=== design 1 ===
Figure 1. Cell classes on the final placement (design 1).
Drawn at 4 px/um. Fill, decap, tap and diode cells in grey.
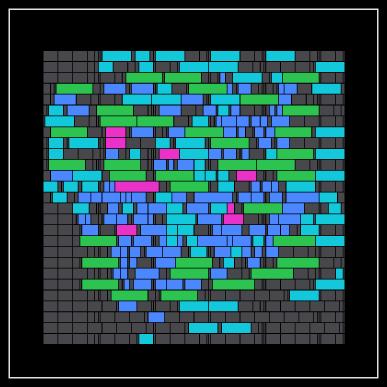

$ cat src/rtl/demux_dispatcher.sv
// demux_dispatcher: takes one beat at a time from a valid/ready stream, holds it
// in a register and presents it to a single output lane, chosen either by the
// beat's own destination or by a round-robin pointer. A stalled lane is abandoned
// after TIMEOUT cycles: directed beats are dropped, round-robin beats move on.
module demux_dispatcher #(
    parameter int NUM_ELEM = 4,
    parameter int DATA_W   = 8,
    parameter int TIMEOUT  = 15
) (
    input  logic                        clk_i,
    input  logic                        arst_ni,
    input  logic                        cfg_rr_i,
    input  logic                        in_valid_i,
    output logic                        in_ready_o,
    input  logic [DATA_W-1:0]           in_data_i,
    input  logic [$clog2(NUM_ELEM)-1:0] in_dest_i,
    output logic [NUM_ELEM-1:0]         out_valid_o,
    output logic [DATA_W-1:0]           out_data_o,
    input  logic [NUM_ELEM-1:0]         out_ready_i,
    output logic                        err_drop_o,
    output logic [15:0]                 beat_cnt_o
);

    localparam int SEL_W     = $clog2(NUM_ELEM);
    localparam int LANE_SPAN = 2 ** SEL_W;
    localparam int CNT_W     = $clog2(TIMEOUT + 1);

    // One bit per encodable destination; bits at or above NUM_ELEM are clear so
    // out-of-range destinations can be detected without a magnitude compare.
    localparam logic [LANE_SPAN-1:0] DEST_OK  = {LANE_SPAN{1'b1}} >> (LANE_SPAN - NUM_ELEM);
    localparam logic [SEL_W-1:0]     LAST_SEL = SEL_W'(NUM_ELEM - 1);
    // The counter holds completed stall cycles, so the TIMEOUT-th stalled cycle
    // is the one where it already reads TIMEOUT-1.
    localparam logic [CNT_W-1:0]     TMO_LAST = CNT_W'(TIMEOUT - 1);

    typedef enum logic {
        IDLE,
        HOLD
    } state_e;

    state_e              state_q, state_d;
    logic [SEL_W-1:0]    sel_q, sel_d;
    logic [SEL_W-1:0]    rrPtr_q, rrPtr_d;
    logic [DATA_W-1:0]   data_q, data_d;
    logic                rrMode_q, rrMode_d;
    logic [CNT_W-1:0]    tmoCnt_q, tmoCnt_d;
    logic [15:0]         beatCnt_q, beatCnt_d;
    logic                errDrop_q, errDrop_d;

    logic                deliver;
    logic                stalled;
    logic                accept;
    logic                destOk;

    // Next lane in round-robin order, wrapping from the last lane back to 0.
    function automatic logic [SEL_W-1:0] nextLane(input logic [SEL_W-1:0] lane);
        if (lane == LAST_SEL) begin
            return '0;
        end
        return lane + SEL_W'(1);
    endfunction

    // Handshake decode: a held beat either leaves this cycle or stalls, and a
    // leaving beat frees the register for a new accept on the same edge.
    always_comb begin
        deliver    = (state_q == HOLD) && out_ready_i[sel_q];
        stalled    = (state_q == HOLD) && !out_ready_i[sel_q];
        in_ready_o = (state_q == IDLE) || deliver;
        accept     = in_valid_i && in_ready_o;
        destOk     = DEST_OK[in_dest_i];
    end

    // Next-state logic: retire or time out the held beat first, then let a new
    // accept (only possible when nothing is stalled) overwrite the hold register.
    always_comb begin
        state_d   = state_q;
        sel_d     = sel_q;
        rrPtr_d   = rrPtr_q;
        data_d    = data_q;
        rrMode_d  = rrMode_q;
        tmoCnt_d  = tmoCnt_q;
        beatCnt_d = beatCnt_q;
        errDrop_d = 1'b0;

        if (deliver) begin
            beatCnt_d = beatCnt_q + 16'd1;
            state_d   = IDLE;
        end else if (stalled) begin
            if (tmoCnt_q == TMO_LAST) begin
                tmoCnt_d = '0;
                if (rrMode_q) begin
                    sel_d   = rrPtr_q;
                    rrPtr_d = nextLane(rrPtr_q);
                end else begin
                    state_d   = IDLE;
                    errDrop_d = 1'b1;
                end
            end else begin
                tmoCnt_d = tmoCnt_q + CNT_W'(1);
            end
        end

        if (accept) begin
            tmoCnt_d = '0;
            if (cfg_rr_i) begin
                state_d  = HOLD;
                sel_d    = rrPtr_q;
                rrPtr_d  = nextLane(rrPtr_q);
                data_d   = in_data_i;
                rrMode_d = 1'b1;
            end else if (destOk) begin
                state_d  = HOLD;
                sel_d    = in_dest_i;
                rrPtr_d  = nextLane(in_dest_i);
                data_d   = in_data_i;
                rrMode_d = 1'b0;
            end else begin
                errDrop_d = 1'b1;
            end
        end
    end

    // State and datapath registers; reset discards any held beat.
    always_ff @(posedge clk_i or negedge arst_ni) begin
        if (!arst_ni) begin
            state_q   <= IDLE;
            sel_q     <= '0;
            rrPtr_q   <= '0;
            data_q    <= '0;
            rrMode_q  <= 1'b0;
            tmoCnt_q  <= '0;
            beatCnt_q <= '0;
            errDrop_q <= 1'b0;
        end else begin
            state_q   <= state_d;
            sel_q     <= sel_d;
            rrPtr_q   <= rrPtr_d;
            data_q    <= data_d;
            rrMode_q  <= rrMode_d;
            tmoCnt_q  <= tmoCnt_d;
            beatCnt_q <= beatCnt_d;
            errDrop_q <= errDrop_d;
        end
    end

    // Output lane decode straight from registered state, so it is one-hot or zero.
    always_comb begin
        out_valid_o = '0;
        if (state_q == HOLD) begin
            out_valid_o[sel_q] = 1'b1;
        end
    end

    assign out_data_o = data_q;
    assign err_drop_o = errDrop_q;
    assign beat_cnt_o = beatCnt_q;

endmodule

$ cat config.mk
export PLATFORM = sky130hd
export DESIGN_NAME = demux_dispatcher
export DESIGN_NICKNAME = d
export VERILOG_FILES = /design/src/rtl/demux_dispatcher.sv
export SDC_FILE = /design/constraint.sdc
export NUM_CORES = 1
export LEC_CHECK = 0
export CORE_MARGIN = 8
export CORE_UTILIZATION = 30
export DETAILED_ROUTE_END_ITERATION = 10
export PLACE_DENSITY = 0.63
export SYNTH_ARGS = -nofsm -noshare
export SYNTH_HDL_FRONTEND = slang
export SYNTH_SLANG_ARGS = --single-unit
$ cat constraint.sdc
create_clock -name clk_i -period 1.7 [get_ports clk_i]
set_input_delay 0.34 -clock clk_i [delete_from_list [all_inputs] [get_ports clk_i]]
set_output_delay 0.34 -clock clk_i [all_outputs]
set_load 0.1 [all_outputs]
=== design 2 ===
## config.mk

```make
export PLATFORM = sky130hd
export DESIGN_NAME = blink_pattern_flat
export DESIGN_NICKNAME = d
export VERILOG_FILES = /design/src/rtl/blink_pattern_if.sv /design/src/rtl/blink_pattern.sv /design/src/flat_wrapper.sv
export SDC_FILE = /design/constraint.sdc
export NUM_CORES = 1
export LEC_CHECK = 0
export CAP_MARGIN = 20
export CORE_MARGIN = 5
export CORE_UTILIZATION = 40
export CTS_BUF_LIST = sky130_fd_sc_hd__clkbuf_4 sky130_fd_sc_hd__clkbuf_8
export CTS_CLUSTER_SIZE = 40
export DETAILED_ROUTE_END_ITERATION = 8
export GPL_TIMING_DRIVEN = 0
export PLACE_DENSITY = 0.76
export SYNTH_ARGS = -nofsm -noshare
export SYNTH_HDL_FRONTEND = slang
export SYNTH_SLANG_ARGS = --single-unit
```

## constraint.sdc

```tcl
create_clock -name clk -period 5 [get_ports clk]
set_input_delay 1 -clock clk [delete_from_list [all_inputs] [get_ports clk]]
set_output_delay 1 -clock clk [all_outputs]
set_load 0.005 [all_outputs]
```

## src/rtl/blink_pattern_if.sv

```systemverilog
// Handshake and pattern bus between the blink sequencer and its controller.
// The controller drives the step strobe and sequence requests; the sequencer reports LED and status.
interface blink_pattern_if #(
  parameter int PBITS = 8,
  parameter int RBITS = 4
) ();
  localparam int SW = (PBITS > 1) ? $clog2(PBITS) : 1;

  logic             tick;
  logic             start;
  logic             abort;
  logic [PBITS-1:0] pattern;
  logic [RBITS-1:0] reps;
  logic             led;
  logic             busy;
  logic             done;
  logic [SW-1:0]    step;

  modport master (
    output tick, start, abort, pattern, reps,
    input  led, busy, done, step
  );

  modport slave (
    input  tick, start, abort, pattern, reps,
    output led, busy, done, step
  );
endinterface

```

## src/rtl/blink_pattern.sv

```systemverilog
// Plays a captured bit pattern on an LED one bit per tick, repeated reps times
// with GAP_TICKS dark ticks between repetitions; all outputs are registered.
module blink_pattern #(
  parameter int PBITS     = 8,
  parameter int RBITS     = 4,
  parameter int GAP_TICKS = 2
) (
  input  logic           clk,
  input  logic           rst,
  blink_pattern_if.slave bus
);
  localparam int SW = (PBITS > 1) ? $clog2(PBITS) : 1;
  localparam int GW = (GAP_TICKS > 1) ? $clog2(GAP_TICKS) : 1;
  localparam logic [SW-1:0] STEP_LAST = SW'(PBITS - 1);
  localparam logic [GW-1:0] GAP_LAST  = GW'((GAP_TICKS > 0) ? GAP_TICKS - 1 : 0);

  typedef enum logic [2:0] {
    ST_IDLE,
    ST_LOAD,
    ST_RUN,
    ST_GAP,
    ST_DONE
  } state_e;

  state_e             state_q, state_d;
  logic [PBITS-1:0]   shadow_q, shadow_d;
  logic [RBITS-1:0]   rep_q, rep_d;
  logic [GW-1:0]      gap_q, gap_d;
  logic [SW-1:0]      step_q, step_d;
  logic               led_q, led_d;
  logic               busy_q, busy_d;
  logic               done_q, done_d;

  // NOTE: sequential state uses non-blocking assignments so every register samples pre-edge values.
  always_ff @(posedge clk or posedge rst) begin
    if (rst) begin
      state_q  <= ST_IDLE;
      shadow_q <= '0;
      rep_q    <= '0;
      gap_q    <= '0;
      step_q   <= '0;
      led_q    <= 1'b0;
      busy_q   <= 1'b0;
      done_q   <= 1'b0;
    end else begin
      state_q  <= state_d;
      shadow_q <= shadow_d;
      rep_q    <= rep_d;
      gap_q    <= gap_d;
      step_q   <= step_d;
      led_q    <= led_d;
      busy_q   <= busy_d;
      done_q   <= done_d;
    end
  end

  // NOTE: every combinational output is defaulted first so no path leaves it unassigned (no latch).
  always_comb begin
    state_d = state_q;
    unique case (state_q)
      ST_IDLE: if (bus.start) state_d = ST_LOAD;
      ST_LOAD: begin
        if (bus.abort)       state_d = ST_IDLE;
        else if (rep_q == '0) state_d = ST_DONE;
        else                 state_d = ST_RUN;
      end
      ST_RUN: begin
        if (bus.abort) state_d = ST_IDLE;
        else if (bus.tick && step_q == STEP_LAST) begin
          if (rep_q <= RBITS'(1))  state_d = ST_DONE;
          else if (GAP_TICKS > 0) state_d = ST_GAP;
          else                    state_d = ST_RUN;
        end
      end
      ST_GAP: begin
        if (bus.abort) state_d = ST_IDLE;
        else if (bus.tick && gap_q == GAP_LAST) state_d = ST_RUN;
      end
      ST_DONE: state_d = ST_IDLE;
      default: state_d = ST_IDLE;
    endcase
  end

  always_comb begin
    shadow_d = shadow_q;
    rep_d    = rep_q;
    gap_d    = gap_q;
    step_d   = step_q;
    led_d    = led_q;
    unique case (state_q)
      ST_IDLE: begin
        if (bus.start) begin
          shadow_d = bus.pattern;
          rep_d    = bus.reps;
        end
      end
      ST_RUN: begin
        if (!bus.abort && bus.tick) begin
          led_d = shadow_q[step_q];
          if (step_q == STEP_LAST) begin
            step_d = '0;
            rep_d  = (rep_q != '0) ? rep_q - RBITS'(1) : '0;
          end else begin
            step_d = step_q + SW'(1);
          end
        end
      end
      ST_GAP: begin
        if (!bus.abort && bus.tick) begin
          led_d = 1'b0;
          gap_d = (gap_q == GAP_LAST) ? '0 : gap_q + GW'(1);
        end
      end
      default: ;
    endcase

    // Anything headed for IDLE (DONE exit or abort) goes dark with the step index cleared.
    if (state_d == ST_IDLE) begin
      led_d  = 1'b0;
      step_d = '0;
      gap_d  = '0;
    end
  end

  always_comb begin
    busy_d = (state_d == ST_LOAD) || (state_d == ST_RUN) || (state_d == ST_GAP);
    done_d = (state_d == ST_DONE);
  end

  assign bus.led  = led_q;
  assign bus.busy = busy_q;
  assign bus.done = done_q;
  assign bus.step = step_q;
endmodule

```

## src/flat_wrapper.sv

```systemverilog
// flat-port wrapper written by rule: the top's interface ports become plain ports
module blink_pattern_flat 
#(
  parameter int PBITS     = 8,
  parameter int RBITS     = 4,
  parameter int GAP_TICKS = 2
)
  (clk, rst, bus_tick, bus_start, bus_abort, bus_pattern, bus_reps, bus_led, bus_busy, bus_done, bus_step);
  blink_pattern_if #(.PBITS(PBITS), .RBITS(RBITS)) bus_i ();
  input  logic clk;
  input  logic rst;
  input wire logic [$bits(bus_i.tick)-1:0] bus_tick;
  input wire logic [$bits(bus_i.start)-1:0] bus_start;
  input wire logic [$bits(bus_i.abort)-1:0] bus_abort;
  input wire logic [$bits(bus_i.pattern)-1:0] bus_pattern;
  input wire logic [$bits(bus_i.reps)-1:0] bus_reps;
  output wire logic [$bits(bus_i.led)-1:0] bus_led;
  output wire logic [$bits(bus_i.busy)-1:0] bus_busy;
  output wire logic [$bits(bus_i.done)-1:0] bus_done;
  output wire logic [$bits(bus_i.step)-1:0] bus_step;
  assign bus_i.tick = bus_tick;
  assign bus_i.start = bus_start;
  assign bus_i.abort = bus_abort;
  assign bus_i.pattern = bus_pattern;
  assign bus_i.reps = bus_reps;
  assign bus_led = bus_i.led;
  assign bus_busy = bus_i.busy;
  assign bus_done = bus_i.done;
  assign bus_step = bus_i.step;
  blink_pattern #(.PBITS(PBITS), .RBITS(RBITS), .GAP_TICKS(GAP_TICKS)) u_core (.clk(clk), .rst(rst), .bus(bus_i));
endmodule
```

=== design 3 ===
## src/rtl/lsu_wb_ctrl_pkg.sv

```systemverilog
// Shared types for the MEM/WB control path: writeback mux select and LSU FSM states.
package lsu_wb_ctrl_pkg;

  typedef enum logic [1:0] {
    WB_JUMP = 2'b00,
    WB_ALU  = 2'b01,
    WB_MEM  = 2'b10
  } wb_sel_e;

  typedef enum logic [2:0] {
    S_IDLE = 3'd0,
    S_REQ  = 3'd1,
    S_WAIT = 3'd2,
    S_WB   = 3'd3,
    S_ERR  = 3'd4
  } lsu_state_e;

endpackage

```

## src/rtl/lsu_wb_ctrl.sv

```systemverilog
// Load/store unit and writeback controller for the MEM stage: issues data-memory
// requests, stalls the pipeline while an access is in flight, and aborts on timeout.
module lsu_wb_ctrl
  import lsu_wb_ctrl_pkg::*;
#(
  parameter int TIMEOUT = 15
) (
  input  logic       clk,
  input  logic       rst_n,
  input  logic       valid_i,
  input  logic       is_load_i,
  input  logic       is_store_i,
  input  logic       is_jump_i,
  input  logic       rd_wr_i,
  output logic       dm_req_o,
  output logic       dm_we_o,
  input  logic       dm_gnt_i,
  input  logic       dm_rvalid_i,
  output logic [1:0] wb_sel_o,
  output logic       reg_wr_o,
  output logic       stall_o,
  output logic       done_o,
  output logic       err_o
);

  localparam int CW = $clog2(TIMEOUT + 1);

  lsu_state_e     r_state;
  logic [CW-1:0]  r_cnt;
  logic           r_is_store;
  logic           r_rd_wr;

  logic           w_mem_op;
  logic           w_expire;
  wb_sel_e        w_wb_sel;

  assign w_mem_op = is_load_i | is_store_i;
  // The cycle being spent now is the TIMEOUT-th one in REQ/WAIT.
  assign w_expire = (r_cnt == CW'(TIMEOUT - 1));

  always_ff @(posedge clk or negedge rst_n) begin
    if (!rst_n) begin
      r_state    <= S_IDLE;
      r_cnt      <= '0;
      r_is_store <= 1'b0;
      r_rd_wr    <= 1'b0;
    end else begin
      case (r_state)
        S_IDLE: begin
          if (valid_i && w_mem_op) begin
            r_state    <= S_REQ;
            r_cnt      <= '0;
            r_is_store <= is_store_i & ~is_load_i;
            r_rd_wr    <= rd_wr_i;
          end
        end
        S_REQ: begin
          r_cnt <= r_cnt + CW'(1);
          if (dm_gnt_i && (r_is_store || dm_rvalid_i)) begin
            r_state <= S_WB;
          end else if (w_expire) begin
            r_state <= S_ERR;
          end else if (dm_gnt_i) begin
            r_state <= S_WAIT;
          end
        end
        S_WAIT: begin
          r_cnt <= r_cnt + CW'(1);
          if (dm_rvalid_i) begin
            r_state <= S_WB;
          end else if (w_expire) begin
            r_state <= S_ERR;
          end
        end
        S_WB, S_ERR: begin
          r_state    <= S_IDLE;
          r_is_store <= 1'b0;
          r_rd_wr    <= 1'b0;
        end
        default: r_state <= S_IDLE;
      endcase
    end
  end

  // IDLE decodes the incoming instruction combinationally; gated by rst_n so
  // outputs sit at their quiet values for the whole reset window.
  always_comb begin
    dm_req_o = 1'b0;
    dm_we_o  = 1'b0;
    w_wb_sel = WB_ALU;
    reg_wr_o = 1'b0;
    stall_o  = 1'b0;
    done_o   = 1'b0;
    err_o    = 1'b0;
    case (r_state)
      S_IDLE: begin
        if (rst_n && valid_i) begin
          if (w_mem_op) begin
            stall_o = 1'b1;
          end else begin
            w_wb_sel = is_jump_i ? WB_JUMP : WB_ALU;
            reg_wr_o = rd_wr_i;
            done_o   = 1'b1;
          end
        end
      end
      S_REQ: begin
        dm_req_o = 1'b1;
        dm_we_o  = r_is_store;
        stall_o  = 1'b1;
      end
      S_WAIT: stall_o = 1'b1;
      S_WB: begin
        done_o = 1'b1;
        if (!r_is_store) begin
          w_wb_sel = WB_MEM;
          reg_wr_o = r_rd_wr;
        end
      end
      S_ERR: begin
        err_o   = 1'b1;
        stall_o = 1'b1;
      end
      default: ;
    endcase
  end

  assign wb_sel_o = w_wb_sel;

endmodule

```

## config.mk

```make
export PLATFORM = sky130hd
export DESIGN_NAME = lsu_wb_ctrl
export DESIGN_NICKNAME = d
export VERILOG_FILES = /design/src/rtl/lsu_wb_ctrl_pkg.sv /design/src/rtl/lsu_wb_ctrl.sv
export SDC_FILE = /design/constraint.sdc
export NUM_CORES = 1
export LEC_CHECK = 0
export ABC_AREA = 0
export CORE_UTILIZATION = 30
export CTS_BUF_LIST = sky130_fd_sc_hd__clkbuf_8
export DETAILED_ROUTE_END_ITERATION = 10
export GPL_TIMING_DRIVEN = 0
export PLACE_DENSITY = 0.6
export RECOVER_POWER = 25
export SLEW_MARGIN = 20
export SYNTH_ARGS = -nofsm -noshare
export SYNTH_HDL_FRONTEND = slang
export SYNTH_SLANG_ARGS = --single-unit
```

## constraint.sdc

```tcl
create_clock -name clk -period 2.3 [get_ports clk]
set_input_delay 0.23 -clock clk [delete_from_list [all_inputs] [get_ports clk]]
set_output_delay 0.23 -clock clk [all_outputs]
set_load 0.1 [all_outputs]
```

=== design 4 ===
### src/rtl/seq_sweep_arb_pkg.sv
// seq_pkg: shared state type, default step width and pointer width helper for the sweep arbiter
package seq_pkg;
    localparam int STEP_W_DEF = 3;
    typedef enum logic [1:0] {IDLE, RUN, DONE} state_t;
    function automatic int ptr_w(input int n);
        return (n > 1) ? $clog2(n) : 1;
    endfunction
endpackage

### src/rtl/seq_sweep_arb_if.sv
// seq_sweep_arb_if: request/grant and step bus between channel control and the shared sequencer
interface seq_sweep_arb_if #(parameter int NREQ = 4, parameter int STEP_W = 3);
    logic [NREQ-1:0]        req;
    logic [NREQ*STEP_W-1:0] len;
    logic                   abort;
    logic [NREQ-1:0]        gnt;
    logic [STEP_W-1:0]      step;
    logic                   step_vld;
    logic                   last;
    logic [NREQ-1:0]        done;
    logic                   busy;
    modport master (output req, len, abort, input gnt, step, step_vld, last, done, busy);
    modport slave (input req, len, abort, output gnt, step, step_vld, last, done, busy);
endinterface

### src/rtl/seq_sweep_arb_rr_pick.sv
// seq_rr_pick: combinational round-robin picker, first set request at or after ptr wins
module seq_rr_pick import seq_pkg::*; #(
    parameter int NREQ = 4,
    parameter int PW = ptr_w(NREQ)
) (
    input  logic [NREQ-1:0] req,
    input  logic [PW-1:0]   ptr,
    output logic [NREQ-1:0] win,
    output logic [PW-1:0]   win_idx
);
    logic [PW-1:0] c;
    // walk from farthest to nearest so the candidate closest to ptr is written last
    always_comb begin
        win = '0;
        win_idx = '0;
        c = '0;
        for (int k = NREQ - 1; k >= 0; k--) begin
            c = PW'((int'(ptr) + k) % NREQ);
            if (req[c]) begin
                win = '0;
                win[c] = 1'b1;
                win_idx = c;
            end
        end
    end
endmodule

### src/rtl/seq_sweep_arb.sv
// seq_sweep_arb: round-robin owner of a shared step sequencer, sweeps 0..len and pulses done
module seq_sweep_arb import seq_pkg::*; #(
    parameter int NREQ = 4,
    parameter int STEP_W = STEP_W_DEF
) (
    input logic          clk,
    input logic          rst_n,
    seq_sweep_arb_if.slave bus
);
    localparam int PW = ptr_w(NREQ);
    state_t state, state_n;
    logic [PW-1:0] ptr, ptr_n, owner, owner_n, win_idx, nxt_ptr;
    logic [NREQ-1:0] win, gnt_n, done_n;
    logic [STEP_W-1:0] len_q, len_n, step_n, win_len, step_inc;
    logic vld_n, last_n;
    seq_rr_pick #(.NREQ(NREQ), .PW(PW)) u_pick (.req(bus.req), .ptr(ptr), .win(win), .win_idx(win_idx));
    assign win_len = bus.len[int'(win_idx) * STEP_W +: STEP_W];
    assign nxt_ptr = (int'(owner) == NREQ - 1) ? '0 : owner + 1'b1;
    assign step_inc = bus.step + 1'b1;
    assign bus.busy = state != IDLE;
    always_ff @(posedge clk or negedge rst_n) begin
        if (!rst_n) begin
            state <= IDLE;
            ptr <= '0;
            owner <= '0;
            len_q <= '0;
            bus.gnt <= '0;
            bus.step <= '0;
            bus.step_vld <= 1'b0;
            bus.last <= 1'b0;
            bus.done <= '0;
        end else begin
            state <= state_n;
            ptr <= ptr_n;
            owner <= owner_n;
            len_q <= len_n;
            bus.gnt <= gnt_n;
            bus.step <= step_n;
            bus.step_vld <= vld_n;
            bus.last <= last_n;
            bus.done <= done_n;
        end
    end
    // abort and withdraw outrank both the last-step exit and the normal advance
    always_comb begin
        state_n = state;
        ptr_n = ptr;
        owner_n = owner;
        len_n = len_q;
        gnt_n = '0;
        step_n = bus.step;
        vld_n = 1'b0;
        last_n = 1'b0;
        done_n = '0;
        case (state)
            IDLE: if (|bus.req && !bus.abort) begin
                state_n = RUN;
                owner_n = win_idx;
                len_n = win_len;
                gnt_n = win;
                step_n = '0;
                vld_n = 1'b1;
                last_n = win_len == '0;
            end
            RUN: if (bus.abort || !bus.req[owner]) begin
                state_n = IDLE;
                ptr_n = nxt_ptr;
                step_n = '0;
            end else if (bus.last) begin
                state_n = DONE;
                ptr_n = nxt_ptr;
                done_n = bus.gnt;
            end else begin
                gnt_n = bus.gnt;
                vld_n = 1'b1;
                step_n = step_inc;
                last_n = step_inc == len_q;
            end
            default: state_n = IDLE;
        endcase
    end
endmodule

### src/flat_wrapper.sv
// flat-port wrapper written by rule: the top's interface ports become plain ports
module seq_sweep_arb_flat import seq_pkg::*;
#(
    parameter int NREQ = 4,
    parameter int STEP_W = STEP_W_DEF
)
  (clk, rst_n, bus_req, bus_len, bus_abort, bus_gnt, bus_step, bus_step_vld, bus_last, bus_done, bus_busy);
  seq_sweep_arb_if #(.NREQ(NREQ), .STEP_W(STEP_W)) bus_i ();
  input logic clk;
  input logic rst_n;
  input wire logic [$bits(bus_i.req)-1:0] bus_req;
  input wire logic [$bits(bus_i.len)-1:0] bus_len;
  input wire logic [$bits(bus_i.abort)-1:0] bus_abort;
  output wire logic [$bits(bus_i.gnt)-1:0] bus_gnt;
  output wire logic [$bits(bus_i.step)-1:0] bus_step;
  output wire logic [$bits(bus_i.step_vld)-1:0] bus_step_vld;
  output wire logic [$bits(bus_i.last)-1:0] bus_last;
  output wire logic [$bits(bus_i.done)-1:0] bus_done;
  output wire logic [$bits(bus_i.busy)-1:0] bus_busy;
  assign bus_i.req = bus_req;
  assign bus_i.len = bus_len;
  assign bus_i.abort = bus_abort;
  assign bus_gnt = bus_i.gnt;
  assign bus_step = bus_i.step;
  assign bus_step_vld = bus_i.step_vld;
  assign bus_last = bus_i.last;
  assign bus_done = bus_i.done;
  assign bus_busy = bus_i.busy;
  seq_sweep_arb #(.NREQ(NREQ), .STEP_W(STEP_W)) u_core (.clk(clk), .rst_n(rst_n), .bus(bus_i));
endmodule
### config.mk
export PLATFORM = sky130hd
export DESIGN_NAME = seq_sweep_arb_flat
export DESIGN_NICKNAME = d
export VERILOG_FILES = /design/src/rtl/seq_sweep_arb_pkg.sv /design/src/rtl/seq_sweep_arb_if.sv /design/src/rtl/seq_sweep_arb_rr_pick.sv /design/src/rtl/seq_sweep_arb.sv /design/src/flat_wrapper.sv
export SDC_FILE = /design/constraint.sdc
export NUM_CORES = 1
export LEC_CHECK = 0
export ABC_CLOCK_PERIOD_IN_PS = 3850
export CELL_PAD_IN_SITES_DETAIL_PLACEMENT = 1
export CELL_PAD_IN_SITES_GLOBAL_PLACEMENT = 1
export CORE_ASPECT_RATIO = 1.4
export CORE_MARGIN = 1.5
export CORE_UTILIZATION = 39
export DETAILED_ROUTE_END_ITERATION = 8
export GPL_ROUTABILITY_DRIVEN = 0
export GPL_TIMING_DRIVEN = 0
export PLACE_DENSITY_LB_ADDON = 0.1
export SETUP_SLACK_MARGIN = 0.15
export SYNTH_ARGS = -nofsm -noshare
export SYNTH_HDL_FRONTEND = slang
export SYNTH_SLANG_ARGS = --single-unit
### constraint.sdc
create_clock -name clk -period 3.85 [get_ports clk]
set_input_delay 0.385 -clock clk [delete_from_list [all_inputs] [get_ports clk]]
set_output_delay 0.385 -clock clk [all_outputs]
set_load 0.02 [all_outputs]
Figure 2. Track usage over the die (design 1).
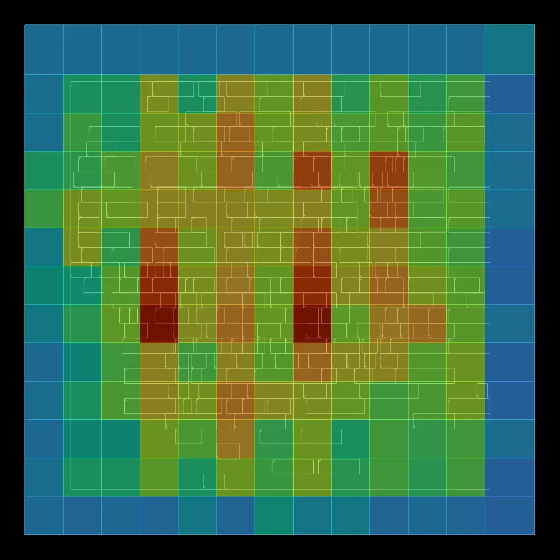
met1 Use GR: 13.0%
GRT Util Overall: 10.5%
met3 Track Usage GR: 3.75%
GR peak layer: met2

## Picture notes: Figure 1
Key: clock drivers and dummy loads = magenta [cells 8, share of their area 3.9%]; remaining buffers and delay cells = cyan [cells 71, share of their area 33%]; remaining logic cells = blue [cells 108, share of their area 33%]; registers = green [cells 35, share of their area 30%]
core footprint: 5540 um2
Layout Utilization: 55.6%
fin area: 3080 um2

==> results.txt, design 1 <==
run results: synthesis warning total=0, violated checks=hold timing, setup timing, cts repair resizes=12, Area leader share=50.9%, Fillers=481, wire per inst=15.2 um, outcome=finished, violations left, hold slack=-7.99 ps, worst reg2reg path endpoint=tmoCnt_q[2]$_DFFE_PN0P_, share of cells above drive strength 1=51.4%, Complex Gates by Area=9.88%, Non-clock buffer share=31.9%, final hold viol count=14, Worst Setup SP=sel_q[1]$_DFFE_PN0P_, WP data required=1360 ps, yosys xor share=8.14%, Setup violations, final=17, Primary FF master, synth=dfrtp_1, fin. max-slew vios=0, Vias=1407, sequential cells=35, flip-flops with a built-in enable=0, final worst slack=-148 ps, htree depth=2, port bufs=47, Syn Area/Cell=11.8 um2, CTS tree=built, initial antenna violation count=0, clk_skew=5.28 ps
design 1: through the flow:
step | std cells | cell area, um2 | setup WS, ps | utilization, %
3_5_place_dp | 276 | 2700 | -308 | 48.8
2_1_floorplan | 146 | 1760 | -173 | -
4_1_cts | 289 | 2890 | -169 | 52.1
3_3_place_gp | 276 | 2700 | -287 | 48.8
5_1_grt | 294 | 3080 | -198 | 55.6
6_report | 294 | 3080 | -148 | 55.6
design 1: metal layers:
layer  share of wire [%]  wire length [um]  vias up
met2                  50              2230       34
met4                0.67                30        0
met5                   0                 0        -
met3                 5.6               248        4
met1                  44              1940      691
li1                    -                 -      678
Figure 3. Clock wires, drivers and flops (design 4).
Drawn at 4 px/um.
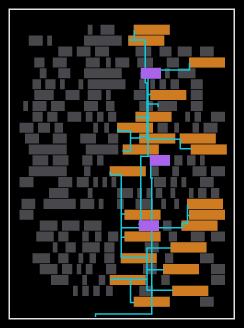
Key: clock wires = cyan [length 282 um]; flip-flops = orange [count 22]; clock-net drivers = purple [count 3]
There are 4 routed clock nets.
clk_skew: 1.08 ps
Late-Pin Clk Latency: 260 ps

==> results.txt, design 4 <==
run results: Post-synth mux share=17.3%, vias in the first global route=1339, DRC Markers=0, worst min-delay path category=reg2reg, Netlist cell types=42, Tcrit/Tclk final=80.2%, sequential cells=22, adder-cell share of the synthesized area=8.20%, Setup violations, final=0, Worst Setup SP=u_core.ptr[0]$_DFFE_PN0P_, top cells, area=dfrtp_1 (36%), mux4_1 (8.6%), ha_1 (8.2%), htree depth=1, Antenna diodes=0, outcome=completed, DP HPWL=3.04 mm, drt pass-1 iters=4, hold_buf cts=0, setup_tns=0 ps, worst-case reg-to-reg path depth=9, root buf cell=clkbuf_8, cells in synth_stat.txt=145, Complex Gates by Area=17.5%, #MultiIn Comb=118
## design 4: layer usage
metal,routed length [um],vias up
met3,101,10
met1,1500,624
met2,1960,30
met5,0,-
met4,120,0
li1,-,611
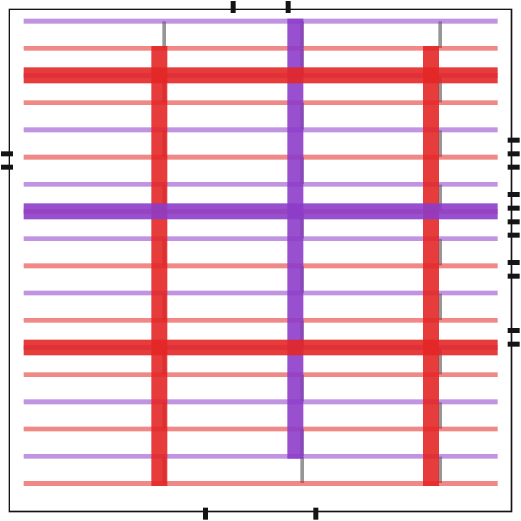
Figure 4: design 3, floorplan with the power grid.
Drawn at 10 px/um. Pins as bars on the die edge. Tap cells in grey.
Key: VDD = purple; VSS = red
17 signal pins sit on the boundary. 3 straps on met5. 18 met1 rails follow the rows. 3 straps on met4.
core footprint: 2190 um2
die width: 50.1 um
die height: 50.1 um

Figure 5. Clock wires, drivers and flops (design 3).
Drawn at 8 px/um.
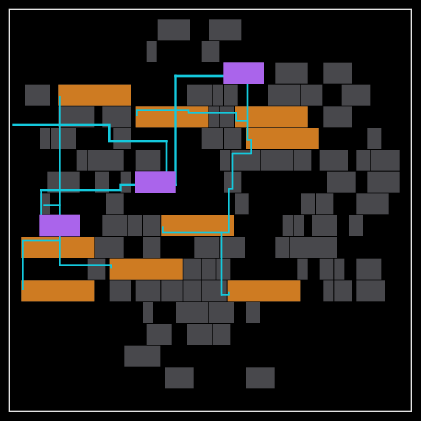
Key: clock wires = cyan [length 171 um]; flip-flops = orange [count 9]; clock-net drivers = purple [count 3]
There are 4 routed clock nets.
clk_skew: 4.53 ps
Late-Pin Clk Latency: 240 ps

==> results.txt, design 3 <==
run results: outcome=completed, global-route wire length before repair=2.76 mm, final hold viol count=0, worst reg2reg path endpoint=r_state[1]$_DFFE_PN0P_, Signal inverters=7, Worst Setup SP=r_state[0]$_DFFE_PN0P_, Well Taps=28, largest registers=r_cnt: 4 flops, r_state: 3 flops, Via-to-Cell Ratio=5.29, CTS Buf Count=3, sequential cells=9, Non-CTS buffers=19, hold slack=67.6 ps, Post-CTS Setup Inserts=0, Rel. slew slack=37.0%, fmax=0.469 GHz, final WL=1.65 mm, root buf cell=clkbuf_8, flop share of the area=24.0%, delay-heaviest family, CP=buffers and inverters, Layout Utilization=42.9%, WP depth=3, vias in the first global route=608, worst slew pin tran=949 ps, multi-input logic area=434 um2, uppermost layer routed=met4, GR peak layer=met2, r2r setup slk=880 ps, worst-case reg-to-reg path depth=4
-- design 3: cell usage after synthesis, types with 2 or more instances --
library cell	count	area, um2
dfrtp_1	9	225
inv_1	7	26.3
a21oi_1	4	20.0
nand2_1	4	15.0
nand2b_1	4	25.0
o21ai_0	4	20.0
a221o_1	3	30.0
a22o_1	3	26.3
and2_1	3	18.8
nor2_1	3	11.3
nor2b_1	3	18.8
a2111oi_0	2	17.5
and3_1	2	12.5
buf_2	2	10.0
ha_1	2	25.0
mux2_2	2	22.5
nand3_1	2	10.0
nand4bb_1	2	22.5
or3b_1	2	17.5
Figure 6. Cell classes on the final placement (design 2).
Drawn at 8 px/um. Fill, decap, tap and diode cells in grey.
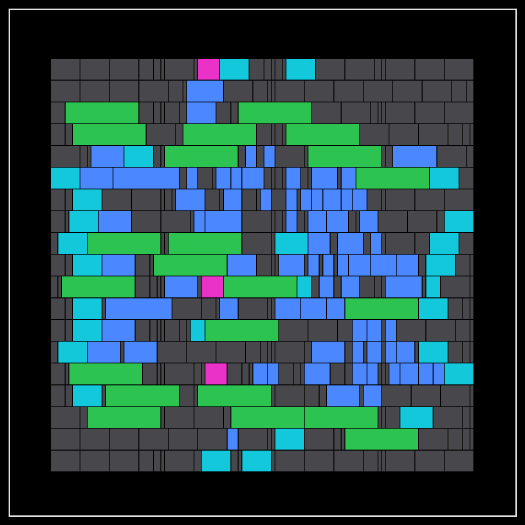
Key: remaining buffers and delay cells = cyan [cells 27, share of their area 19%]; registers = green [cells 22, share of their area 40%]; remaining logic cells = blue [cells 75, share of their area 40%]; clock-net drivers = magenta [cells 3, share of their area 1.6%]

==> results.txt, design 2 <==
run results: outcome=completed, Final #Nets=148, worst reg2reg path endpoint=u_core.rep_q[0]$_DFFE_PP0P_, top cells, area=dfrtp_1 (49%), mux2_2 (9.0%), mux4_2 (4.0%), cts repair resizes=0, worst min-delay path category=reg2reg, largest class=registers, setup_tns=0 ps, Crit Path Max Fanout=10, Antenna diodes=0, Reg area=551 um2, flop share of the area=39.0%, Area leader share=48.7%, Post-synth ARST share=100%, WL met2=1.05 mm, global-route wire length before repair=3.99 mm, hold slack=518 ps, Final ANT Viol Nets=0, hold path startpoint=u_core.shadow_q[3]$_DFFE_PP0P_, YS chip area=1130 um2, logic share of the area=37.6%, yosys xor share=0.774%, clk_skew=3.82 ps, uppermost layer routed=met4, area grow syn2layout=24.9%, share of cells above drive strength 1=19.7%, RSZ-0062 raised after global routing=no, initial drt markers=19, DRC Markers=0, Setup violations, final=0, final WL=2.19 mm, placed insts=155, worst slew pin tran=817 ps, slowest cell on the critical path=clkdlybuf4s50_1, end point of the critical path=u_core.shadow_q[6]$_DFFE_PP0P_, flip-flops with a built-in enable=0, Post-CTS Setup Inserts=0, Post-synth mux share=15.6%, fmax=0.423 GHz
## design 2: flip-flops by register name, summed over array words and instances, names as in the netlist
register and count:
u_core.shadow_q 8, u_core.rep_q 4, u_core.bus.step 3, u_core.state_q 3, u_core.bus.busy 1, u_core.bus.done 1, u_core.bus.led 1, u_core.gap_q 1

=== design 5 ===
Figure 7. Cell classes on the final placement (design 5).
Drawn at 4 px/um. Fill, decap, tap and diode cells in grey.
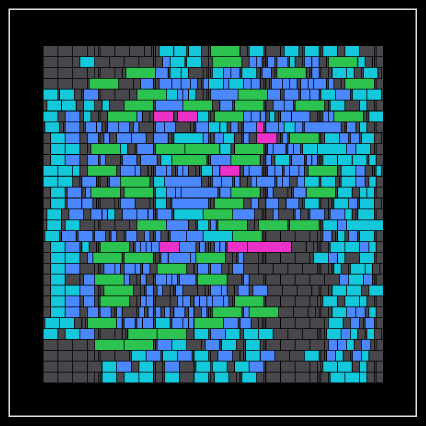

[src/rtl/cte_pkg.sv]
// cte_pkg: slot schedule, group-word layout and types shared by the YUV scheduler
package cte_pkg;
   typedef logic [31:0] grp_t;
   typedef logic [2:0] slot_t;
   typedef enum logic {IDLE, RUN} state_t;
   localparam slot_t SLOT_U  = 3'd0;
   localparam slot_t SLOT_Y1 = 3'd1;
   localparam slot_t SLOT_V  = 3'd2;
   localparam slot_t SLOT_P0 = 3'd3;
   localparam slot_t SLOT_Y2 = 3'd4;
   localparam slot_t SLOT_P1 = 3'd5;
   localparam int OFS_U  = 24;
   localparam int OFS_Y1 = 16;
   localparam int OFS_V  = 8;
   localparam int OFS_Y2 = 0;
   function automatic logic [7:0] grp_byte(grp_t w, int ofs);
      return w[ofs +: 8];
   endfunction
endpackage

[src/rtl/cte_rr_arbiter2.sv]
// cte_rr_arbiter2: 2-way round-robin arbiter; last grant advances only when adv is high
module cte_rr_arbiter2 (
   input  logic       clk,
   input  logic       reset,
   input  logic [1:0] req,
   input  logic       adv,
   output logic [1:0] gnt
);
   logic last;
   always_comb gnt = &req ? (last ? 2'b01 : 2'b10) : req;
   always_ff @(posedge clk)
      if (reset) last <= 1'b1;
      else if (adv && |req) last <= gnt[1];
endmodule

[src/rtl/cte_yuv_scheduler.sv]
// cte_yuv_scheduler: round-robin sharing of one YUV-to-RGB converter between two 4:2:2 requesters,
// serialising each group into the converter's 6-slot cadence and tagging the returned pixels
module cte_yuv_scheduler
   import cte_pkg::*;
#(
   parameter int CNT_W = 16
) (
   input  logic             clk,
   input  logic             reset,
   input  logic [1:0]       req_valid,
   input  logic [31:0]      req_data0,
   input  logic [31:0]      req_data1,
   output logic [1:0]       req_ready,
   output logic             cte_in_en,
   output logic [7:0]       cte_yuv,
   input  logic             cte_out_valid,
   input  logic [23:0]      cte_rgb,
   output logic             out_valid,
   output logic [23:0]      out_rgb,
   output logic             out_id,
   output logic             out_last,
   output logic             busy,
   output logic             seq_err,
   output logic [CNT_W-1:0] grp_cnt
);
   state_t state, state_nx;
   slot_t slot, slot_nx;
   grp_t word;
   logic owner, eval, grant, active, pix_slot;
   logic [1:0] gnt;
   // no grant while in reset so upstream never sees a transfer that gets discarded
   assign eval = !reset && (state == IDLE || slot == SLOT_P1);
   assign grant = eval && |req_valid;
   cte_rr_arbiter2 u_arb (
      .clk  (clk),
      .reset(reset),
      .req  (req_valid),
      .adv  (eval),
      .gnt  (gnt)
   );
   always_ff @(posedge clk)
      if (reset) begin
         state <= IDLE;
         slot  <= SLOT_U;
      end else begin
         state <= state_nx;
         slot  <= slot_nx;
      end
   always_comb begin
      state_nx = (grant || (state == RUN && slot != SLOT_P1)) ? RUN : IDLE;
      slot_nx  = (state == RUN && slot != SLOT_P1) ? slot_t'(slot + 3'd1) : SLOT_U;
   end
   always_comb begin
      active    = state == RUN;
      pix_slot  = active && (slot == SLOT_P0 || slot == SLOT_P1);
      req_ready = eval ? gnt : 2'b00;
      cte_in_en = active;
      busy      = active;
      cte_yuv   = !active          ? 8'h00 :
                  slot == SLOT_U   ? grp_byte(word, OFS_U) :
                  slot == SLOT_Y1  ? grp_byte(word, OFS_Y1) :
                  slot == SLOT_V   ? grp_byte(word, OFS_V) :
                  slot == SLOT_Y2  ? grp_byte(word, OFS_Y2) : 8'h00;
      out_valid = pix_slot && cte_out_valid;
      out_rgb   = out_valid ? cte_rgb : 24'h0;
      out_id    = owner;
      out_last  = slot == SLOT_P1;
   end
   always_ff @(posedge clk)
      if (reset) begin
         word    <= '0;
         owner   <= 1'b0;
         seq_err <= 1'b0;
         grp_cnt <= '0;
      end else begin
         if (grant) begin
            word  <= gnt[1] ? req_data1 : req_data0;
            owner <= gnt[1];
         end
         if (cte_out_valid != pix_slot) seq_err <= 1'b1;
         if (active && slot == SLOT_P1 && cte_out_valid) grp_cnt <= grp_cnt + CNT_W'(1);
      end
endmodule

[config.mk]
export PLATFORM = sky130hd
export DESIGN_NAME = cte_yuv_scheduler
export DESIGN_NICKNAME = d
export VERILOG_FILES = /design/src/rtl/cte_pkg.sv /design/src/rtl/cte_rr_arbiter2.sv /design/src/rtl/cte_yuv_scheduler.sv
export SDC_FILE = /design/constraint.sdc
export NUM_CORES = 1
export LEC_CHECK = 0
export CAP_MARGIN = 20
export CORE_MARGIN = 8
export CORE_UTILIZATION = 40
export DETAILED_ROUTE_END_ITERATION = 10
export PLACE_DENSITY = 0.81
export RECOVER_POWER = 100
export SLEW_MARGIN = 20
export SYNTH_ARGS = -nofsm -noshare
export SYNTH_HDL_FRONTEND = slang
export SYNTH_SLANG_ARGS = --single-unit
[constraint.sdc]
create_clock -name clk -period 2.4 [get_ports clk]
set_input_delay 0.48 -clock clk [delete_from_list [all_inputs] [get_ports clk]]
set_output_delay 0.48 -clock clk [all_outputs]
set_load 0.01 [all_outputs]
=== design 6 ===
**src/rtl/pipe_stage_reg.sv**
```systemverilog
// Inter-stage pipeline register: DEPTH cascaded stages with shared stall/flush and bubble insertion.
// Define PIPE_STAGE_STATS_EN to add saturating stall/flush event counters (stallCnt, flushCnt).

module pipe_stage_reg #(
  parameter int unsigned          CTRL_W    = 8,
  parameter int unsigned          DATA_W    = 64,
  parameter int unsigned          INSTR_W   = 16,
  parameter logic [INSTR_W-1:0]   NOP_INSTR = INSTR_W'(16'h0800),
  parameter int unsigned          DEPTH     = 1
) (
  input  logic               clk,
  input  logic               rst,
  input  logic               stall,
  input  logic               flush,
  input  logic               validIn,
  input  logic [CTRL_W-1:0]  ctrlIn,
  input  logic [DATA_W-1:0]  dataIn,
  input  logic [INSTR_W-1:0] instrIn,
  output logic               validOut,
  output logic [CTRL_W-1:0]  ctrlOut,
  output logic [DATA_W-1:0]  dataOut,
  output logic [INSTR_W-1:0] instrOut,
  output logic               busy
`ifdef PIPE_STAGE_STATS_EN
  ,
  output logic [15:0]        stallCnt,
  output logic [15:0]        flushCnt
`endif
);

  logic               valid_q [DEPTH];
  logic [CTRL_W-1:0]  ctrl_q  [DEPTH];
  logic [DATA_W-1:0]  data_q  [DEPTH];
  logic [INSTR_W-1:0] instr_q [DEPTH];

  logic               valid_d [DEPTH];
  logic [CTRL_W-1:0]  ctrl_d  [DEPTH];
  logic [DATA_W-1:0]  data_d  [DEPTH];
  logic [INSTR_W-1:0] instr_d [DEPTH];

  // Next-state: flush squashes (data held), stall holds, otherwise shift one stage.
  always_comb begin
    for (int k = 0; k < DEPTH; k++) begin
      valid_d[k] = valid_q[k];
      ctrl_d[k]  = ctrl_q[k];
      data_d[k]  = data_q[k];
      instr_d[k] = instr_q[k];
    end
    if (flush) begin
      for (int k = 0; k < DEPTH; k++) begin
        valid_d[k] = 1'b0;
        ctrl_d[k]  = '0;
        instr_d[k] = NOP_INSTR;
      end
    end else if (!stall) begin
      valid_d[0] = validIn;
      ctrl_d[0]  = validIn ? ctrlIn : '0;
      data_d[0]  = dataIn;
      instr_d[0] = validIn ? instrIn : NOP_INSTR;
      for (int k = 1; k < DEPTH; k++) begin
        valid_d[k] = valid_q[k-1];
        ctrl_d[k]  = ctrl_q[k-1];
        data_d[k]  = data_q[k-1];
        instr_d[k] = instr_q[k-1];
      end
    end
  end

  always_ff @(posedge clk) begin
    if (rst) begin
      for (int k = 0; k < DEPTH; k++) begin
        valid_q[k] <= 1'b0;
        ctrl_q[k]  <= '0;
        data_q[k]  <= '0;
        instr_q[k] <= NOP_INSTR;
      end
    end else begin
      for (int k = 0; k < DEPTH; k++) begin
        valid_q[k] <= valid_d[k];
        ctrl_q[k]  <= ctrl_d[k];
        data_q[k]  <= data_d[k];
        instr_q[k] <= instr_d[k];
      end
    end
  end

  always_comb begin
    busy = 1'b0;
    for (int k = 0; k < DEPTH; k++) begin
      busy = busy | valid_q[k];
    end
  end

  assign validOut = valid_q[DEPTH-1];
  assign ctrlOut  = ctrl_q[DEPTH-1];
  assign dataOut  = data_q[DEPTH-1];
  assign instrOut = instr_q[DEPTH-1];

`ifdef PIPE_STAGE_STATS_EN
  logic [15:0] stall_cnt_q, stall_cnt_d;
  logic [15:0] flush_cnt_q, flush_cnt_d;

  // Only count events that affected at least one real entry; saturate instead of wrapping.
  always_comb begin
    stall_cnt_d = stall_cnt_q;
    flush_cnt_d = flush_cnt_q;
    if (stall && !flush && busy && (stall_cnt_q != 16'hFFFF)) begin
      stall_cnt_d = stall_cnt_q + 16'd1;
    end
    if (flush && busy && (flush_cnt_q != 16'hFFFF)) begin
      flush_cnt_d = flush_cnt_q + 16'd1;
    end
  end

  always_ff @(posedge clk) begin
    if (rst) begin
      stall_cnt_q <= '0;
      flush_cnt_q <= '0;
    end else begin
      stall_cnt_q <= stall_cnt_d;
      flush_cnt_q <= flush_cnt_d;
    end
  end

  assign stallCnt = stall_cnt_q;
  assign flushCnt = flush_cnt_q;
`endif

endmodule

```
**config.mk**
```make
export PLATFORM = sky130hd
export DESIGN_NAME = pipe_stage_reg
export DESIGN_NICKNAME = d
export VERILOG_FILES = /design/src/rtl/pipe_stage_reg.sv
export SDC_FILE = /design/constraint.sdc
export NUM_CORES = 1
export LEC_CHECK = 0
export CORE_ASPECT_RATIO = 0.5
export CORE_MARGIN = 1
export CORE_UTILIZATION = 43
export DETAILED_ROUTE_END_ITERATION = 8
export PLACE_DENSITY_LB_ADDON = 0.2
export SYNTH_ARGS = -nofsm -noshare
export SYNTH_HDL_FRONTEND = slang
export SYNTH_SLANG_ARGS = --single-unit
```
**constraint.sdc**
```tcl
create_clock -name clk -period 1.79 [get_ports clk]
set_input_delay 0.537 -clock clk [delete_from_list [all_inputs] [get_ports clk]]
set_output_delay 0.537 -clock clk [all_outputs]
set_load 0.02 [all_outputs]
```
=== design 7 ===
$ cat src/rtl/ac_motor_pkg.sv
// rtl/ac_motor_pkg.sv - shared types and defaults for the three-phase PWM modulator
package ac_motor_pkg;

    localparam int unsigned CNT_W_DEF  = 12;
    localparam int unsigned PHASES_DEF = 3;

    typedef enum logic {
        CAR_UP   = 1'b0,
        CAR_DOWN = 1'b1
    } car_dir_e;

endpackage

$ cat src/rtl/ac_motor_pwm_carrier.sv
// rtl/ac_motor_pwm_carrier.sv - triangular up/down carrier with active period register
module ac_motor_pwm_carrier
    import ac_motor_pkg::*;
#(
    parameter int unsigned CNT_W = CNT_W_DEF
) (
    input  logic             clk_i,
    input  logic             rst_n_i,
    input  logic [CNT_W-1:0] pend_period_i,
    output logic [CNT_W-1:0] cnt_o,
    output logic [CNT_W-1:0] period_o,
    output car_dir_e         dir_o,
    output logic             at_bot_o,
    output logic             at_top_o
);

    logic [CNT_W-1:0] cnt_q, cnt_d;
    logic [CNT_W-1:0] period_q, period_d;
    car_dir_e         dir_q, dir_d;
    logic [CNT_W-1:0] cnt_inc, cnt_dec;

    assign cnt_inc = cnt_q + CNT_W'(1);
    assign cnt_dec = cnt_q - CNT_W'(1);

    // The direction register describes the value being entered, so the
    // apex cycle is already DOWN and the bottom cycle is always UP.
    always_comb begin
        cnt_d    = cnt_q;
        dir_d    = dir_q;
        period_d = period_q;
        if (cnt_q == '0) begin
            period_d = pend_period_i;
            if (pend_period_i == '0) begin
                cnt_d = '0;
                dir_d = CAR_UP;
            end else begin
                cnt_d = CNT_W'(1);
                dir_d = (pend_period_i == CNT_W'(1)) ? CAR_DOWN : CAR_UP;
            end
        end else if (dir_q == CAR_UP && cnt_q < period_q) begin
            cnt_d = cnt_inc;
            dir_d = (cnt_inc == period_q) ? CAR_DOWN : CAR_UP;
        end else begin
            cnt_d = cnt_dec;
            dir_d = (cnt_dec == '0) ? CAR_UP : CAR_DOWN;
        end
    end

    always_ff @(posedge clk_i or negedge rst_n_i) begin
        if (!rst_n_i) begin
            cnt_q    <= '0;
            period_q <= '0;
            dir_q    <= CAR_UP;
        end else begin
            cnt_q    <= cnt_d;
            period_q <= period_d;
            dir_q    <= dir_d;
        end
    end

    assign cnt_o    = cnt_q;
    assign period_o = period_q;
    assign dir_o    = dir_q;
    assign at_bot_o = (cnt_q == '0);
    assign at_top_o = (cnt_q == period_q) && (period_q != '0);

endmodule

$ cat src/rtl/ac_motor_pwm_gen.sv
// rtl/ac_motor_pwm_gen.sv - three-phase center-aligned PWM with bottom-synchronous shadow registers
module ac_motor_pwm_gen
    import ac_motor_pkg::*;
#(
    parameter int unsigned CNT_W  = CNT_W_DEF,
    parameter int unsigned PHASES = PHASES_DEF
) (
    input  logic                    clk_i,
    input  logic                    rst_n_i,
    input  logic                    enable_i,
    input  logic                    load_i,
    input  logic [CNT_W-1:0]        period_i,
    input  logic [PHASES*CNT_W-1:0] duty_i,
    output logic [PHASES-1:0]       s_out_o,
    output logic                    sync_bot_o,
    output logic                    sync_top_o
);

    logic [CNT_W-1:0]        pend_period_q;
    logic [PHASES*CNT_W-1:0] pend_duty_q;
    logic [PHASES*CNT_W-1:0] act_duty_q;
    logic [PHASES-1:0]       s_out_q, s_out_d;
    logic                    sync_bot_q, sync_top_q;

    logic [CNT_W-1:0] cnt;
    logic [CNT_W-1:0] act_period;
    car_dir_e         dir;
    logic             at_bot;
    logic             at_top;

    ac_motor_pwm_carrier #(
        .CNT_W (CNT_W)
    ) u_carrier (
        .clk_i         (clk_i),
        .rst_n_i       (rst_n_i),
        .pend_period_i (pend_period_q),
        .cnt_o         (cnt),
        .period_o      (act_period),
        .dir_o         (dir),
        .at_bot_o      (at_bot),
        .at_top_o      (at_top)
    );

    // UP counts strictly below D, DOWN includes D but excludes the bottom,
    // which yields exactly 2D high clocks centered on the carrier bottom.
    for (genvar g = 0; g < PHASES; g++) begin : g_phase
        logic [CNT_W-1:0] duty_raw;
        logic [CNT_W-1:0] duty_clamped;
        logic             cmp;

        assign duty_raw     = act_duty_q[g*CNT_W +: CNT_W];
        assign duty_clamped = (duty_raw > act_period) ? act_period : duty_raw;
        assign cmp          = (dir == CAR_UP) ? (cnt < duty_clamped)
                                              : ((cnt <= duty_clamped) && (cnt != '0));
        assign s_out_d[g]   = enable_i & cmp;
    end

    // The bottom copy reads pend_*_q, so a LOAD in that same cycle waits a period.
    always_ff @(posedge clk_i or negedge rst_n_i) begin
        if (!rst_n_i) begin
            pend_period_q <= '0;
            pend_duty_q   <= '0;
            act_duty_q    <= '0;
            s_out_q       <= '0;
            sync_bot_q    <= 1'b0;
            sync_top_q    <= 1'b0;
        end else begin
            if (load_i) begin
                pend_period_q <= period_i;
                pend_duty_q   <= duty_i;
            end
            if (at_bot) begin
                act_duty_q <= pend_duty_q;
            end
            s_out_q    <= s_out_d;
            sync_bot_q <= at_bot;
            sync_top_q <= at_top;
        end
    end

    assign s_out_o    = s_out_q;
    assign sync_bot_o = sync_bot_q;
    assign sync_top_o = sync_top_q;

endmodule

$ cat config.mk
export PLATFORM = sky130hd
export DESIGN_NAME = ac_motor_pwm_gen
export DESIGN_NICKNAME = d
export VERILOG_FILES = /design/src/rtl/ac_motor_pkg.sv /design/src/rtl/ac_motor_pwm_carrier.sv /design/src/rtl/ac_motor_pwm_gen.sv
export SDC_FILE = /design/constraint.sdc
export NUM_CORES = 1
export LEC_CHECK = 0
export ABC_CLOCK_PERIOD_IN_PS = 3600
export CORE_MARGIN = 1
export CORE_UTILIZATION = 59
export DETAILED_ROUTE_END_ITERATION = 8
export PLACE_DENSITY = 0.81
export SKIP_CTS_REPAIR_TIMING = 1
export SLEW_MARGIN = 20
export SYNTH_ARGS = -nofsm -noshare
export SYNTH_HDL_FRONTEND = slang
export SYNTH_SLANG_ARGS = --single-unit
$ cat constraint.sdc
create_clock -name clk_i -period 3.6 [get_ports clk_i]
set_input_delay 1.08 -clock clk_i [delete_from_list [all_inputs] [get_ports clk_i]]
set_output_delay 1.08 -clock clk_i [all_outputs]
set_load 0.005 [all_outputs]
Figure 8. Track usage over the die (design 5).
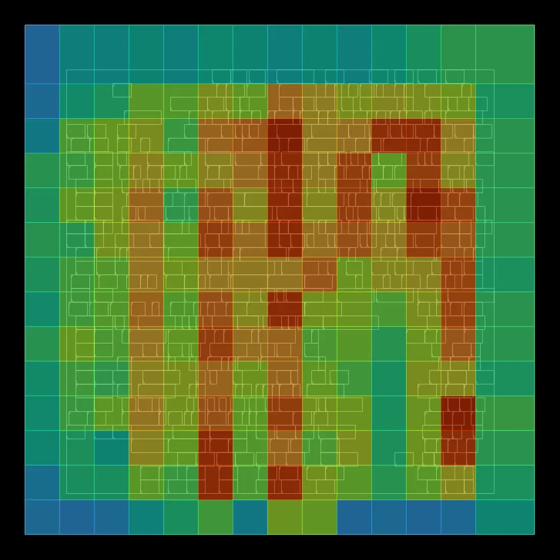
Layout Utilization: 65.4%
met1 Use GR: 20.7%
wire per inst: 16.3 um

Notes on Figure 7 above:
Key: remaining logic cells = blue [cells 259, share of their area 39%]; registers = green [cells 55, share of their area 24%]; clock drivers and dummy loads = magenta [cells 8, share of their area 2.6%]; remaining buffers and delay cells = cyan [cells 171, share of their area 34%]
site row count: 31
flop share of the area: 23.6%
fin area: 4690 um2
core footprint: 7180 um2

==> results.txt, design 5 <==
run results: DRC Markers=0, Rel. slew slack=29.7%, hold path startpoint=slot[0]$_SDFF_PP0_, Tcrit/Tclk final=96.7%, met3 Track Usage GR=6.46%, final WL=9.66 mm, Int Pwr=0.00162 W, hold_buf cts=0, Main logic family=simple AND/OR/NAND/NOR gates, Fillers=591, GR peak layer=met2, GP Congestion=0.933, Leak=1.87 nW, Post-synth mux share=14.1%, drt pass-1 iters=4, Clock Tree Buf Depth=2, DP HPWL=7.61 mm, Max-Cap Viols=0, Via-to-Cell Ratio=5.14, chip footprint=10300 um2, Net Count, Synth=441, Comb group=0.000527 W, WP data required=1920 ps, GR Util met2=32.8%, Late-Pin Clk Latency=300 ps, sequential element share of the synthesized area=37.7%, synthesized cell area=2920 um2, flip-flops with a built-in enable=0, Gate Count Post-Synth=342, outcome=completed, Primary FF master, synth=dfxtp_1, Netlist cell types=34, RSZ-0062 raised after global routing=yes
-- design 5: kinds of logic after synthesis --
logic type	after synthesis
flops	55
compound gates	69
buf+inv	36
simple gates	127
mux	40
xor+xnor	9
fa+ha+maj	6
-- design 5: cell type report --
type	count	area [um2]	area share, %
timing repair buffer	171	1550	33.0
inverter	8	30.0	0.640
clock inverter	2	35.0	0.746
clock buffer	6	82.6	1.76
tap	99	124	2.64
multi-input combinational	251	1770	37.6
sequential	55	1110	23.6
-- design 5: through the flow --
stage,setup slack [ps],cells
global route,-14.6,592
finish,80.1,592
global placement,-141,582
floorplan,241,342
CTS,-3.99,591
detailed placement,-222,582
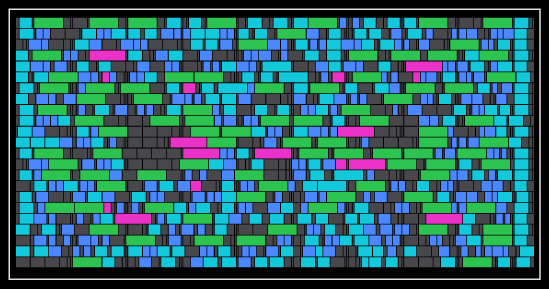
Figure 9: design 6, cell classes on the final placement.
Drawn at 4 px/um. Fill, decap, tap and diode cells in grey.
Key: remaining logic cells = blue [cells 267, share of their area 29%]; clock drivers and dummy loads = magenta [cells 16, share of their area 5.0%]; registers = green [cells 89, share of their area 32%]; remaining buffers and delay cells = cyan [cells 191, share of their area 33%]
fin area: 5640 um2
Layout Utilization: 69.5%
core footprint: 8120 um2

==> results.txt, design 6 <==
run results: outcome=completed, Int Pwr=0.00335 W, htree depth=3, GP Congestion=0.766, wire per inst=13.9 um, hold path startpoint=ctrl_q[0][0]$_SDFFE_PP0N_, die width=132 um, GRT Util Overall=21.1%, yosys simple share=23.1%, Final #Nets=651, logic gate share of total power=15.3%, die height=67.1 um, CTS tree=built, Max-Cap Viols=0, worst-case reg-to-reg path depth=2, slowest cell on the critical path=dfxtp_1, WP depth=1, r2r setup slk=1110 ps, Net Count, Synth=496, sequential element share of the synthesized area=48.8%, CP startpoint kind=flip-flop, final non-filler cell total=675, Leak=2.35 nW, max incr delay on CP=360 ps, Final ANT Viol Nets=0, Yosys reg bits=89, CTS Buf Count=9, final WL=9.38 mm
## design 6: final cells by class
type,instances,area share (%)
Multi-Input combinational cell,267,28.7
Clock inverter,7,0.843
Timing Repair Buffer,191,32.4
Clock buffer,9,3.99
Sequential cell,89,31.6
Tap cell,112,2.49
## design 6: sequential cells by signal, summed over array words and instances (netlist names)
| register | flops |
|---|---|
| ctrl_q | 8 |
| data_q | 64 |
| instr_q | 16 |
| valid_q | 1 |
## design 6: metal layers
layer	up-vias	share of wire [%]	GRT usage, %
met5	-	0	0
met4	0	1.1	6.47
met3	8	6.3	7.66
met2	97	46	34.6
met1	1549	47	26.5
li1	1747	-	-
Figure 10. Clock wires, drivers and flops (design 7).
Drawn at 3 px/um.
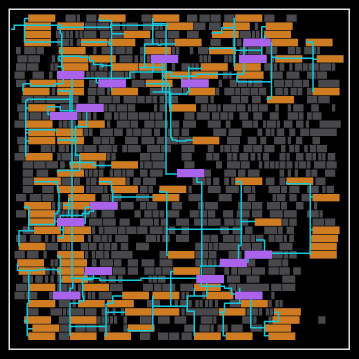
Key: clock wires = cyan [length 1480 um]; clock-net drivers = purple [count 17]; flip-flops = orange [count 114]
Position of the flops: widely spread. There are 18 routed clock nets.
P_clk: 0.00176 W
Late-Pin Clk Latency: 420 ps
Clock power frac: 20.5%
clk_skew: 8.21 ps

Figure 11. Cell classes on the final placement (design 7).
Drawn at 4 px/um. Fill, decap, tap and diode cells in grey.
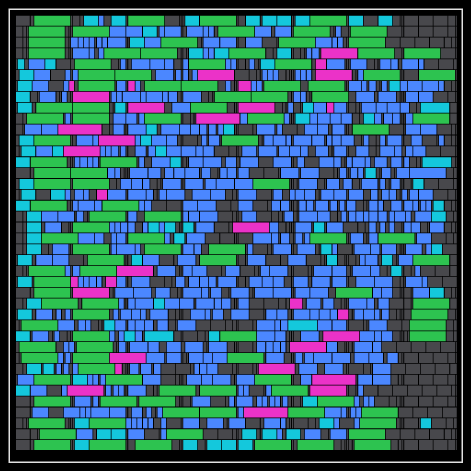
Key: remaining buffers and delay cells = cyan [cells 90, share of their area 10%]; registers = green [cells 114, share of their area 33%]; remaining logic cells = blue [cells 570, share of their area 49%]; clock drivers and dummy loads = magenta [cells 32, share of their area 7.2%]
core footprint: 12000 um2
flop share of the area: 32.6%
site row count: 40
fin area: 8740 um2

==> results.txt, design 7 <==
run results: outcome=completed, Vias=5922, Area after DPL=8120 um2, metal3 WL=1.44 mm, Signal inverters=18, Hold EP=act_duty_q[29]$_DFFE_PN0P_, multi-input logic area=4160 um2, final non-filler cell total=953, Peak VDD IR=0.000465 V, Setup WS pre-CTS=280 ps, hold slack=471 ps, I/O Pins=57, Well Taps=147, Setup violations, final=0, P_sw=0.00352 W, Final ANT Viol Nets=0, cells in synth_stat.txt=720, Crit Path Max Fanout=12, Top power group=combinational logic, Top cells excl fill/tap=nand2_1 (127), dfrtp_1 (114), ha_1 (87), Post-synth mux share=15.4%, synthesis warning total=0, Yosys top cell by instances=nand2_1, gr ovfl total=0, WS Path Type=reg2reg, final WL=19.9 mm, setup_tns=0 ps, initial antenna violation count=0, placed insts=921, end point of the critical path=s_out_o[1]$_DFF_PN0_, Clock Tree Buf Depth=2, Min Clock Period, post-route=3340 ps, Non-clock buffer share=9.82%, Post-synth ARST share=100%, Via-to-Cell Ratio=6.21, htree depth=4, # clk buffers=18, switch share=41.1%, register share of total power=25.3%
design 7: sequential cells by signal (all words and copies together) (netlist names):
signal	cells
act_duty_q	36
pend_duty_q	36
pend_period_q	12
u_carrier.cnt_o	12
u_carrier.period_o	12
s_out_o	3
sync_bot_o	1
sync_top_o	1
u_carrier.dir_o	1

==> layout pictures side by side <==
Floorplan with the power grid.
Drawn at 4 px/um. Pins as bars on the die edge. Tap cells in grey.
panel A
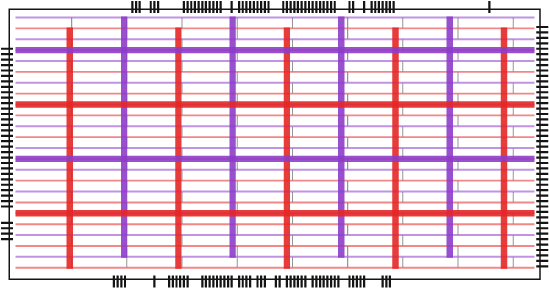
panel B
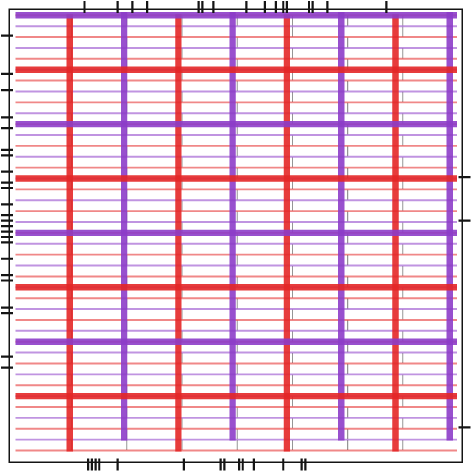
panel C
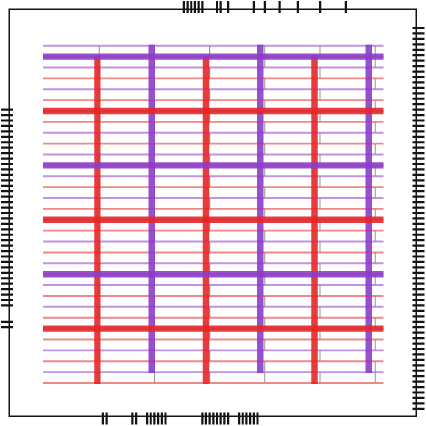
design 7 -> panel B
design 5 -> panel C
design 6 -> panel A
Of these, fewest pins: panel B


=== design 8 ===
===== config.mk =====
export PLATFORM = sky130hd
export DESIGN_NAME = rd_burst_master
export DESIGN_NICKNAME = d
export VERILOG_FILES = /design/src/rtl/rd_burst_master.sv
export SDC_FILE = /design/constraint.sdc
export NUM_CORES = 1
export LEC_CHECK = 0
export CAP_MARGIN = 20
export CORE_AREA = 4 4 230 232
export CTS_CLUSTER_SIZE = 8
export DETAILED_ROUTE_END_ITERATION = 8
export DIE_AREA = 0 0 234 236
export PLACE_DENSITY = 0.68
export SYNTH_ARGS = -nofsm -noshare
export SYNTH_HDL_FRONTEND = slang
export SYNTH_SLANG_ARGS = --single-unit

===== constraint.sdc =====
create_clock -name ddr_clk -period 7.6 [get_ports ddr_clk]
set_input_delay 0.76 -clock ddr_clk [delete_from_list [all_inputs] [get_ports ddr_clk]]
set_output_delay 0.76 -clock ddr_clk [all_outputs]
set_load 0.05 [all_outputs]

===== src/rtl/rd_burst_master.sv =====
// rtl/rd_burst_master.sv - splits a line read into AXI4 read bursts and streams beats back
// Single clock; at most one burst outstanding; beat count, not rlast, ends each burst.
module rd_burst_master #(
  parameter int ADDR_WIDTH = 27,
  parameter int DQ_WIDTH   = 32,
  parameter int LEN_WIDTH  = 16,
  parameter int MAX_BURST  = 64
) (
  input  logic                    ddr_clk,
  input  logic                    ddr_rst,
  input  logic                    ddr_rreq,
  input  logic [ADDR_WIDTH-1:0]   ddr_raddr,
  input  logic [LEN_WIDTH-1:0]    ddr_rd_len,
  output logic                    ddr_rrdy,
  output logic [8*DQ_WIDTH-1:0]   ddr_rdata,
  output logic                    ddr_rdata_en,
  output logic                    ddr_rdone,
  output logic                    rd_err,
  output logic [ADDR_WIDTH-1:0]   axi_araddr,
  output logic [7:0]              axi_arlen,
  output logic                    axi_arvalid,
  input  logic                    axi_arready,
  input  logic [8*DQ_WIDTH-1:0]   axi_rdata,
  input  logic                    axi_rvalid,
  input  logic                    axi_rlast,
  output logic                    axi_rready
);

  typedef enum logic [1:0] {IDLE, ADDR, DATA, DONE} state_t;

  localparam logic [LEN_WIDTH-1:0] MAX_BURST_LEN = LEN_WIDTH'(MAX_BURST);

  state_t                  state, state_next;
  logic [ADDR_WIDTH-1:0]   cur_addr;
  logic [LEN_WIDTH-1:0]    remain;
  logic [8:0]              burst;
  logic [7:0]              beat_cnt;

  logic                    ar_fire, beat_fire, last_beat, start_line, err_evt;
  logic                    load_ar, rdone_next;
  logic [ADDR_WIDTH-1:0]   next_araddr;
  logic [LEN_WIDTH-1:0]    next_len;
  logic [8:0]              next_burst;

  function automatic logic [8:0] clip_burst(input logic [LEN_WIDTH-1:0] len);
    return (len > MAX_BURST_LEN) ? 9'(MAX_BURST) : len[8:0];
  endfunction

  always_ff @(posedge ddr_clk) begin
    if (ddr_rst) state <= IDLE;
    else         state <= state_next;
  end

  always_comb begin
    ar_fire     = (state == ADDR) && axi_arready;
    beat_fire   = (state == DATA) && axi_rvalid;
    last_beat   = beat_fire && (beat_cnt == 8'd0);
    start_line  = (state == IDLE) && ddr_rreq && (ddr_rd_len != '0);
    err_evt     = (ddr_rreq && (state != IDLE)) ||
                  (beat_fire && (axi_rlast != (beat_cnt == 8'd0)));
    state_next  = state;
    load_ar     = 1'b0;
    rdone_next  = 1'b0;
    next_araddr = cur_addr;
    next_len    = remain;
    case (state)
      IDLE: begin
        if (start_line) begin
          state_next  = ADDR;
          load_ar     = 1'b1;
          next_araddr = ddr_raddr;
          next_len    = ddr_rd_len;
        end else if (ddr_rreq) begin
          state_next = DONE;
          rdone_next = 1'b1;
        end
      end
      ADDR: if (ar_fire) state_next = DATA;
      DATA: begin
        if (last_beat) begin
          if (remain != '0) begin
            state_next = ADDR;
            load_ar    = 1'b1;
          end else begin
            state_next = DONE;
          end
        end
      end
      // After data, DONE lasts two cycles so the pulse trails the final beat by one.
      DONE: begin
        if (ddr_rdone) state_next = IDLE;
        else           rdone_next = 1'b1;
      end
      default: state_next = IDLE;
    endcase
    next_burst = clip_burst(next_len);
  end

  assign ddr_rrdy    = (state == IDLE);
  assign axi_arvalid = (state == ADDR);
  assign axi_rready  = (state == DATA);

  always_ff @(posedge ddr_clk) begin
    if (ddr_rst) begin
      cur_addr     <= '0;
      remain       <= '0;
      burst        <= '0;
      beat_cnt     <= '0;
      axi_araddr   <= '0;
      axi_arlen    <= '0;
      ddr_rdata    <= '0;
      ddr_rdata_en <= 1'b0;
      ddr_rdone    <= 1'b0;
      rd_err       <= 1'b0;
    end else begin
      ddr_rdata_en <= beat_fire;
      ddr_rdone    <= rdone_next;
      if (beat_fire) ddr_rdata <= axi_rdata;
      if (err_evt)   rd_err    <= 1'b1;
      if (start_line) begin
        cur_addr <= ddr_raddr;
        remain   <= ddr_rd_len;
      end
      if (load_ar) begin
        axi_araddr <= next_araddr;
        axi_arlen  <= 8'(next_burst - 9'd1);
        burst      <= next_burst;
      end
      if (ar_fire) begin
        cur_addr <= cur_addr + (ADDR_WIDTH'(burst) << 3);
        remain   <= remain - LEN_WIDTH'(burst);
        beat_cnt <= 8'(burst - 9'd1);
      end else if (beat_fire) begin
        beat_cnt <= beat_cnt - 8'd1;
      end
    end
  end

endmodule


=== design 9 ===
## src/rtl/rng_stream_ctrl.sv

```systemverilog
// Command-driven scheduler between the LFSR word source and the UART transmitter.
// Optional status command is compiled in with `define RNG_STREAM_STATUS_EN.
module rng_stream_ctrl #(
    parameter int unsigned FIFO_DEPTH  = 4,
    parameter bit          DEFAULT_RUN = 1'b0
) (
    input  logic       clk,
    input  logic       rst_n,
    input  logic       word_valid,
    input  logic [7:0] word,
    input  logic       rx_received,
    input  logic [7:0] rx_byte,
    input  logic       tx_free,
    output logic       transmit,
    output logic [7:0] tx_byte,
    output logic       reset_req,
    output logic       streaming,
    output logic [7:0] dropped
);

    localparam int unsigned AW        = (FIFO_DEPTH > 1) ? $clog2(FIFO_DEPTH) : 1;
    localparam logic [AW:0] DEPTH_CNT = (AW + 1)'(FIFO_DEPTH);

    localparam logic [1:0] ST_IDLE   = 2'd0;
    localparam logic [1:0] ST_STREAM = 2'd1;
    localparam logic [1:0] ST_ARG    = 2'd2;
    localparam logic [1:0] ST_BURST  = 2'd3;
    localparam logic [1:0] ST_RESET  = DEFAULT_RUN ? ST_STREAM : ST_IDLE;

    localparam logic [7:0] CMD_GO     = 8'h67;
    localparam logic [7:0] CMD_HALT   = 8'h68;
    localparam logic [7:0] CMD_BURST  = 8'h62;
    localparam logic [7:0] CMD_RESET  = 8'h72;

    logic [1:0]    state, state_next;
    logic [8:0]    remaining, remaining_next;
    logic [7:0]    mem [FIFO_DEPTH];
    logic [AW-1:0] wr_ptr, rd_ptr;
    logic [AW:0]   count;

    logic running, cmd_valid, flush, fifo_empty, fifo_full;
    logic send_go, pop, word_in, push, drop;
    logic status_pend;
    logic [7:0] send_byte;

    assign running    = (state == ST_STREAM) || (state == ST_BURST);
    assign streaming  = running;
    assign cmd_valid  = rx_received && (state != ST_ARG);
    assign flush      = cmd_valid && (rx_byte == CMD_RESET);
    assign fifo_empty = (count == '0);
    assign fifo_full  = (count == DEPTH_CNT);

    // A pending status byte takes the send slot without popping the FIFO.
    assign send_go = tx_free && !transmit && !flush && (!fifo_empty || status_pend);
    assign pop     = send_go && !status_pend;
    assign word_in = word_valid && running;
    assign push    = word_in && (!fifo_full || pop);
    assign drop    = word_in && fifo_full && !pop;

`ifdef RNG_STREAM_STATUS_EN
    localparam logic [7:0] CMD_STATUS = 8'h73;

    logic [7:0] status_byte;
    logic [3:0] occ4;
    logic       status_cmd;

    assign occ4       = 4'(count);
    assign status_cmd = cmd_valid && (rx_byte == CMD_STATUS);
    assign send_byte  = status_pend ? status_byte : mem[rd_ptr];

    always_ff @(posedge clk or negedge rst_n) begin
        if (!rst_n) begin
            status_pend <= 1'b0;
            status_byte <= '0;
        end else if (flush) begin
            status_pend <= 1'b0;
        end else if (status_cmd) begin
            status_pend <= 1'b1;
            status_byte <= {running, state == ST_BURST, fifo_full, dropped != '0, occ4};
        end else if (send_go) begin
            status_pend <= 1'b0;
        end
    end
`else
    assign status_pend = 1'b0;
    assign send_byte   = mem[rd_ptr];
`endif

    // Command decode overrides a same-edge burst completion.
    always_comb begin
        state_next     = state;
        remaining_next = remaining;
        if (push && (state == ST_BURST)) begin
            remaining_next = remaining - 9'd1;
            if (remaining == 9'd1) state_next = ST_IDLE;
        end
        if (rx_received) begin
            if (state == ST_ARG) begin
                remaining_next = {1'b0, rx_byte} + 9'd1;
                state_next     = ST_BURST;
            end else begin
                case (rx_byte)
                    CMD_GO:    state_next = ST_STREAM;
                    CMD_HALT:  state_next = ST_IDLE;
                    CMD_BURST: state_next = ST_ARG;
                    CMD_RESET: begin
                        state_next     = ST_IDLE;
                        remaining_next = '0;
                    end
                    default: ;
                endcase
            end
        end
    end

    always_ff @(posedge clk or negedge rst_n) begin
        if (!rst_n) begin
            state     <= ST_RESET;
            remaining <= '0;
        end else begin
            state     <= state_next;
            remaining <= remaining_next;
        end
    end

    always_ff @(posedge clk) begin
        if (push) mem[wr_ptr] <= word;
    end

    always_ff @(posedge clk or negedge rst_n) begin
        if (!rst_n) begin
            wr_ptr <= '0;
            rd_ptr <= '0;
            count  <= '0;
        end else if (flush) begin
            wr_ptr <= '0;
            rd_ptr <= '0;
            count  <= '0;
        end else begin
            if (push) wr_ptr <= wr_ptr + 1'b1;
            if (pop)  rd_ptr <= rd_ptr + 1'b1;
            case ({push, pop})
                2'b10:   count <= count + 1'b1;
                2'b01:   count <= count - 1'b1;
                default: ;
            endcase
        end
    end

    always_ff @(posedge clk or negedge rst_n) begin
        if (!rst_n) begin
            dropped <= '0;
        end else if (flush) begin
            dropped <= '0;
        end else if (drop && (dropped != 8'hFF)) begin
            dropped <= dropped + 8'd1;
        end
    end

    always_ff @(posedge clk or negedge rst_n) begin
        if (!rst_n) begin
            transmit  <= 1'b0;
            tx_byte   <= '0;
            reset_req <= 1'b0;
        end else begin
            transmit  <= send_go;
            reset_req <= flush;
            if (send_go) tx_byte <= send_byte;
        end
    end

endmodule

```

## config.mk

```make
export PLATFORM = sky130hd
export DESIGN_NAME = rng_stream_ctrl
export DESIGN_NICKNAME = d
export VERILOG_FILES = /design/src/rtl/rng_stream_ctrl.sv
export SDC_FILE = /design/constraint.sdc
export NUM_CORES = 1
export LEC_CHECK = 0
export CORE_MARGIN = 3
export CORE_UTILIZATION = 42
export CTS_CLUSTER_SIZE = 8
export DETAILED_ROUTE_END_ITERATION = 12
export HOLD_SLACK_MARGIN = 0.12
export SYNTH_ARGS = -nofsm -noshare
export SYNTH_HDL_FRONTEND = slang
export SYNTH_SLANG_ARGS = --single-unit
export TNS_END_PERCENT = 20
```

## constraint.sdc

```tcl
create_clock -name clk -period 2.9 [get_ports clk]
set_input_delay 0.58 -clock clk [delete_from_list [all_inputs] [get_ports clk]]
set_output_delay 0.58 -clock clk [all_outputs]
set_load 0.1 [all_outputs]
```

Figure 12. Floorplan with the power grid (design 9).
Drawn at 4 px/um. Pins as bars on the die edge. Tap cells in grey.
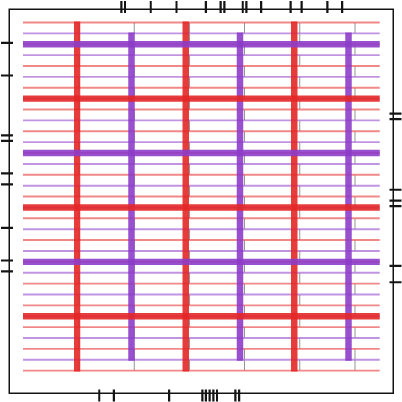
Key: VSS = red; VDD = purple
6 straps on met5. The core has 32 rows. 33 met1 rails follow the rows. 40 signal pins sit on the boundary.
core footprint: 7770 um2
die height: 95.6 um
die width: 95.6 um

==> results.txt, design 9 <==
run results: outcome=completed, Vias=2230, top cells, area=edfxtp_1 (28%), dfrtp_1 (27%), mux4_2 (5.3%), Main logic family=simple AND/OR/NAND/NOR gates, final WL=6.68 mm, initial drt markers=53, Setup violations, final=0, Reg area=1860 um2, logic share of the area=34.2%, cell chain of the critical path=clkdlybuf4s50_1 > inv_1 > ha_1 > or3b_4 > nor4_4 > buf_4 > nor2_2 > a211oi_1 > a31oi_1 > o31ai_1, sequential element share of the synthesized area=55.2%, switch share=41.9%, Setup WS pre-CTS=-204 ps, flip-flops with a built-in enable=32, placed insts=423, worst slew pin tran=841 ps, Non-CTS buffers=59, # clk buffers=11, Critical R2R Launch=state[0]$_DFF_PN0_, total chip power=0.00429 W, YS chip area=3370 um2, max incr delay on CP=670 ps, Min Clock Period, post-route=2700 ps, gr ovfl total=0, Post-synth mux share=9.20%, sequential cells=68, Top power group=combinational logic, final non-filler cell total=439, I/O Pins=40, Primary FF master, synth=dfrtp_1, port bufs=39, worst min-delay path category=in2async, register share of total power=36.7%
-- design 9: worst max path at each step --
stage               start                      to  slack (ps)  cells after the start
2_1_floorplan  rx_byte[0]    count[1]$_DFFE_PN0P_         210                     10
5_1_grt        rx_byte[0]  dropped[6]$_DFFE_PN0P_          20                     10
3_5_place_dp   rx_byte[0]    count[1]$_DFFE_PN0P_        -200                     10
6_report       rx_byte[0]    count[2]$_DFFE_PN0P_         200                     10
4_1_cts        rx_byte[0]    count[1]$_DFFE_PN0P_         160                     10
3_3_place_gp   rx_byte[0]    count[1]$_DFFE_PN0P_        -140                     10
Figure 13. Clock wires, drivers and flops (design 8).
Drawn at 1.5 px/um.
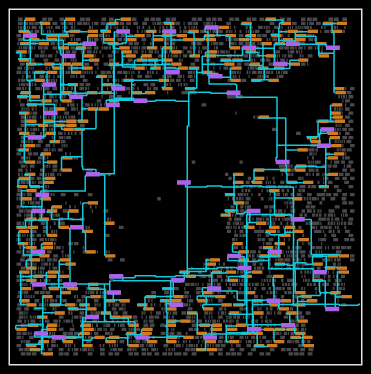
Key: clock-net drivers = purple [count 51]; flip-flops = orange [count 356]; clock wires = cyan [length 5470 um]
Position of the flops: widely spread. There are 52 routed clock nets.

Figure 14. Track usage over the die (design 8).
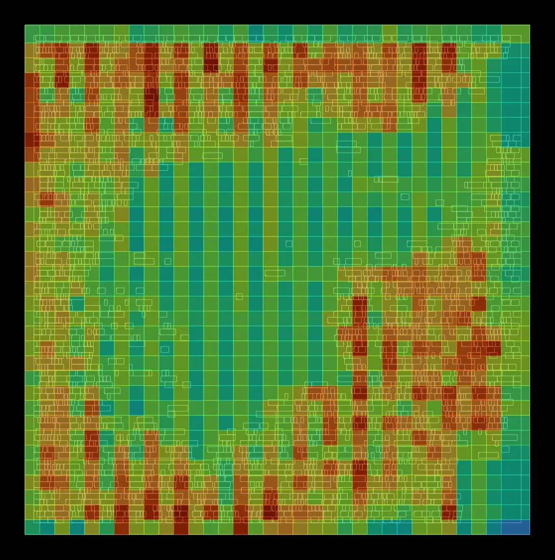
wire per inst: 17.8 um
Layout Utilization: 43.8%
met3 Track Usage GR: 6.45%
GRT Util Overall: 18.7%

==> results.txt, design 8 <==
run results: outcome=completed, Vias=14700, Clock transition at path regs=50 ps, Final #Nets=2710, flop share of the area=31.9%, Worst Path Arrival=4580 ps, Initial Util=28.2%, YS chip area=14400 um2, clk_skew=35.3 ps, logic share of the area=30.0%, Setup violations, final=0, flip-flops with a built-in enable=0, Well Taps=680, slowest cell on the critical path=or4_4, drt pass-1 iters=7, Leak=7.74 nW, hold path startpoint=ddr_rdata[255]$_SDFFE_PP0P_, # clk buffers=55, Antenna diodes=3, vias in the first global route=14200, Hold EP=ddr_rdata[255]$_SDFFE_PP0P_, worst min-delay path category=reg2reg, Worst Setup SP=ddr_rd_len[0], max incr delay on CP=590 ps, Tcrit/Tclk final=53.8%, Critical R2R Launch=state[1]$_SDFFE_PP0P_, die width=234 um, Top cells excl fill/tap=nand2_1 (604), clkdlybuf4s50_1 (600), dfxtp_1 (356)
-- design 8: power by group through the flow --
stage,Sequential (W),Combinational [W],Clock [W]
6_report,0.00238,0.00277,0.00203
3_5_place_dp,0.00241,0.00276,0
4_1_cts,0.00238,0.00277,0.00210
5_1_grt,0.00241,0.00297,0.00218
2_1_floorplan,0.00309,0.00114,0
3_3_place_gp,0.00240,0.00272,0
-- design 8: sequential cells by signal (all words and copies together), names as in the netlist --
signal,flops
rd_err,1
ddr_rdata,256
cur_addr,27
beat_cnt,8
ddr_rdata_en,1
axi_araddr,27
axi_arlen,8
state,2
remain,16
burst,9
ddr_rdone,1

=== design 10 ===
Figure 15. Cell classes on the final placement (design 10).
Drawn at 6 px/um. Fill, decap, tap and diode cells in grey.
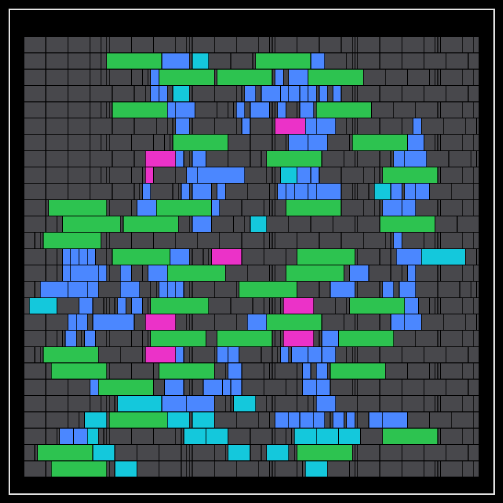

File: src/rtl/reset_sequencer_pkg.sv
// rtl/reset_sequencer_pkg.sv - shared state encodings, reset cause codes and helpers
// Cause codes are decoded by the core's I/O block, so their values are fixed.
package reset_sequencer_pkg;

  typedef enum logic [1:0] {
    S_HOLD  = 2'b00,
    S_RUN   = 2'b01,
    S_PRESS = 2'b10
  } state_t;

  localparam logic [1:0] CAUSE_POR = 2'b00;
  localparam logic [1:0] CAUSE_BTN = 2'b01;
  localparam logic [1:0] CAUSE_WDT = 2'b10;

  function automatic logic [7:0] sat_inc(input logic [7:0] v);
    return (v == 8'hFF) ? v : v + 8'd1;
  endfunction

endpackage

File: src/rtl/reset_sequencer_debounce.sv
// rtl/reset_sequencer_debounce.sv - button synchroniser plus counting debounce filter
// LEVEL is the filtered active-low button level (1 = released).
module debounce #(
  parameter int SYNC_STAGES   = 2,
  parameter int DEBOUNCE_BITS = 16
) (
  input  logic CLK,
  input  logic RESn,
  input  logic IN_N,
  output logic LEVEL
);

  logic [SYNC_STAGES-1:0]   sync;
  logic [DEBOUNCE_BITS-1:0] cnt;
  logic                     stable;

  // The level only flips after the synchronised input has disagreed with it
  // for a full counter wrap; any agreeing sample restarts the window.
  always_ff @(posedge CLK or negedge RESn) begin
    if (!RESn) begin
      sync   <= '1;
      stable <= 1'b1;
      cnt    <= '0;
    end else begin
      sync <= {sync[SYNC_STAGES-2:0], IN_N};
      if (sync[SYNC_STAGES-1] == stable) begin
        cnt <= '0;
      end else if (&cnt) begin
        stable <= sync[SYNC_STAGES-1];
        cnt    <= '0;
      end else begin
        cnt <= cnt + DEBOUNCE_BITS'(1);
      end
    end
  end

  assign LEVEL = stable;

endmodule

File: src/rtl/reset_sequencer.sv
// rtl/reset_sequencer.sv - board reset/boot sequencer with cause and count tracking
// Optional watchdog enabled by defining RESET_SEQUENCER_WDT_EN.
module reset_sequencer
  import reset_sequencer_pkg::*;
#(
  parameter int SYNC_STAGES   = 2,
  parameter int DEBOUNCE_BITS = 16,
  parameter int HOLD_CYCLES   = 64,
  parameter int WDT_BITS      = 24
) (
  input  logic       CLK,
  input  logic       RESn,
  input  logic       BTN_N,
  input  logic       WDT_KICK,
  output logic       CORE_RES,
  output logic       RUN,
  output logic       BTN_PRESSED,
  output logic [1:0] CAUSE,
  output logic [7:0] RST_CNT
);

  localparam int HOLD_W = (HOLD_CYCLES > 1) ? $clog2(HOLD_CYCLES) : 1;
  localparam logic [HOLD_W-1:0] HOLD_INIT = HOLD_W'(HOLD_CYCLES - 1);

  state_t            state, state_nxt;
  logic [HOLD_W-1:0] hold_cnt;
  logic              level;
  logic              wdt_expire;
  logic [1:0]        cause_nxt;
  logic [7:0]        rst_cnt_nxt;

  debounce #(
    .SYNC_STAGES  (SYNC_STAGES),
    .DEBOUNCE_BITS(DEBOUNCE_BITS)
  ) u_debounce (
    .CLK  (CLK),
    .RESn (RESn),
    .IN_N (BTN_N),
    .LEVEL(level)
  );

  assign BTN_PRESSED = ~level;

`ifdef RESET_SEQUENCER_WDT_EN
  logic [WDT_BITS-1:0] wdt_cnt;

  always_ff @(posedge CLK or negedge RESn) begin
    if (!RESn) begin
      wdt_cnt <= '0;
    end else if (state != S_RUN || WDT_KICK) begin
      wdt_cnt <= '0;
    end else begin
      wdt_cnt <= wdt_cnt + WDT_BITS'(1);
    end
  end

  assign wdt_expire = (state == S_RUN) && (&wdt_cnt) && !WDT_KICK;
`else
  assign wdt_expire = 1'b0;
  wire [WDT_BITS:0] unused_wdt = {WDT_KICK, {WDT_BITS{1'b0}}};
`endif

  always_ff @(posedge CLK or negedge RESn) begin
    if (!RESn) begin
      state    <= S_HOLD;
      hold_cnt <= HOLD_INIT;
      CORE_RES <= 1'b1;
      RUN      <= 1'b0;
      CAUSE    <= CAUSE_POR;
      RST_CNT  <= 8'd0;
    end else begin
      state    <= state_nxt;
      CORE_RES <= (state_nxt != S_RUN);
      RUN      <= (state_nxt == S_RUN);
      CAUSE    <= cause_nxt;
      RST_CNT  <= rst_cnt_nxt;
      // Staying in S_HOLD implies the counter is non-zero; any other path reloads it.
      if (state == S_HOLD && state_nxt == S_HOLD) begin
        hold_cnt <= hold_cnt - HOLD_W'(1);
      end else begin
        hold_cnt <= HOLD_INIT;
      end
    end
  end

  always_comb begin
    state_nxt = state;
    case (state)
      S_HOLD: begin
        if (BTN_PRESSED) state_nxt = S_PRESS;
        else if (hold_cnt == '0) state_nxt = S_RUN;
      end
      S_RUN: begin
        if (BTN_PRESSED) state_nxt = S_PRESS;
        else if (wdt_expire) state_nxt = S_HOLD;
      end
      S_PRESS: begin
        if (!BTN_PRESSED) state_nxt = S_HOLD;
      end
      default: state_nxt = S_HOLD;
    endcase
  end

  // Only an exit from S_RUN is a new reset event; re-presses during hold are not.
  always_comb begin
    cause_nxt   = CAUSE;
    rst_cnt_nxt = RST_CNT;
    if (state == S_RUN && state_nxt != S_RUN) begin
      cause_nxt   = BTN_PRESSED ? CAUSE_BTN : CAUSE_WDT;
      rst_cnt_nxt = sat_inc(RST_CNT);
    end
  end

endmodule

File: config.mk
export PLATFORM = sky130hd
export DESIGN_NAME = reset_sequencer
export DESIGN_NICKNAME = d
export VERILOG_FILES = /design/src/rtl/reset_sequencer_pkg.sv /design/src/rtl/reset_sequencer_debounce.sv /design/src/rtl/reset_sequencer.sv
export SDC_FILE = /design/constraint.sdc
export NUM_CORES = 1
export LEC_CHECK = 0
export CAP_MARGIN = 20
export CELL_PAD_IN_SITES_DETAIL_PLACEMENT = 0
export CELL_PAD_IN_SITES_GLOBAL_PLACEMENT = 1
export CORE_MARGIN = 2
export CORE_UTILIZATION = 30
export CTS_CLUSTER_DIAMETER = 120
export DETAILED_ROUTE_END_ITERATION = 10
export HOLD_SLACK_MARGIN = 0.08
export PLACE_DENSITY = 0.57
export SYNTH_ARGS = -nofsm -noshare
export SYNTH_HDL_FRONTEND = slang
export SYNTH_HIERARCHICAL = 1
export SYNTH_SLANG_ARGS = --single-unit
File: constraint.sdc
create_clock -name CLK -period 1.9 [get_ports CLK]
set_input_delay 0.285 -clock CLK [delete_from_list [all_inputs] [get_ports CLK]]
set_output_delay 0.285 -clock CLK [all_outputs]
set_load 0.02 [all_outputs]
=== design 11 ===
==> src/rtl/twiddle_seq.sv <==
`default_nettype none
// ============================================================================
// Module   : twiddle_seq
// Purpose  : Radix-2 DIT twiddle generator. For each start command it emits
//            the N/2 twiddles W_N^k = cos(2*pi*k/N) - j*sin(2*pi*k/N) of one
//            FFT stage, one per butterfly. Only a quarter-wave cosine ROM is
//            stored; the rest of the circle is obtained by folding. Supports
//            conjugate (inverse) output and ready/valid backpressure.
// Ports    : clk, rst_n          clock, async active-low reset
//            start, stage,       stage request (sampled only while idle)
//            inverse
//            busy                stage in progress
//            out_valid/out_ready twiddle handshake
//            out_w               {re, im}, two's complement, FRAC fraction bits
//            out_k, out_last     exponent k, final twiddle of the stage
//            done                one-cycle pulse after the final handshake
// Revision : 1.0 - initial release
// ============================================================================
module twiddle_seq #(
  parameter int LOG2N = 4,
  parameter int DW    = 16,
  parameter int FRAC  = 8
) (
  input  logic                     clk,
  input  logic                     rst_n,
  input  logic                     start,
  input  logic [$clog2(LOG2N)-1:0] stage,
  input  logic                     inverse,
  output logic                     busy,
  output logic                     out_valid,
  input  logic                     out_ready,
  output logic [2*DW-1:0]          out_w,
  output logic [LOG2N-1:0]         out_k,
  output logic                     out_last,
  output logic                     done
);

  localparam int N    = 1 << LOG2N;
  localparam int HALF = N / 2;
  localparam int QTR  = N / 4;
  localparam int IW   = LOG2N - 1;        // butterfly index 0..N/2-1
  localparam int SW   = $clog2(LOG2N);
  localparam int RW   = FRAC + 1;         // ROM magnitude, 0..2^FRAC
  localparam int AW   = LOG2N - 1;        // ROM address, 0..N/4

  // Fixed-point constants for the elaboration-time cosine (Q30).
  localparam longint ONE_Q30 = 64'sd1 << 30;
  localparam longint PI_Q30  = 64'sd3373259426;

  // Round-half-away of 2^FRAC*cos(2*pi*r/N) for 0 <= r <= N/4, computed
  // with an integer Taylor series so no real arithmetic is needed. Over
  // [0, pi/2] twelve terms leave an error far below one output LSB.
  function automatic logic [RW-1:0] cos_q(input int r);
    longint x, x2, term, sum, scaled;
    x    = (PI_Q30 * longint'(r)) >>> (LOG2N - 1);
    x2   = (x * x) >>> 30;
    term = ONE_Q30;
    sum  = ONE_Q30;
    for (int n = 1; n <= 12; n++) begin
      term = -((term * x2) >>> 30) / longint'((2 * n - 1) * (2 * n));
      sum  = sum + term;
    end
    if (r == 0) return RW'(1) << FRAC;
    if (r == QTR) return '0;
    if (sum <= 0) return '0;
    scaled = ((sum <<< FRAC) + (ONE_Q30 >>> 1)) >>> 30;
    return RW'(scaled);
  endfunction

  // Quarter-wave ROM, one constant per entry.
  logic [RW-1:0] rom [0:QTR];
  for (genvar g = 0; g <= QTR; g++) begin : g_rom
    localparam logic [RW-1:0] ROM_VAL = cos_q(g);
    assign rom[g] = ROM_VAL;
  end

  typedef enum logic [1:0] {
    S_IDLE  = 2'd0,
    S_RUN   = 2'd1,
    S_DRAIN = 2'd2
  } state_t;

  state_t          r_state;
  logic [SW-1:0]   r_stage;
  logic            r_inv;
  logic [IW-1:0]   r_i;

  // Pipeline stage 1: decoded exponent and ROM addresses.
  logic             r1_valid;
  logic             r1_last;
  logic [LOG2N-1:0] r1_k;
  logic [AW-1:0]    r1_ra;
  logic [AW-1:0]    r1_rb;

  logic             w_en;
  logic             w_issue;
  logic [SW-1:0]    w_stage_in;
  logic [SW-1:0]    w_sel_stage;
  logic [IW-1:0]    w_idx;
  logic [LOG2N-1:0] w_mask;
  logic [LOG2N-1:0] w_k;
  logic [AW-1:0]    w_ra;
  logic signed [DW-1:0] w_cos, w_sin, w_re, w_im;

  // Whole pipeline advances together; a held output freezes everything.
  assign w_en = !out_valid || out_ready;

  // Out-of-range stage requests collapse onto the last stage.
  assign w_stage_in = (int'(stage) >= LOG2N) ? SW'(LOG2N - 1) : stage;

  // Index decode. Index 0 is issued in the same cycle start is accepted,
  // using the live stage input, so the first twiddle appears two cycles on.
  always_comb begin
    w_issue     = 1'b0;
    w_sel_stage = r_stage;
    w_idx       = r_i;
    if (r_state == S_IDLE) begin
      w_issue     = start;
      w_sel_stage = w_stage_in;
      w_idx       = '0;
    end else if (r_state == S_RUN) begin
      w_issue = 1'b1;
    end
    w_mask = (LOG2N'(1) << w_sel_stage) - LOG2N'(1);
    w_k    = (LOG2N'(w_idx) & w_mask) << (IW - int'(w_sel_stage));
    w_ra   = AW'(w_k[LOG2N-3:0]);
  end

  // Fold the quarter-wave lookup onto the half circle k < N/2.
  always_comb begin
    w_cos = DW'(rom[r1_ra]);
    w_sin = DW'(rom[r1_rb]);
    if (!r1_k[LOG2N-2]) begin
      w_re = w_cos;
      w_im = -w_sin;
    end else begin
      w_re = -w_sin;
      w_im = -w_cos;
    end
    if (r_inv) w_im = -w_im;
  end

  always_ff @(posedge clk or negedge rst_n) begin
    if (!rst_n) begin
      r_state   <= S_IDLE;
      r_stage   <= '0;
      r_inv     <= 1'b0;
      r_i       <= '0;
      r1_valid  <= 1'b0;
      r1_last   <= 1'b0;
      r1_k      <= '0;
      r1_ra     <= '0;
      r1_rb     <= '0;
      busy      <= 1'b0;
      out_valid <= 1'b0;
      out_w     <= '0;
      out_k     <= '0;
      out_last  <= 1'b0;
      done      <= 1'b0;
    end else begin
      done <= 1'b0;
      if (w_en) begin
        // Output register: ROM read + sign applied.
        out_valid <= r1_valid;
        out_last  <= r1_valid & r1_last;
        if (r1_valid) begin
          out_w <= {w_re, w_im};
          out_k <= r1_k;
        end

        // Decode register.
        r1_valid <= w_issue;
        if (w_issue) begin
          r1_k    <= w_k;
          r1_ra   <= w_ra;
          r1_rb   <= AW'(QTR) - w_ra;
          r1_last <= (w_idx == IW'(HALF - 1));
        end

        case (r_state)
          S_IDLE: begin
            if (start) begin
              r_state <= S_RUN;
              r_stage <= w_stage_in;
              r_inv   <= inverse;
              r_i     <= IW'(1);
              busy    <= 1'b1;
            end
          end
          S_RUN: begin
            r_i <= r_i + 1'b1;
            if (r_i == IW'(HALF - 1)) r_state <= S_DRAIN;
          end
          S_DRAIN: begin
            // w_en with out_valid high implies out_ready: this is the handshake.
            if (out_valid && out_last) begin
              r_state <= S_IDLE;
              busy    <= 1'b0;
              done    <= 1'b1;
            end
          end
          default: r_state <= S_IDLE;
        endcase
      end
    end
  end

endmodule
`default_nettype wire

==> config.mk <==
export PLATFORM = sky130hd
export DESIGN_NAME = twiddle_seq
export DESIGN_NICKNAME = d
export VERILOG_FILES = /design/src/rtl/twiddle_seq.sv
export SDC_FILE = /design/constraint.sdc
export NUM_CORES = 1
export LEC_CHECK = 0
export ABC_AREA = 1
export CAP_MARGIN = 20
export CORE_ASPECT_RATIO = 1.1
export CORE_UTILIZATION = 64
export DETAILED_ROUTE_END_ITERATION = 6
export DONT_BUFFER_PORTS = 1
export GPL_TIMING_DRIVEN = 0
export PLACE_DENSITY = 0.8
export SLEW_MARGIN = 20
export SYNTH_ARGS = -nofsm -noshare
export SYNTH_HDL_FRONTEND = slang
export SYNTH_SLANG_ARGS = --single-unit
==> constraint.sdc <==
create_clock -name clk -period 3.4 [get_ports clk]
set_input_delay 0.51 -clock clk [delete_from_list [all_inputs] [get_ports clk]]
set_output_delay 0.51 -clock clk [all_outputs]
set_load 0.01 [all_outputs]
=== design 12 ===
### src/rtl/mem_ctrl.sv
// Memory access controller: arbitrates a 16-bit instruction fetch client and an
// 8-bit data client onto a byte-wide RAM using strobe/ready handshakes with a wait timeout.
//
// state     | meaning
// IDLE      | arbitrate d_req / if_req, latch the granted request
// I_LO_REQ  | read strobe for the fetch low byte
// I_LO_WAIT | wait for ram_ready_r on the low byte
// I_HI_REQ  | read strobe for the fetch high byte (address + 1, wrapping)
// I_HI_WAIT | wait for ram_ready_r on the high byte
// D_REQ     | read or write strobe for the data access
// D_WAIT    | wait for ram_ready_r (read) or ram_ready_w (write)
// DONE      | one-cycle ack (with err) to the granted client
module mem_ctrl #(
   parameter int size_addr = 8,
   parameter int timeout   = 15
) (
   input  logic                 clk,
   input  logic                 reset,
   input  logic                 if_req,
   input  logic [size_addr-1:0] if_addr,
   output logic                 if_ack,
   output logic [15:0]          if_data,
   output logic                 if_err,
   input  logic                 d_req,
   input  logic                 d_we,
   input  logic [size_addr-1:0] d_addr,
   input  logic [7:0]           d_wdata,
   output logic                 d_ack,
   output logic [7:0]           d_rdata,
   output logic                 d_err,
   output logic                 ram_read,
   output logic                 ram_write,
   output logic [size_addr-1:0] ram_addr,
   output logic [7:0]           ram_wdata,
   input  logic [7:0]           ram_rdata,
   input  logic                 ram_ready_r,
   input  logic                 ram_ready_w
);

   typedef enum logic [2:0] {
      IDLE,
      I_LO_REQ,
      I_LO_WAIT,
      I_HI_REQ,
      I_HI_WAIT,
      D_REQ,
      D_WAIT,
      DONE
   } state_t;

   localparam logic [7:0]           WAIT_LAST = 8'(timeout - 1);
   localparam logic [size_addr-1:0] ADDR_ONE  = size_addr'(1);

   state_t     state;
   state_t     state_nxt;
   // Doubles as the current-transaction owner and the arbitration history.
   logic       last_fetch;
   logic       we_q;
   logic [7:0] lo_q;
   logic [7:0] wait_cnt;

   logic take_fetch;
   logic take_data;
   logic lo_hit;
   logic hi_hit;
   logic d_hit;
   logic timed_out;
   logic in_wait;
   logic wait_last;
   logic enter_done;

   assign in_wait    = (state == I_LO_WAIT) || (state == I_HI_WAIT) || (state == D_WAIT);
   assign wait_last  = (wait_cnt == WAIT_LAST);
   assign enter_done = (state_nxt == DONE);

   always_comb begin
      state_nxt  = state;
      take_fetch = 1'b0;
      take_data  = 1'b0;
      lo_hit     = 1'b0;
      hi_hit     = 1'b0;
      d_hit      = 1'b0;
      timed_out  = 1'b0;
      case (state)
         IDLE: begin
            if (d_req && (!if_req || last_fetch)) begin
               take_data = 1'b1;
               state_nxt = D_REQ;
            end else if (if_req) begin
               take_fetch = 1'b1;
               state_nxt  = I_LO_REQ;
            end
         end
         I_LO_REQ: state_nxt = I_LO_WAIT;
         I_LO_WAIT: begin
            if (ram_ready_r) begin
               lo_hit    = 1'b1;
               state_nxt = I_HI_REQ;
            end else if (wait_last) begin
               timed_out = 1'b1;
               state_nxt = DONE;
            end
         end
         I_HI_REQ: state_nxt = I_HI_WAIT;
         I_HI_WAIT: begin
            if (ram_ready_r) begin
               hi_hit    = 1'b1;
               state_nxt = DONE;
            end else if (wait_last) begin
               timed_out = 1'b1;
               state_nxt = DONE;
            end
         end
         D_REQ: state_nxt = D_WAIT;
         D_WAIT: begin
            if (we_q ? ram_ready_w : ram_ready_r) begin
               d_hit     = 1'b1;
               state_nxt = DONE;
            end else if (wait_last) begin
               timed_out = 1'b1;
               state_nxt = DONE;
            end
         end
         DONE:    state_nxt = IDLE;
         default: state_nxt = IDLE;
      endcase
   end

   always_ff @(posedge clk) begin
      if (reset) begin
         state      <= IDLE;
         last_fetch <= 1'b1;
         we_q       <= 1'b0;
         lo_q       <= 8'd0;
         wait_cnt   <= 8'd0;
         ram_read   <= 1'b0;
         ram_write  <= 1'b0;
         ram_addr   <= '0;
         ram_wdata  <= 8'd0;
         if_ack     <= 1'b0;
         if_err     <= 1'b0;
         if_data    <= 16'd0;
         d_ack      <= 1'b0;
         d_err      <= 1'b0;
         d_rdata    <= 8'd0;
      end else begin
         state     <= state_nxt;
         wait_cnt  <= (in_wait && (state_nxt == state)) ? wait_cnt + 8'd1 : 8'd0;
         ram_read  <= take_fetch | (take_data & ~d_we) | lo_hit;
         ram_write <= take_data & d_we;
         if_ack    <= enter_done & last_fetch;
         if_err    <= enter_done & last_fetch & timed_out;
         d_ack     <= enter_done & ~last_fetch;
         d_err     <= enter_done & ~last_fetch & timed_out;

         // ram_addr itself is the latched request address for the whole transaction.
         if (take_fetch) begin
            last_fetch <= 1'b1;
            ram_addr   <= if_addr;
         end
         if (take_data) begin
            last_fetch <= 1'b0;
            ram_addr   <= d_addr;
            ram_wdata  <= d_wdata;
            we_q       <= d_we;
         end
         if (lo_hit) begin
            lo_q     <= ram_rdata;
            ram_addr <= ram_addr + ADDR_ONE;
         end
         if (hi_hit) begin
            if_data <= {ram_rdata, lo_q};
         end
         if (d_hit && !we_q) begin
            d_rdata <= ram_rdata;
         end
      end
   end

endmodule

### config.mk
export PLATFORM = sky130hd
export DESIGN_NAME = mem_ctrl
export DESIGN_NICKNAME = d
export VERILOG_FILES = /design/src/rtl/mem_ctrl.sv
export SDC_FILE = /design/constraint.sdc
export NUM_CORES = 1
export LEC_CHECK = 0
export CAP_MARGIN = 20
export CORE_ASPECT_RATIO = 0.6
export CORE_MARGIN = 1
export CORE_UTILIZATION = 42
export CTS_BUF_LIST = sky130_fd_sc_hd__clkbuf_8 sky130_fd_sc_hd__clkbuf_16
export DETAILED_ROUTE_END_ITERATION = 16
export PLACE_DENSITY = 0.71
export SYNTH_ARGS = -nofsm -noshare
export SYNTH_HDL_FRONTEND = slang
export SYNTH_SLANG_ARGS = --single-unit
export TNS_END_PERCENT = 10
### constraint.sdc
create_clock -name clk -period 1.7 [get_ports clk]
set_input_delay 0.17 -clock clk [delete_from_list [all_inputs] [get_ports clk]]
set_output_delay 0.17 -clock clk [all_outputs]
set_load 0.01 [all_outputs]
=== design 13 ===
File: config.mk
export PLATFORM = sky130hd
export DESIGN_NAME = toggle_line_decoder
export DESIGN_NICKNAME = d
export VERILOG_FILES = /design/src/rtl/seq_lab_pkg.sv /design/src/rtl/toggle_bit_recover.sv /design/src/rtl/toggle_line_decoder.sv
export SDC_FILE = /design/constraint.sdc
export NUM_CORES = 1
export LEC_CHECK = 0
export ABC_CLOCK_PERIOD_IN_PS = 2300
export CORE_AREA = 2 2 46 59
export CTS_CLUSTER_SIZE = 24
export DETAILED_ROUTE_END_ITERATION = 8
export DIE_AREA = 0 0 48 61
export PLACE_DENSITY = 0.66
export REMOVE_ABC_BUFFERS = 1
export SLEW_MARGIN = 40
export SYNTH_ARGS = -nofsm -noshare
export SYNTH_HDL_FRONTEND = slang
export SYNTH_HIERARCHICAL = 1
export SYNTH_SLANG_ARGS = --single-unit
File: constraint.sdc
create_clock -name clk -period 2.3 [get_ports clk]
set_input_delay 0.46 -clock clk [delete_from_list [all_inputs] [get_ports clk]]
set_output_delay 0.46 -clock clk [all_outputs]
set_load 0.1 [all_outputs]
File: src/rtl/seq_lab_pkg.sv
// Shared types and defaults for the sequential-lab blocks.
package seq_lab_pkg;

  typedef enum logic {
    IDLE  = 1'b0,
    SHIFT = 1'b1
  } state_t;

  localparam int DEFAULT_WIDTH = 8;

endpackage

File: src/rtl/toggle_bit_recover.sv
// Toggle-line bit recovery: a transition since the previous edge is a 1.
module toggle_bit_recover (
  input  logic clk,
  input  logic rst_n,
  input  logic enable_i,
  input  logic line_i,
  output logic bit_o,
  output logic bit_en_o
);

  logic line_prev_q;

  // Tracked on every edge, gated or not, so re-enabling never sees a stale level.
  always_ff @(posedge clk or negedge rst_n) begin
    if (!rst_n) line_prev_q <= '0;
    else        line_prev_q <= line_i;
  end

  assign bit_o    = line_i ^ line_prev_q;
  assign bit_en_o = enable_i;

endmodule

File: src/rtl/toggle_line_decoder.sv
// Toggle-line receiver: recovers bits, packs them LSB-first into words, valid/ready output.
module toggle_line_decoder
  import seq_lab_pkg::*;
#(
  parameter int WIDTH = DEFAULT_WIDTH,
  parameter int CNT_W = $clog2(WIDTH)
) (
  input  logic             clk,
  input  logic             rst_n,
  input  logic             enable,
  input  logic             line_in,
  input  logic             frame_start,
  output logic [WIDTH-1:0] data_out,
  output logic             data_valid,
  input  logic             data_ready,
  output logic             overflow,
  input  logic             ovf_clr
);

  state_t             state_q, state_d;
  logic [CNT_W-1:0]   bit_cnt_q, bit_cnt_d, cnt_base;
  logic [WIDTH-1:0]   shift_reg_q, shift_reg_d, word;
  logic [WIDTH-1:0]   data_out_q, data_out_d;
  logic               data_valid_q, data_valid_d;
  logic               overflow_q, overflow_d;
  logic               bit_val, bit_en, do_shift, complete, drop;

  toggle_bit_recover u_recover (
    .clk      (clk),
    .rst_n    (rst_n),
    .enable_i (enable),
    .line_i   (line_in),
    .bit_o    (bit_val),
    .bit_en_o (bit_en)
  );

  always_ff @(posedge clk or negedge rst_n) begin
    if (!rst_n) begin
      state_q      <= IDLE;
      bit_cnt_q    <= '0;
      shift_reg_q  <= '0;
      data_out_q   <= '0;
      data_valid_q <= 1'b0;
      overflow_q   <= 1'b0;
    end else begin
      state_q      <= state_d;
      bit_cnt_q    <= bit_cnt_d;
      shift_reg_q  <= shift_reg_d;
      data_out_q   <= data_out_d;
      data_valid_q <= data_valid_d;
      overflow_q   <= overflow_d;
    end
  end

  always_comb begin
    state_d  = state_q;
    do_shift = 1'b0;
    unique case (state_q)
      IDLE: begin
        if (bit_en) begin
          state_d  = SHIFT;
          do_shift = 1'b1;
        end
      end
      SHIFT: begin
        if (bit_en) do_shift = 1'b1;
        else        state_d  = IDLE;
      end
      default: state_d = IDLE;
    endcase

    // frame_start realigns before this edge's sample is merged.
    cnt_base = frame_start ? '0 : bit_cnt_q;
    word     = frame_start ? '0 : shift_reg_q;
    if (do_shift) word[cnt_base] = bit_val;

    complete = do_shift && (cnt_base == CNT_W'(WIDTH - 1));

    if (complete) begin
      bit_cnt_d   = '0;
      shift_reg_d = '0;
    end else if (do_shift) begin
      bit_cnt_d   = cnt_base + 1'b1;
      shift_reg_d = word;
    end else begin
      bit_cnt_d   = cnt_base;
      shift_reg_d = word;
    end

    data_out_d   = data_out_q;
    data_valid_d = data_valid_q;
    drop         = 1'b0;
    if (complete) begin
      if (!data_valid_q || data_ready) begin
        data_out_d   = word;
        data_valid_d = 1'b1;
      end else begin
        drop = 1'b1;
      end
    end else if (data_valid_q && data_ready) begin
      data_valid_d = 1'b0;
    end

    // A drop on the clearing edge keeps the flag set.
    overflow_d = drop | (overflow_q & ~ovf_clr);
  end

  assign data_out   = data_out_q;
  assign data_valid = data_valid_q;
  assign overflow   = overflow_q;

endmodule


==> layout pictures side by side <==
Floorplan with the power grid.
image #1
Drawn at 6 px/um. Pins as bars on the die edge. Tap cells in grey.
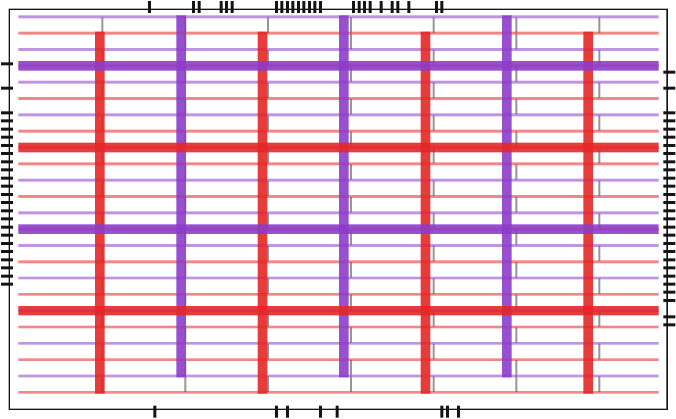
image #2
Drawn at 6 px/um. Pins as bars on the die edge. Tap cells in grey.
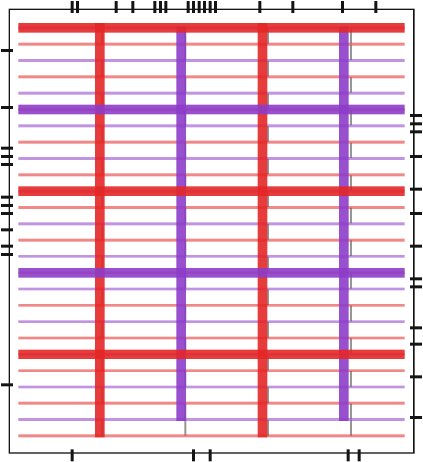
image #3
Drawn at 6 px/um. Pins as bars on the die edge. Tap cells in grey.
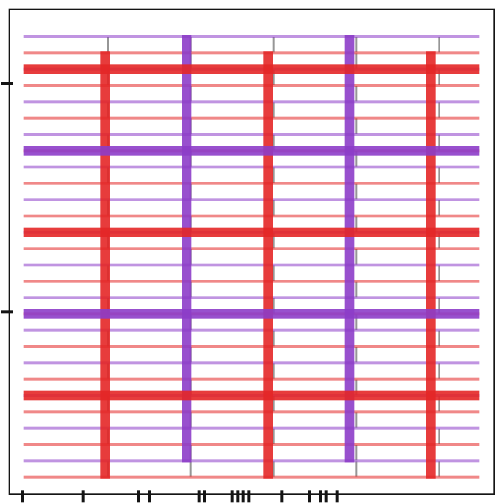
image #4
Drawn at 8 px/um. Pins as bars on the die edge. Tap cells in grey.
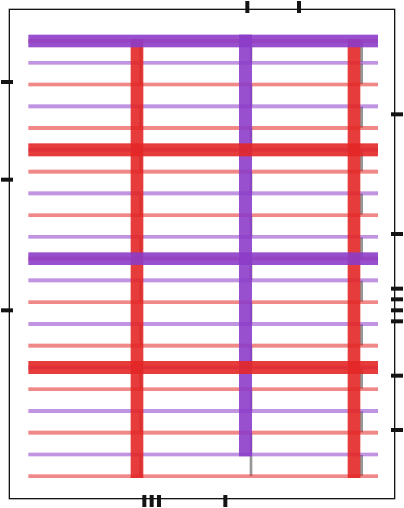
Image #2 comes from design 11.
Image #1 comes from design 12.
Image #3 comes from design 10.
Image #4 comes from design 13.
Of these, most pins: image #1
Of these, smallest die: image #4

Figure 16. Metal layers overlaid (design 13).
Drawn at 8 px/um.
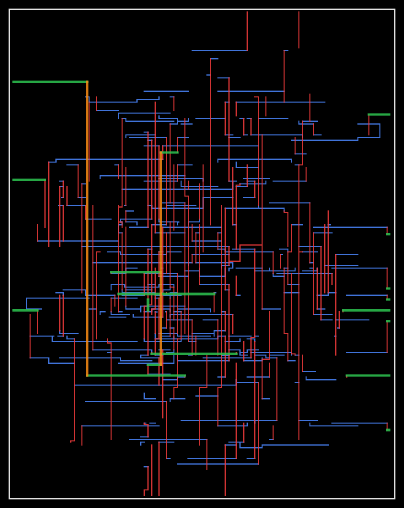
Key: M3 = green [wire length 76.8 um]; M1 = blue [wire length 849 um]; M2 = red [wire length 974 um]; M4 = orange [wire length 63.2 um]
final WL: 1.96 mm
Vias: 723
wire per inst: 13.6 um
GRT Util Overall: 16.5%

==> results.txt, design 13 <==
run results: die height=61 um, GR peak layer=met2, final hold viol count=0, outcome=completed, P_clk=0.000186 W, area grow syn2layout=19.9%, sequential cells=21, multi-input logic area=434 um2, Crit Path Max Fanout=4, final worst slack=621 ps, vias in the first global route=727, r2r setup slk=640 ps, final non-filler cell total=144, CTS tree=built, #MultiIn Comb=56, worst slew pin tran=389 ps, Area after DPL=1210 um2, logic share of the area=35.1%, Top cell excl fill/tap=dfrtp_1, cell chain of the critical path=clkdlybuf4s50_1 > xor2_1 > nand2_1 > or4_4 > a21oi_1
[design 13: how the worst max path moves through the flow]
stage                                to  slack (ps)  cells past startpoint
4_1_cts         data_out[6]$_DFFE_PN0P_         620                      4
5_1_grt         data_out[3]$_DFFE_PN0P_         510                      4
3_3_place_gp    data_out[3]$_DFFE_PN0P_         300                      5
6_report       shift_reg_q[1]$_DFF_PN0_         620                      5
2_1_floorplan   data_out[3]$_DFFE_PN0P_         470                      3
3_5_place_dp    data_out[1]$_DFFE_PN0P_         290                      5
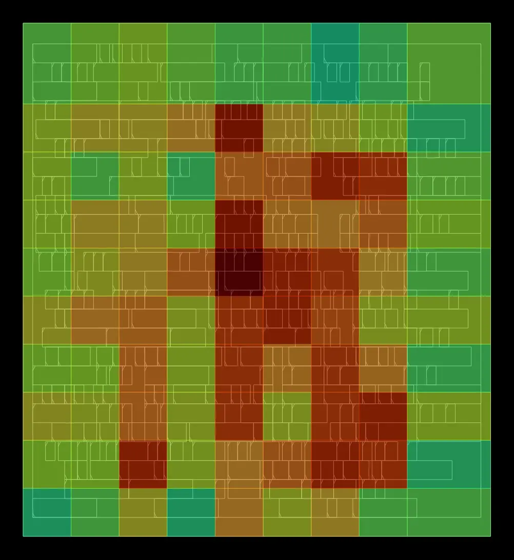
Figure 17: design 11, track usage over the die.
GRT Util Overall: 28.8%
Layout Utilization: 72.7%
met3 Track Usage GR: 6.21%

==> results.txt, design 11 <==
run results: outcome=completed, Clock transition at path regs=110 ps, end point of the critical path=out_w[8]$_DFFE_PN0P_, worst min-delay path category=in2async, die width=67.2 um, synth cell count leaders=nand2_1 (107), dfrtp_1 (56), inv_1 (38), max incr delay on CP=560 ps, wire per inst=14.9 um, htree depth=2, cell chain of the critical path=inv_1 > ha_1 > nand2_4 > ha_1 > inv_1 > o21ai_1 > inv_1 > ha_1 > inv_1 > nor2_1 > nand2_1 > nor2_1 > nand3_1 > nand3_1 > nand3_1 > nand2_1, fin. max-slew vios=0, Initial Util=68.3%, Pwr Density=1100 nW/um2, Clock power frac=11.2%, adder-cell share of the synthesized area=7.53%, Top cell excl fill/tap=nand2_1, root buf cell=clkbuf_8, slowest cell on the critical path=dfrtp_1, Area leader share=46.8%, Comb group=0.00185 W, Gate Count Post-Synth=370, fin area=3180 um2, Area after DPL=3060 um2, Top cell by count, worst path=inv_1, Max-Cap Viols=0, CTS tree=built, P_clk=0.000390 W, yosys simple share=24.6%, Int Pwr=0.00172 W, gr ovfl total=0, fmax=0.343 GHz, Min Clock Period, post-route=2910 ps, Leak=1.68 nW, Tcrit/Tclk final=85.7%, Vias=2465, global-route wire length before repair=10.6 mm, yosys xor share=2.05%, clock net sink count=56, r2r setup slk=490 ps, cts repair resizes=0, drt pass-1 iters=4, Top power group=combinational logic, Setup violations, final=0, max reg flops=32, logic gate share of total power=53.2%
==> design 11: layout make-up <==
type | instances | area (um2)
sequential | 56 | 1400
fill | 328 | 1200
inverter | 42 | 158
clock inverter | 3 | 27.5
tap | 54 | 67.6
clock buffer | 5 | 68.8
buffer | 9 | 37.5
multi-input combinational | 263 | 1400
timing repair buffer | 1 | 27.5
==> design 11: per-layer routing <==
layer  vias to the layer above  wire length, um  GRT usage (%)
met5                         -                0              0
met4                         0              244           14.7
met3                        25              374           6.21
met2                        84             3120           47.1
met1                      1149             2730           35.5
li1                       1207                -              -
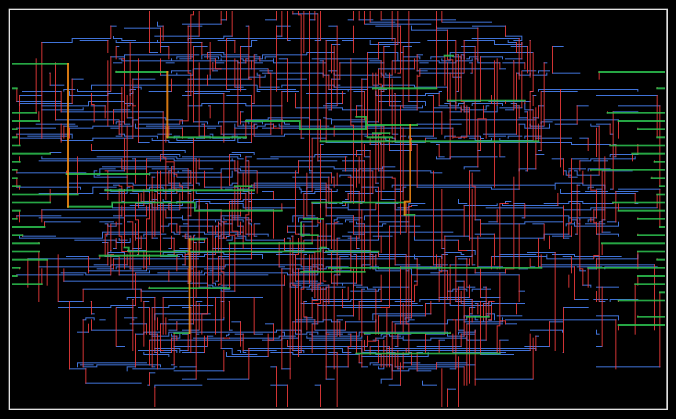
Figure 18: design 12, metal layers overlaid.
Drawn at 6 px/um.
Key: M3 = green [wire length 632 um]; M2 = red [wire length 3300 um]; M1 = blue [wire length 4220 um]; M4 = orange [wire length 66.2 um]

Figure 19. Clock wires, drivers and flops (design 12).
Drawn at 4 px/um.
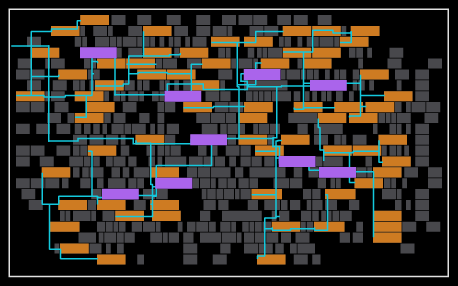
Key: clock wires = cyan [length 818 um]; clock-net drivers = purple [count 9]; flip-flops = orange [count 67]
There are 10 routed clock nets.
Late-Pin Clk Latency: 330 ps
P_clk: 0.00185 W
clk_skew: 4.98 ps
Clock power frac: 38.6%

==> results.txt, design 12 <==
run results: outcome=completed, Yosys reg bits=67, cell chain of the critical path=or4b_4 > nor2_4 > buf_4 > buf_4 > nand2_1 > a21oi_1, fin. max-slew vios=0, share of cells above drive strength 1=16.7%, placed insts=531, synthesized cell area=2910 um2, Buf/Inv on CP=2, Top cell excl fill/tap=clkdlybuf4s50_1, GRT Util Overall=24.2%, sequential element share of the synthesized area=46.1%, final non-filler cell total=548, WP depth=6, Comb group=0.00112 W, WL met2=3.30 mm, YS chip area=2910 um2, Well Taps=87, Clock Tree Buf Depth=2, # clk buffers=10, yosys xor share=1.81%, met1 Use GR=36.1%, Min Clock Period, post-route=1660 ps, CTS tree=built, adder-cell share of the synthesized area=1.29%, register share of total power=38.0%, Critical R2R Launch=state[1]$_SDFF_PP0_, cells in synth_stat.txt=344, Top cells excl fill/tap=clkdlybuf4s50_1 (82), nand2_1 (72), dfxtp_1 (63)
==> design 12: per-stage QoR <==
| step | utilization [%] | hold slack [ps] | setup WS (ps) | area (um2) | power, W |
|---|---|---|---|---|---|
| 2_1_floorplan | - | 306 | 109 | 2910 | 0.00237 |
| 3_3_place_gp | 60.9 | 439 | -221 | 4070 | 0.00291 |
| 3_5_place_dp | 60.9 | 446 | -305 | 4070 | 0.00292 |
| 4_1_cts | 65.5 | 308 | 25.3 | 4370 | 0.00478 |
| 5_1_grt | 65.9 | 334 | 0.0697 | 4400 | 0.00501 |
| 6_report | 65.9 | 329 | 40.6 | 4400 | 0.00479 |
Figure 20. Clock wires, drivers and flops (design 10).
Drawn at 4 px/um.
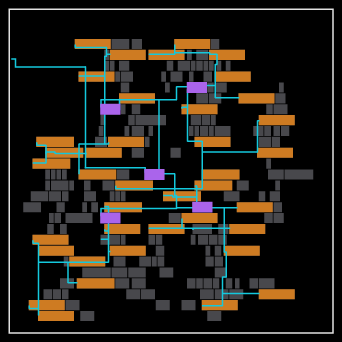
Key: clock wires = cyan [length 503 um]; flip-flops = orange [count 39]; clock-net drivers = purple [count 5]
Position of the flops: widely spread. There are 6 routed clock nets.
P_clk: 0.000601 W
clk_skew: 9.35 ps
Late-Pin Clk Latency: 290 ps
Clock power frac: 39.9%

About Figure 15:
Key: remaining buffers and delay cells = cyan [cells 23, share of their area 11%]; clock drivers and dummy loads = magenta [cells 8, share of their area 4.8%]; registers = green [cells 39, share of their area 47%]; remaining logic cells = blue [cells 121, share of their area 37%]

==> results.txt, design 10 <==
run results: final hold viol count=0, worst slew pin tran=493 ps, die height=80.6 um, site row count=27, Setup WS pre-CTS=104 ps, outcome=completed, Syn Area/Cell=10.9 um2, synthesized cell area=1760 um2, core footprint=5570 um2, top cells, area=dfrtp_1 (41%), dfstp_2 (15%), xnor2_1 (5.5%), CTS tree=built, metal3 WL=90 um, P_sw=0.000309 W, met1 Use GR=14.5%, fin area=2180 um2, root buf cell=clkbuf_8, Final ANT Viol Nets=0, largest class=registers, WS Path Type=reg2reg, I/O Pins=17, fmax=0.556 GHz, htree depth=2, Peak VDD IR=0.000247 V, Setup violations, final=0, YS chip area=1760 um2, Gate Count Post-Synth=161, Net Count, Synth=168, Primary FF master, synth=dfrtp_1
design 10: cells in the mapped netlist (5+ instances only):
cell type	n
nand3_1	5
xor2_1	7
and3_1	5
a21oi_1	8
xnor2_1	11
inv_1	9
nor3_1	6
nand2_1	17
nor2_1	16
dfstp_2	10
dfrtp_1	29
design 10: sequential cells by signal, indices dropped and copies added (netlist names):
| register | flops |
|---|---|
| u_debounce/sync | 2 |
| CAUSE | 2 |
| hold_cnt | 6 |
| RUN | 1 |
| u_debounce/LEVEL | 1 |
| CORE_RES | 1 |
| state | 2 |
| RST_CNT | 8 |
| u_debounce/cnt | 16 |


==> screenshots <==
Metal layers overlaid.
shot_01.png
Drawn at 4 px/um.
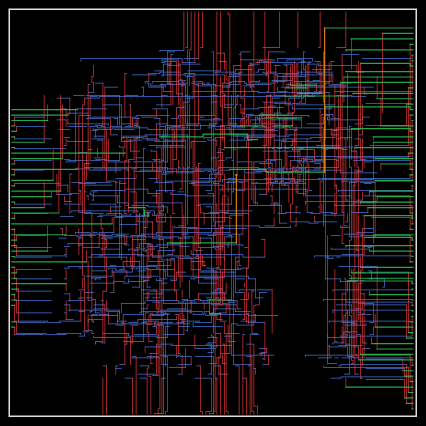
shot_02.png
Drawn at 8 px/um.
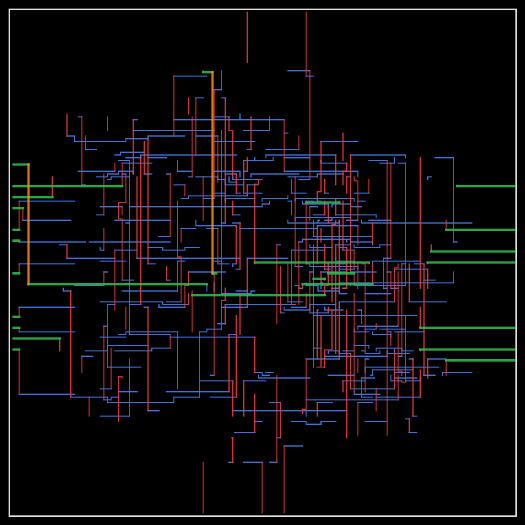
shot_03.png
Drawn at 2 px/um.
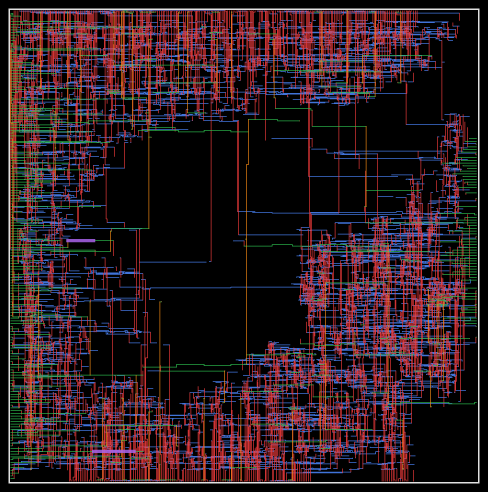
shot_04.png
Drawn at 4 px/um.
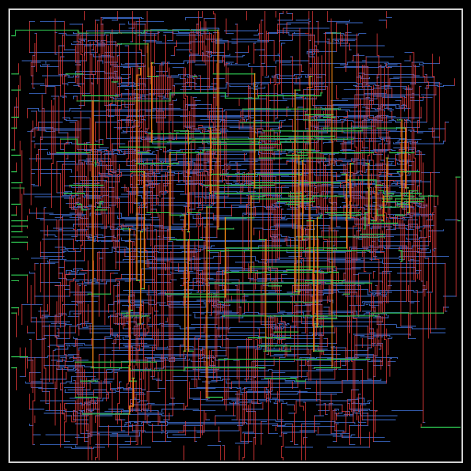
shot_05.png
Drawn at 6 px/um.
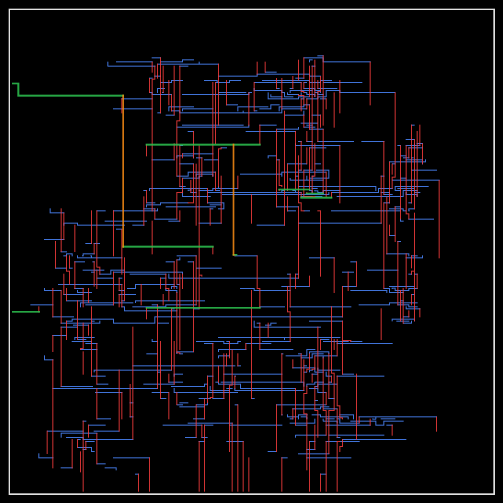
shot_06.png
Drawn at 4 px/um.
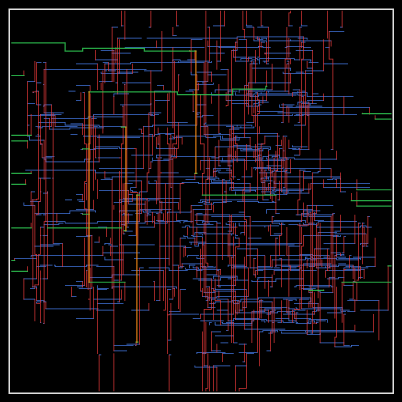
The one with the least wire is shot_02.png.
The one with the smallest die is shot_02.png.
shot_04.png -> design 7
shot_06.png -> design 9
shot_03.png -> design 8
shot_02.png -> design 2
shot_05.png -> design 10
shot_01.png -> design 5

Key to shot_03.png:
Key: M3 = green [wire length 4530 um]; M1 = blue [wire length 21.2 mm]; M2 = red [wire length 26.9 mm]; M5 = purple [wire length 33.1 um]; M4 = orange [wire length 2000 um]


## Gallery

Clock wires, drivers and flops.
Plate I
Drawn at 4 px/um.
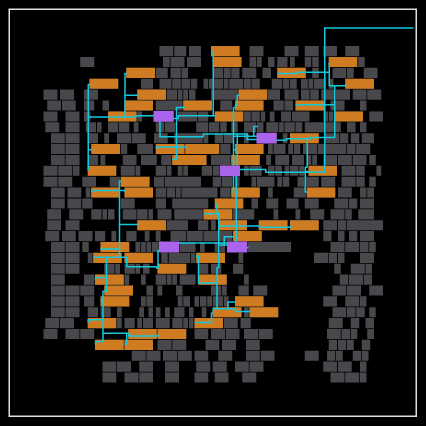
Plate II
Drawn at 4 px/um.
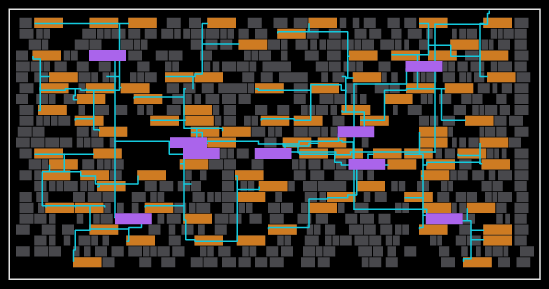
Plate III
Drawn at 6 px/um.
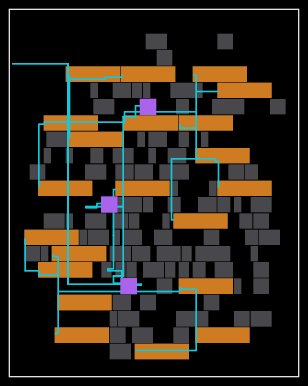
Plate IV
Drawn at 6 px/um.
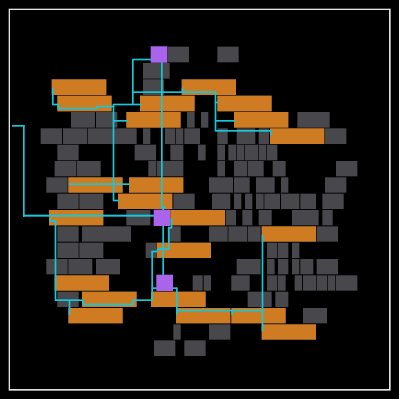
Plate V
Drawn at 4 px/um.
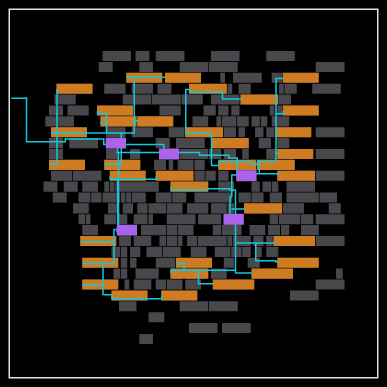
Plate VI
Drawn at 4 px/um.
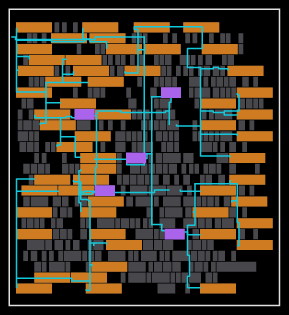
- smallest die: Plate III
| picture | from |
|---|---|
| Plate III | design 13 |
| Plate V | design 1 |
| Plate II | design 6 |
| Plate I | design 5 |
| Plate IV | design 2 |
| Plate VI | design 11 |

No activity file was given, so power comes from the tool's default toggle rates.
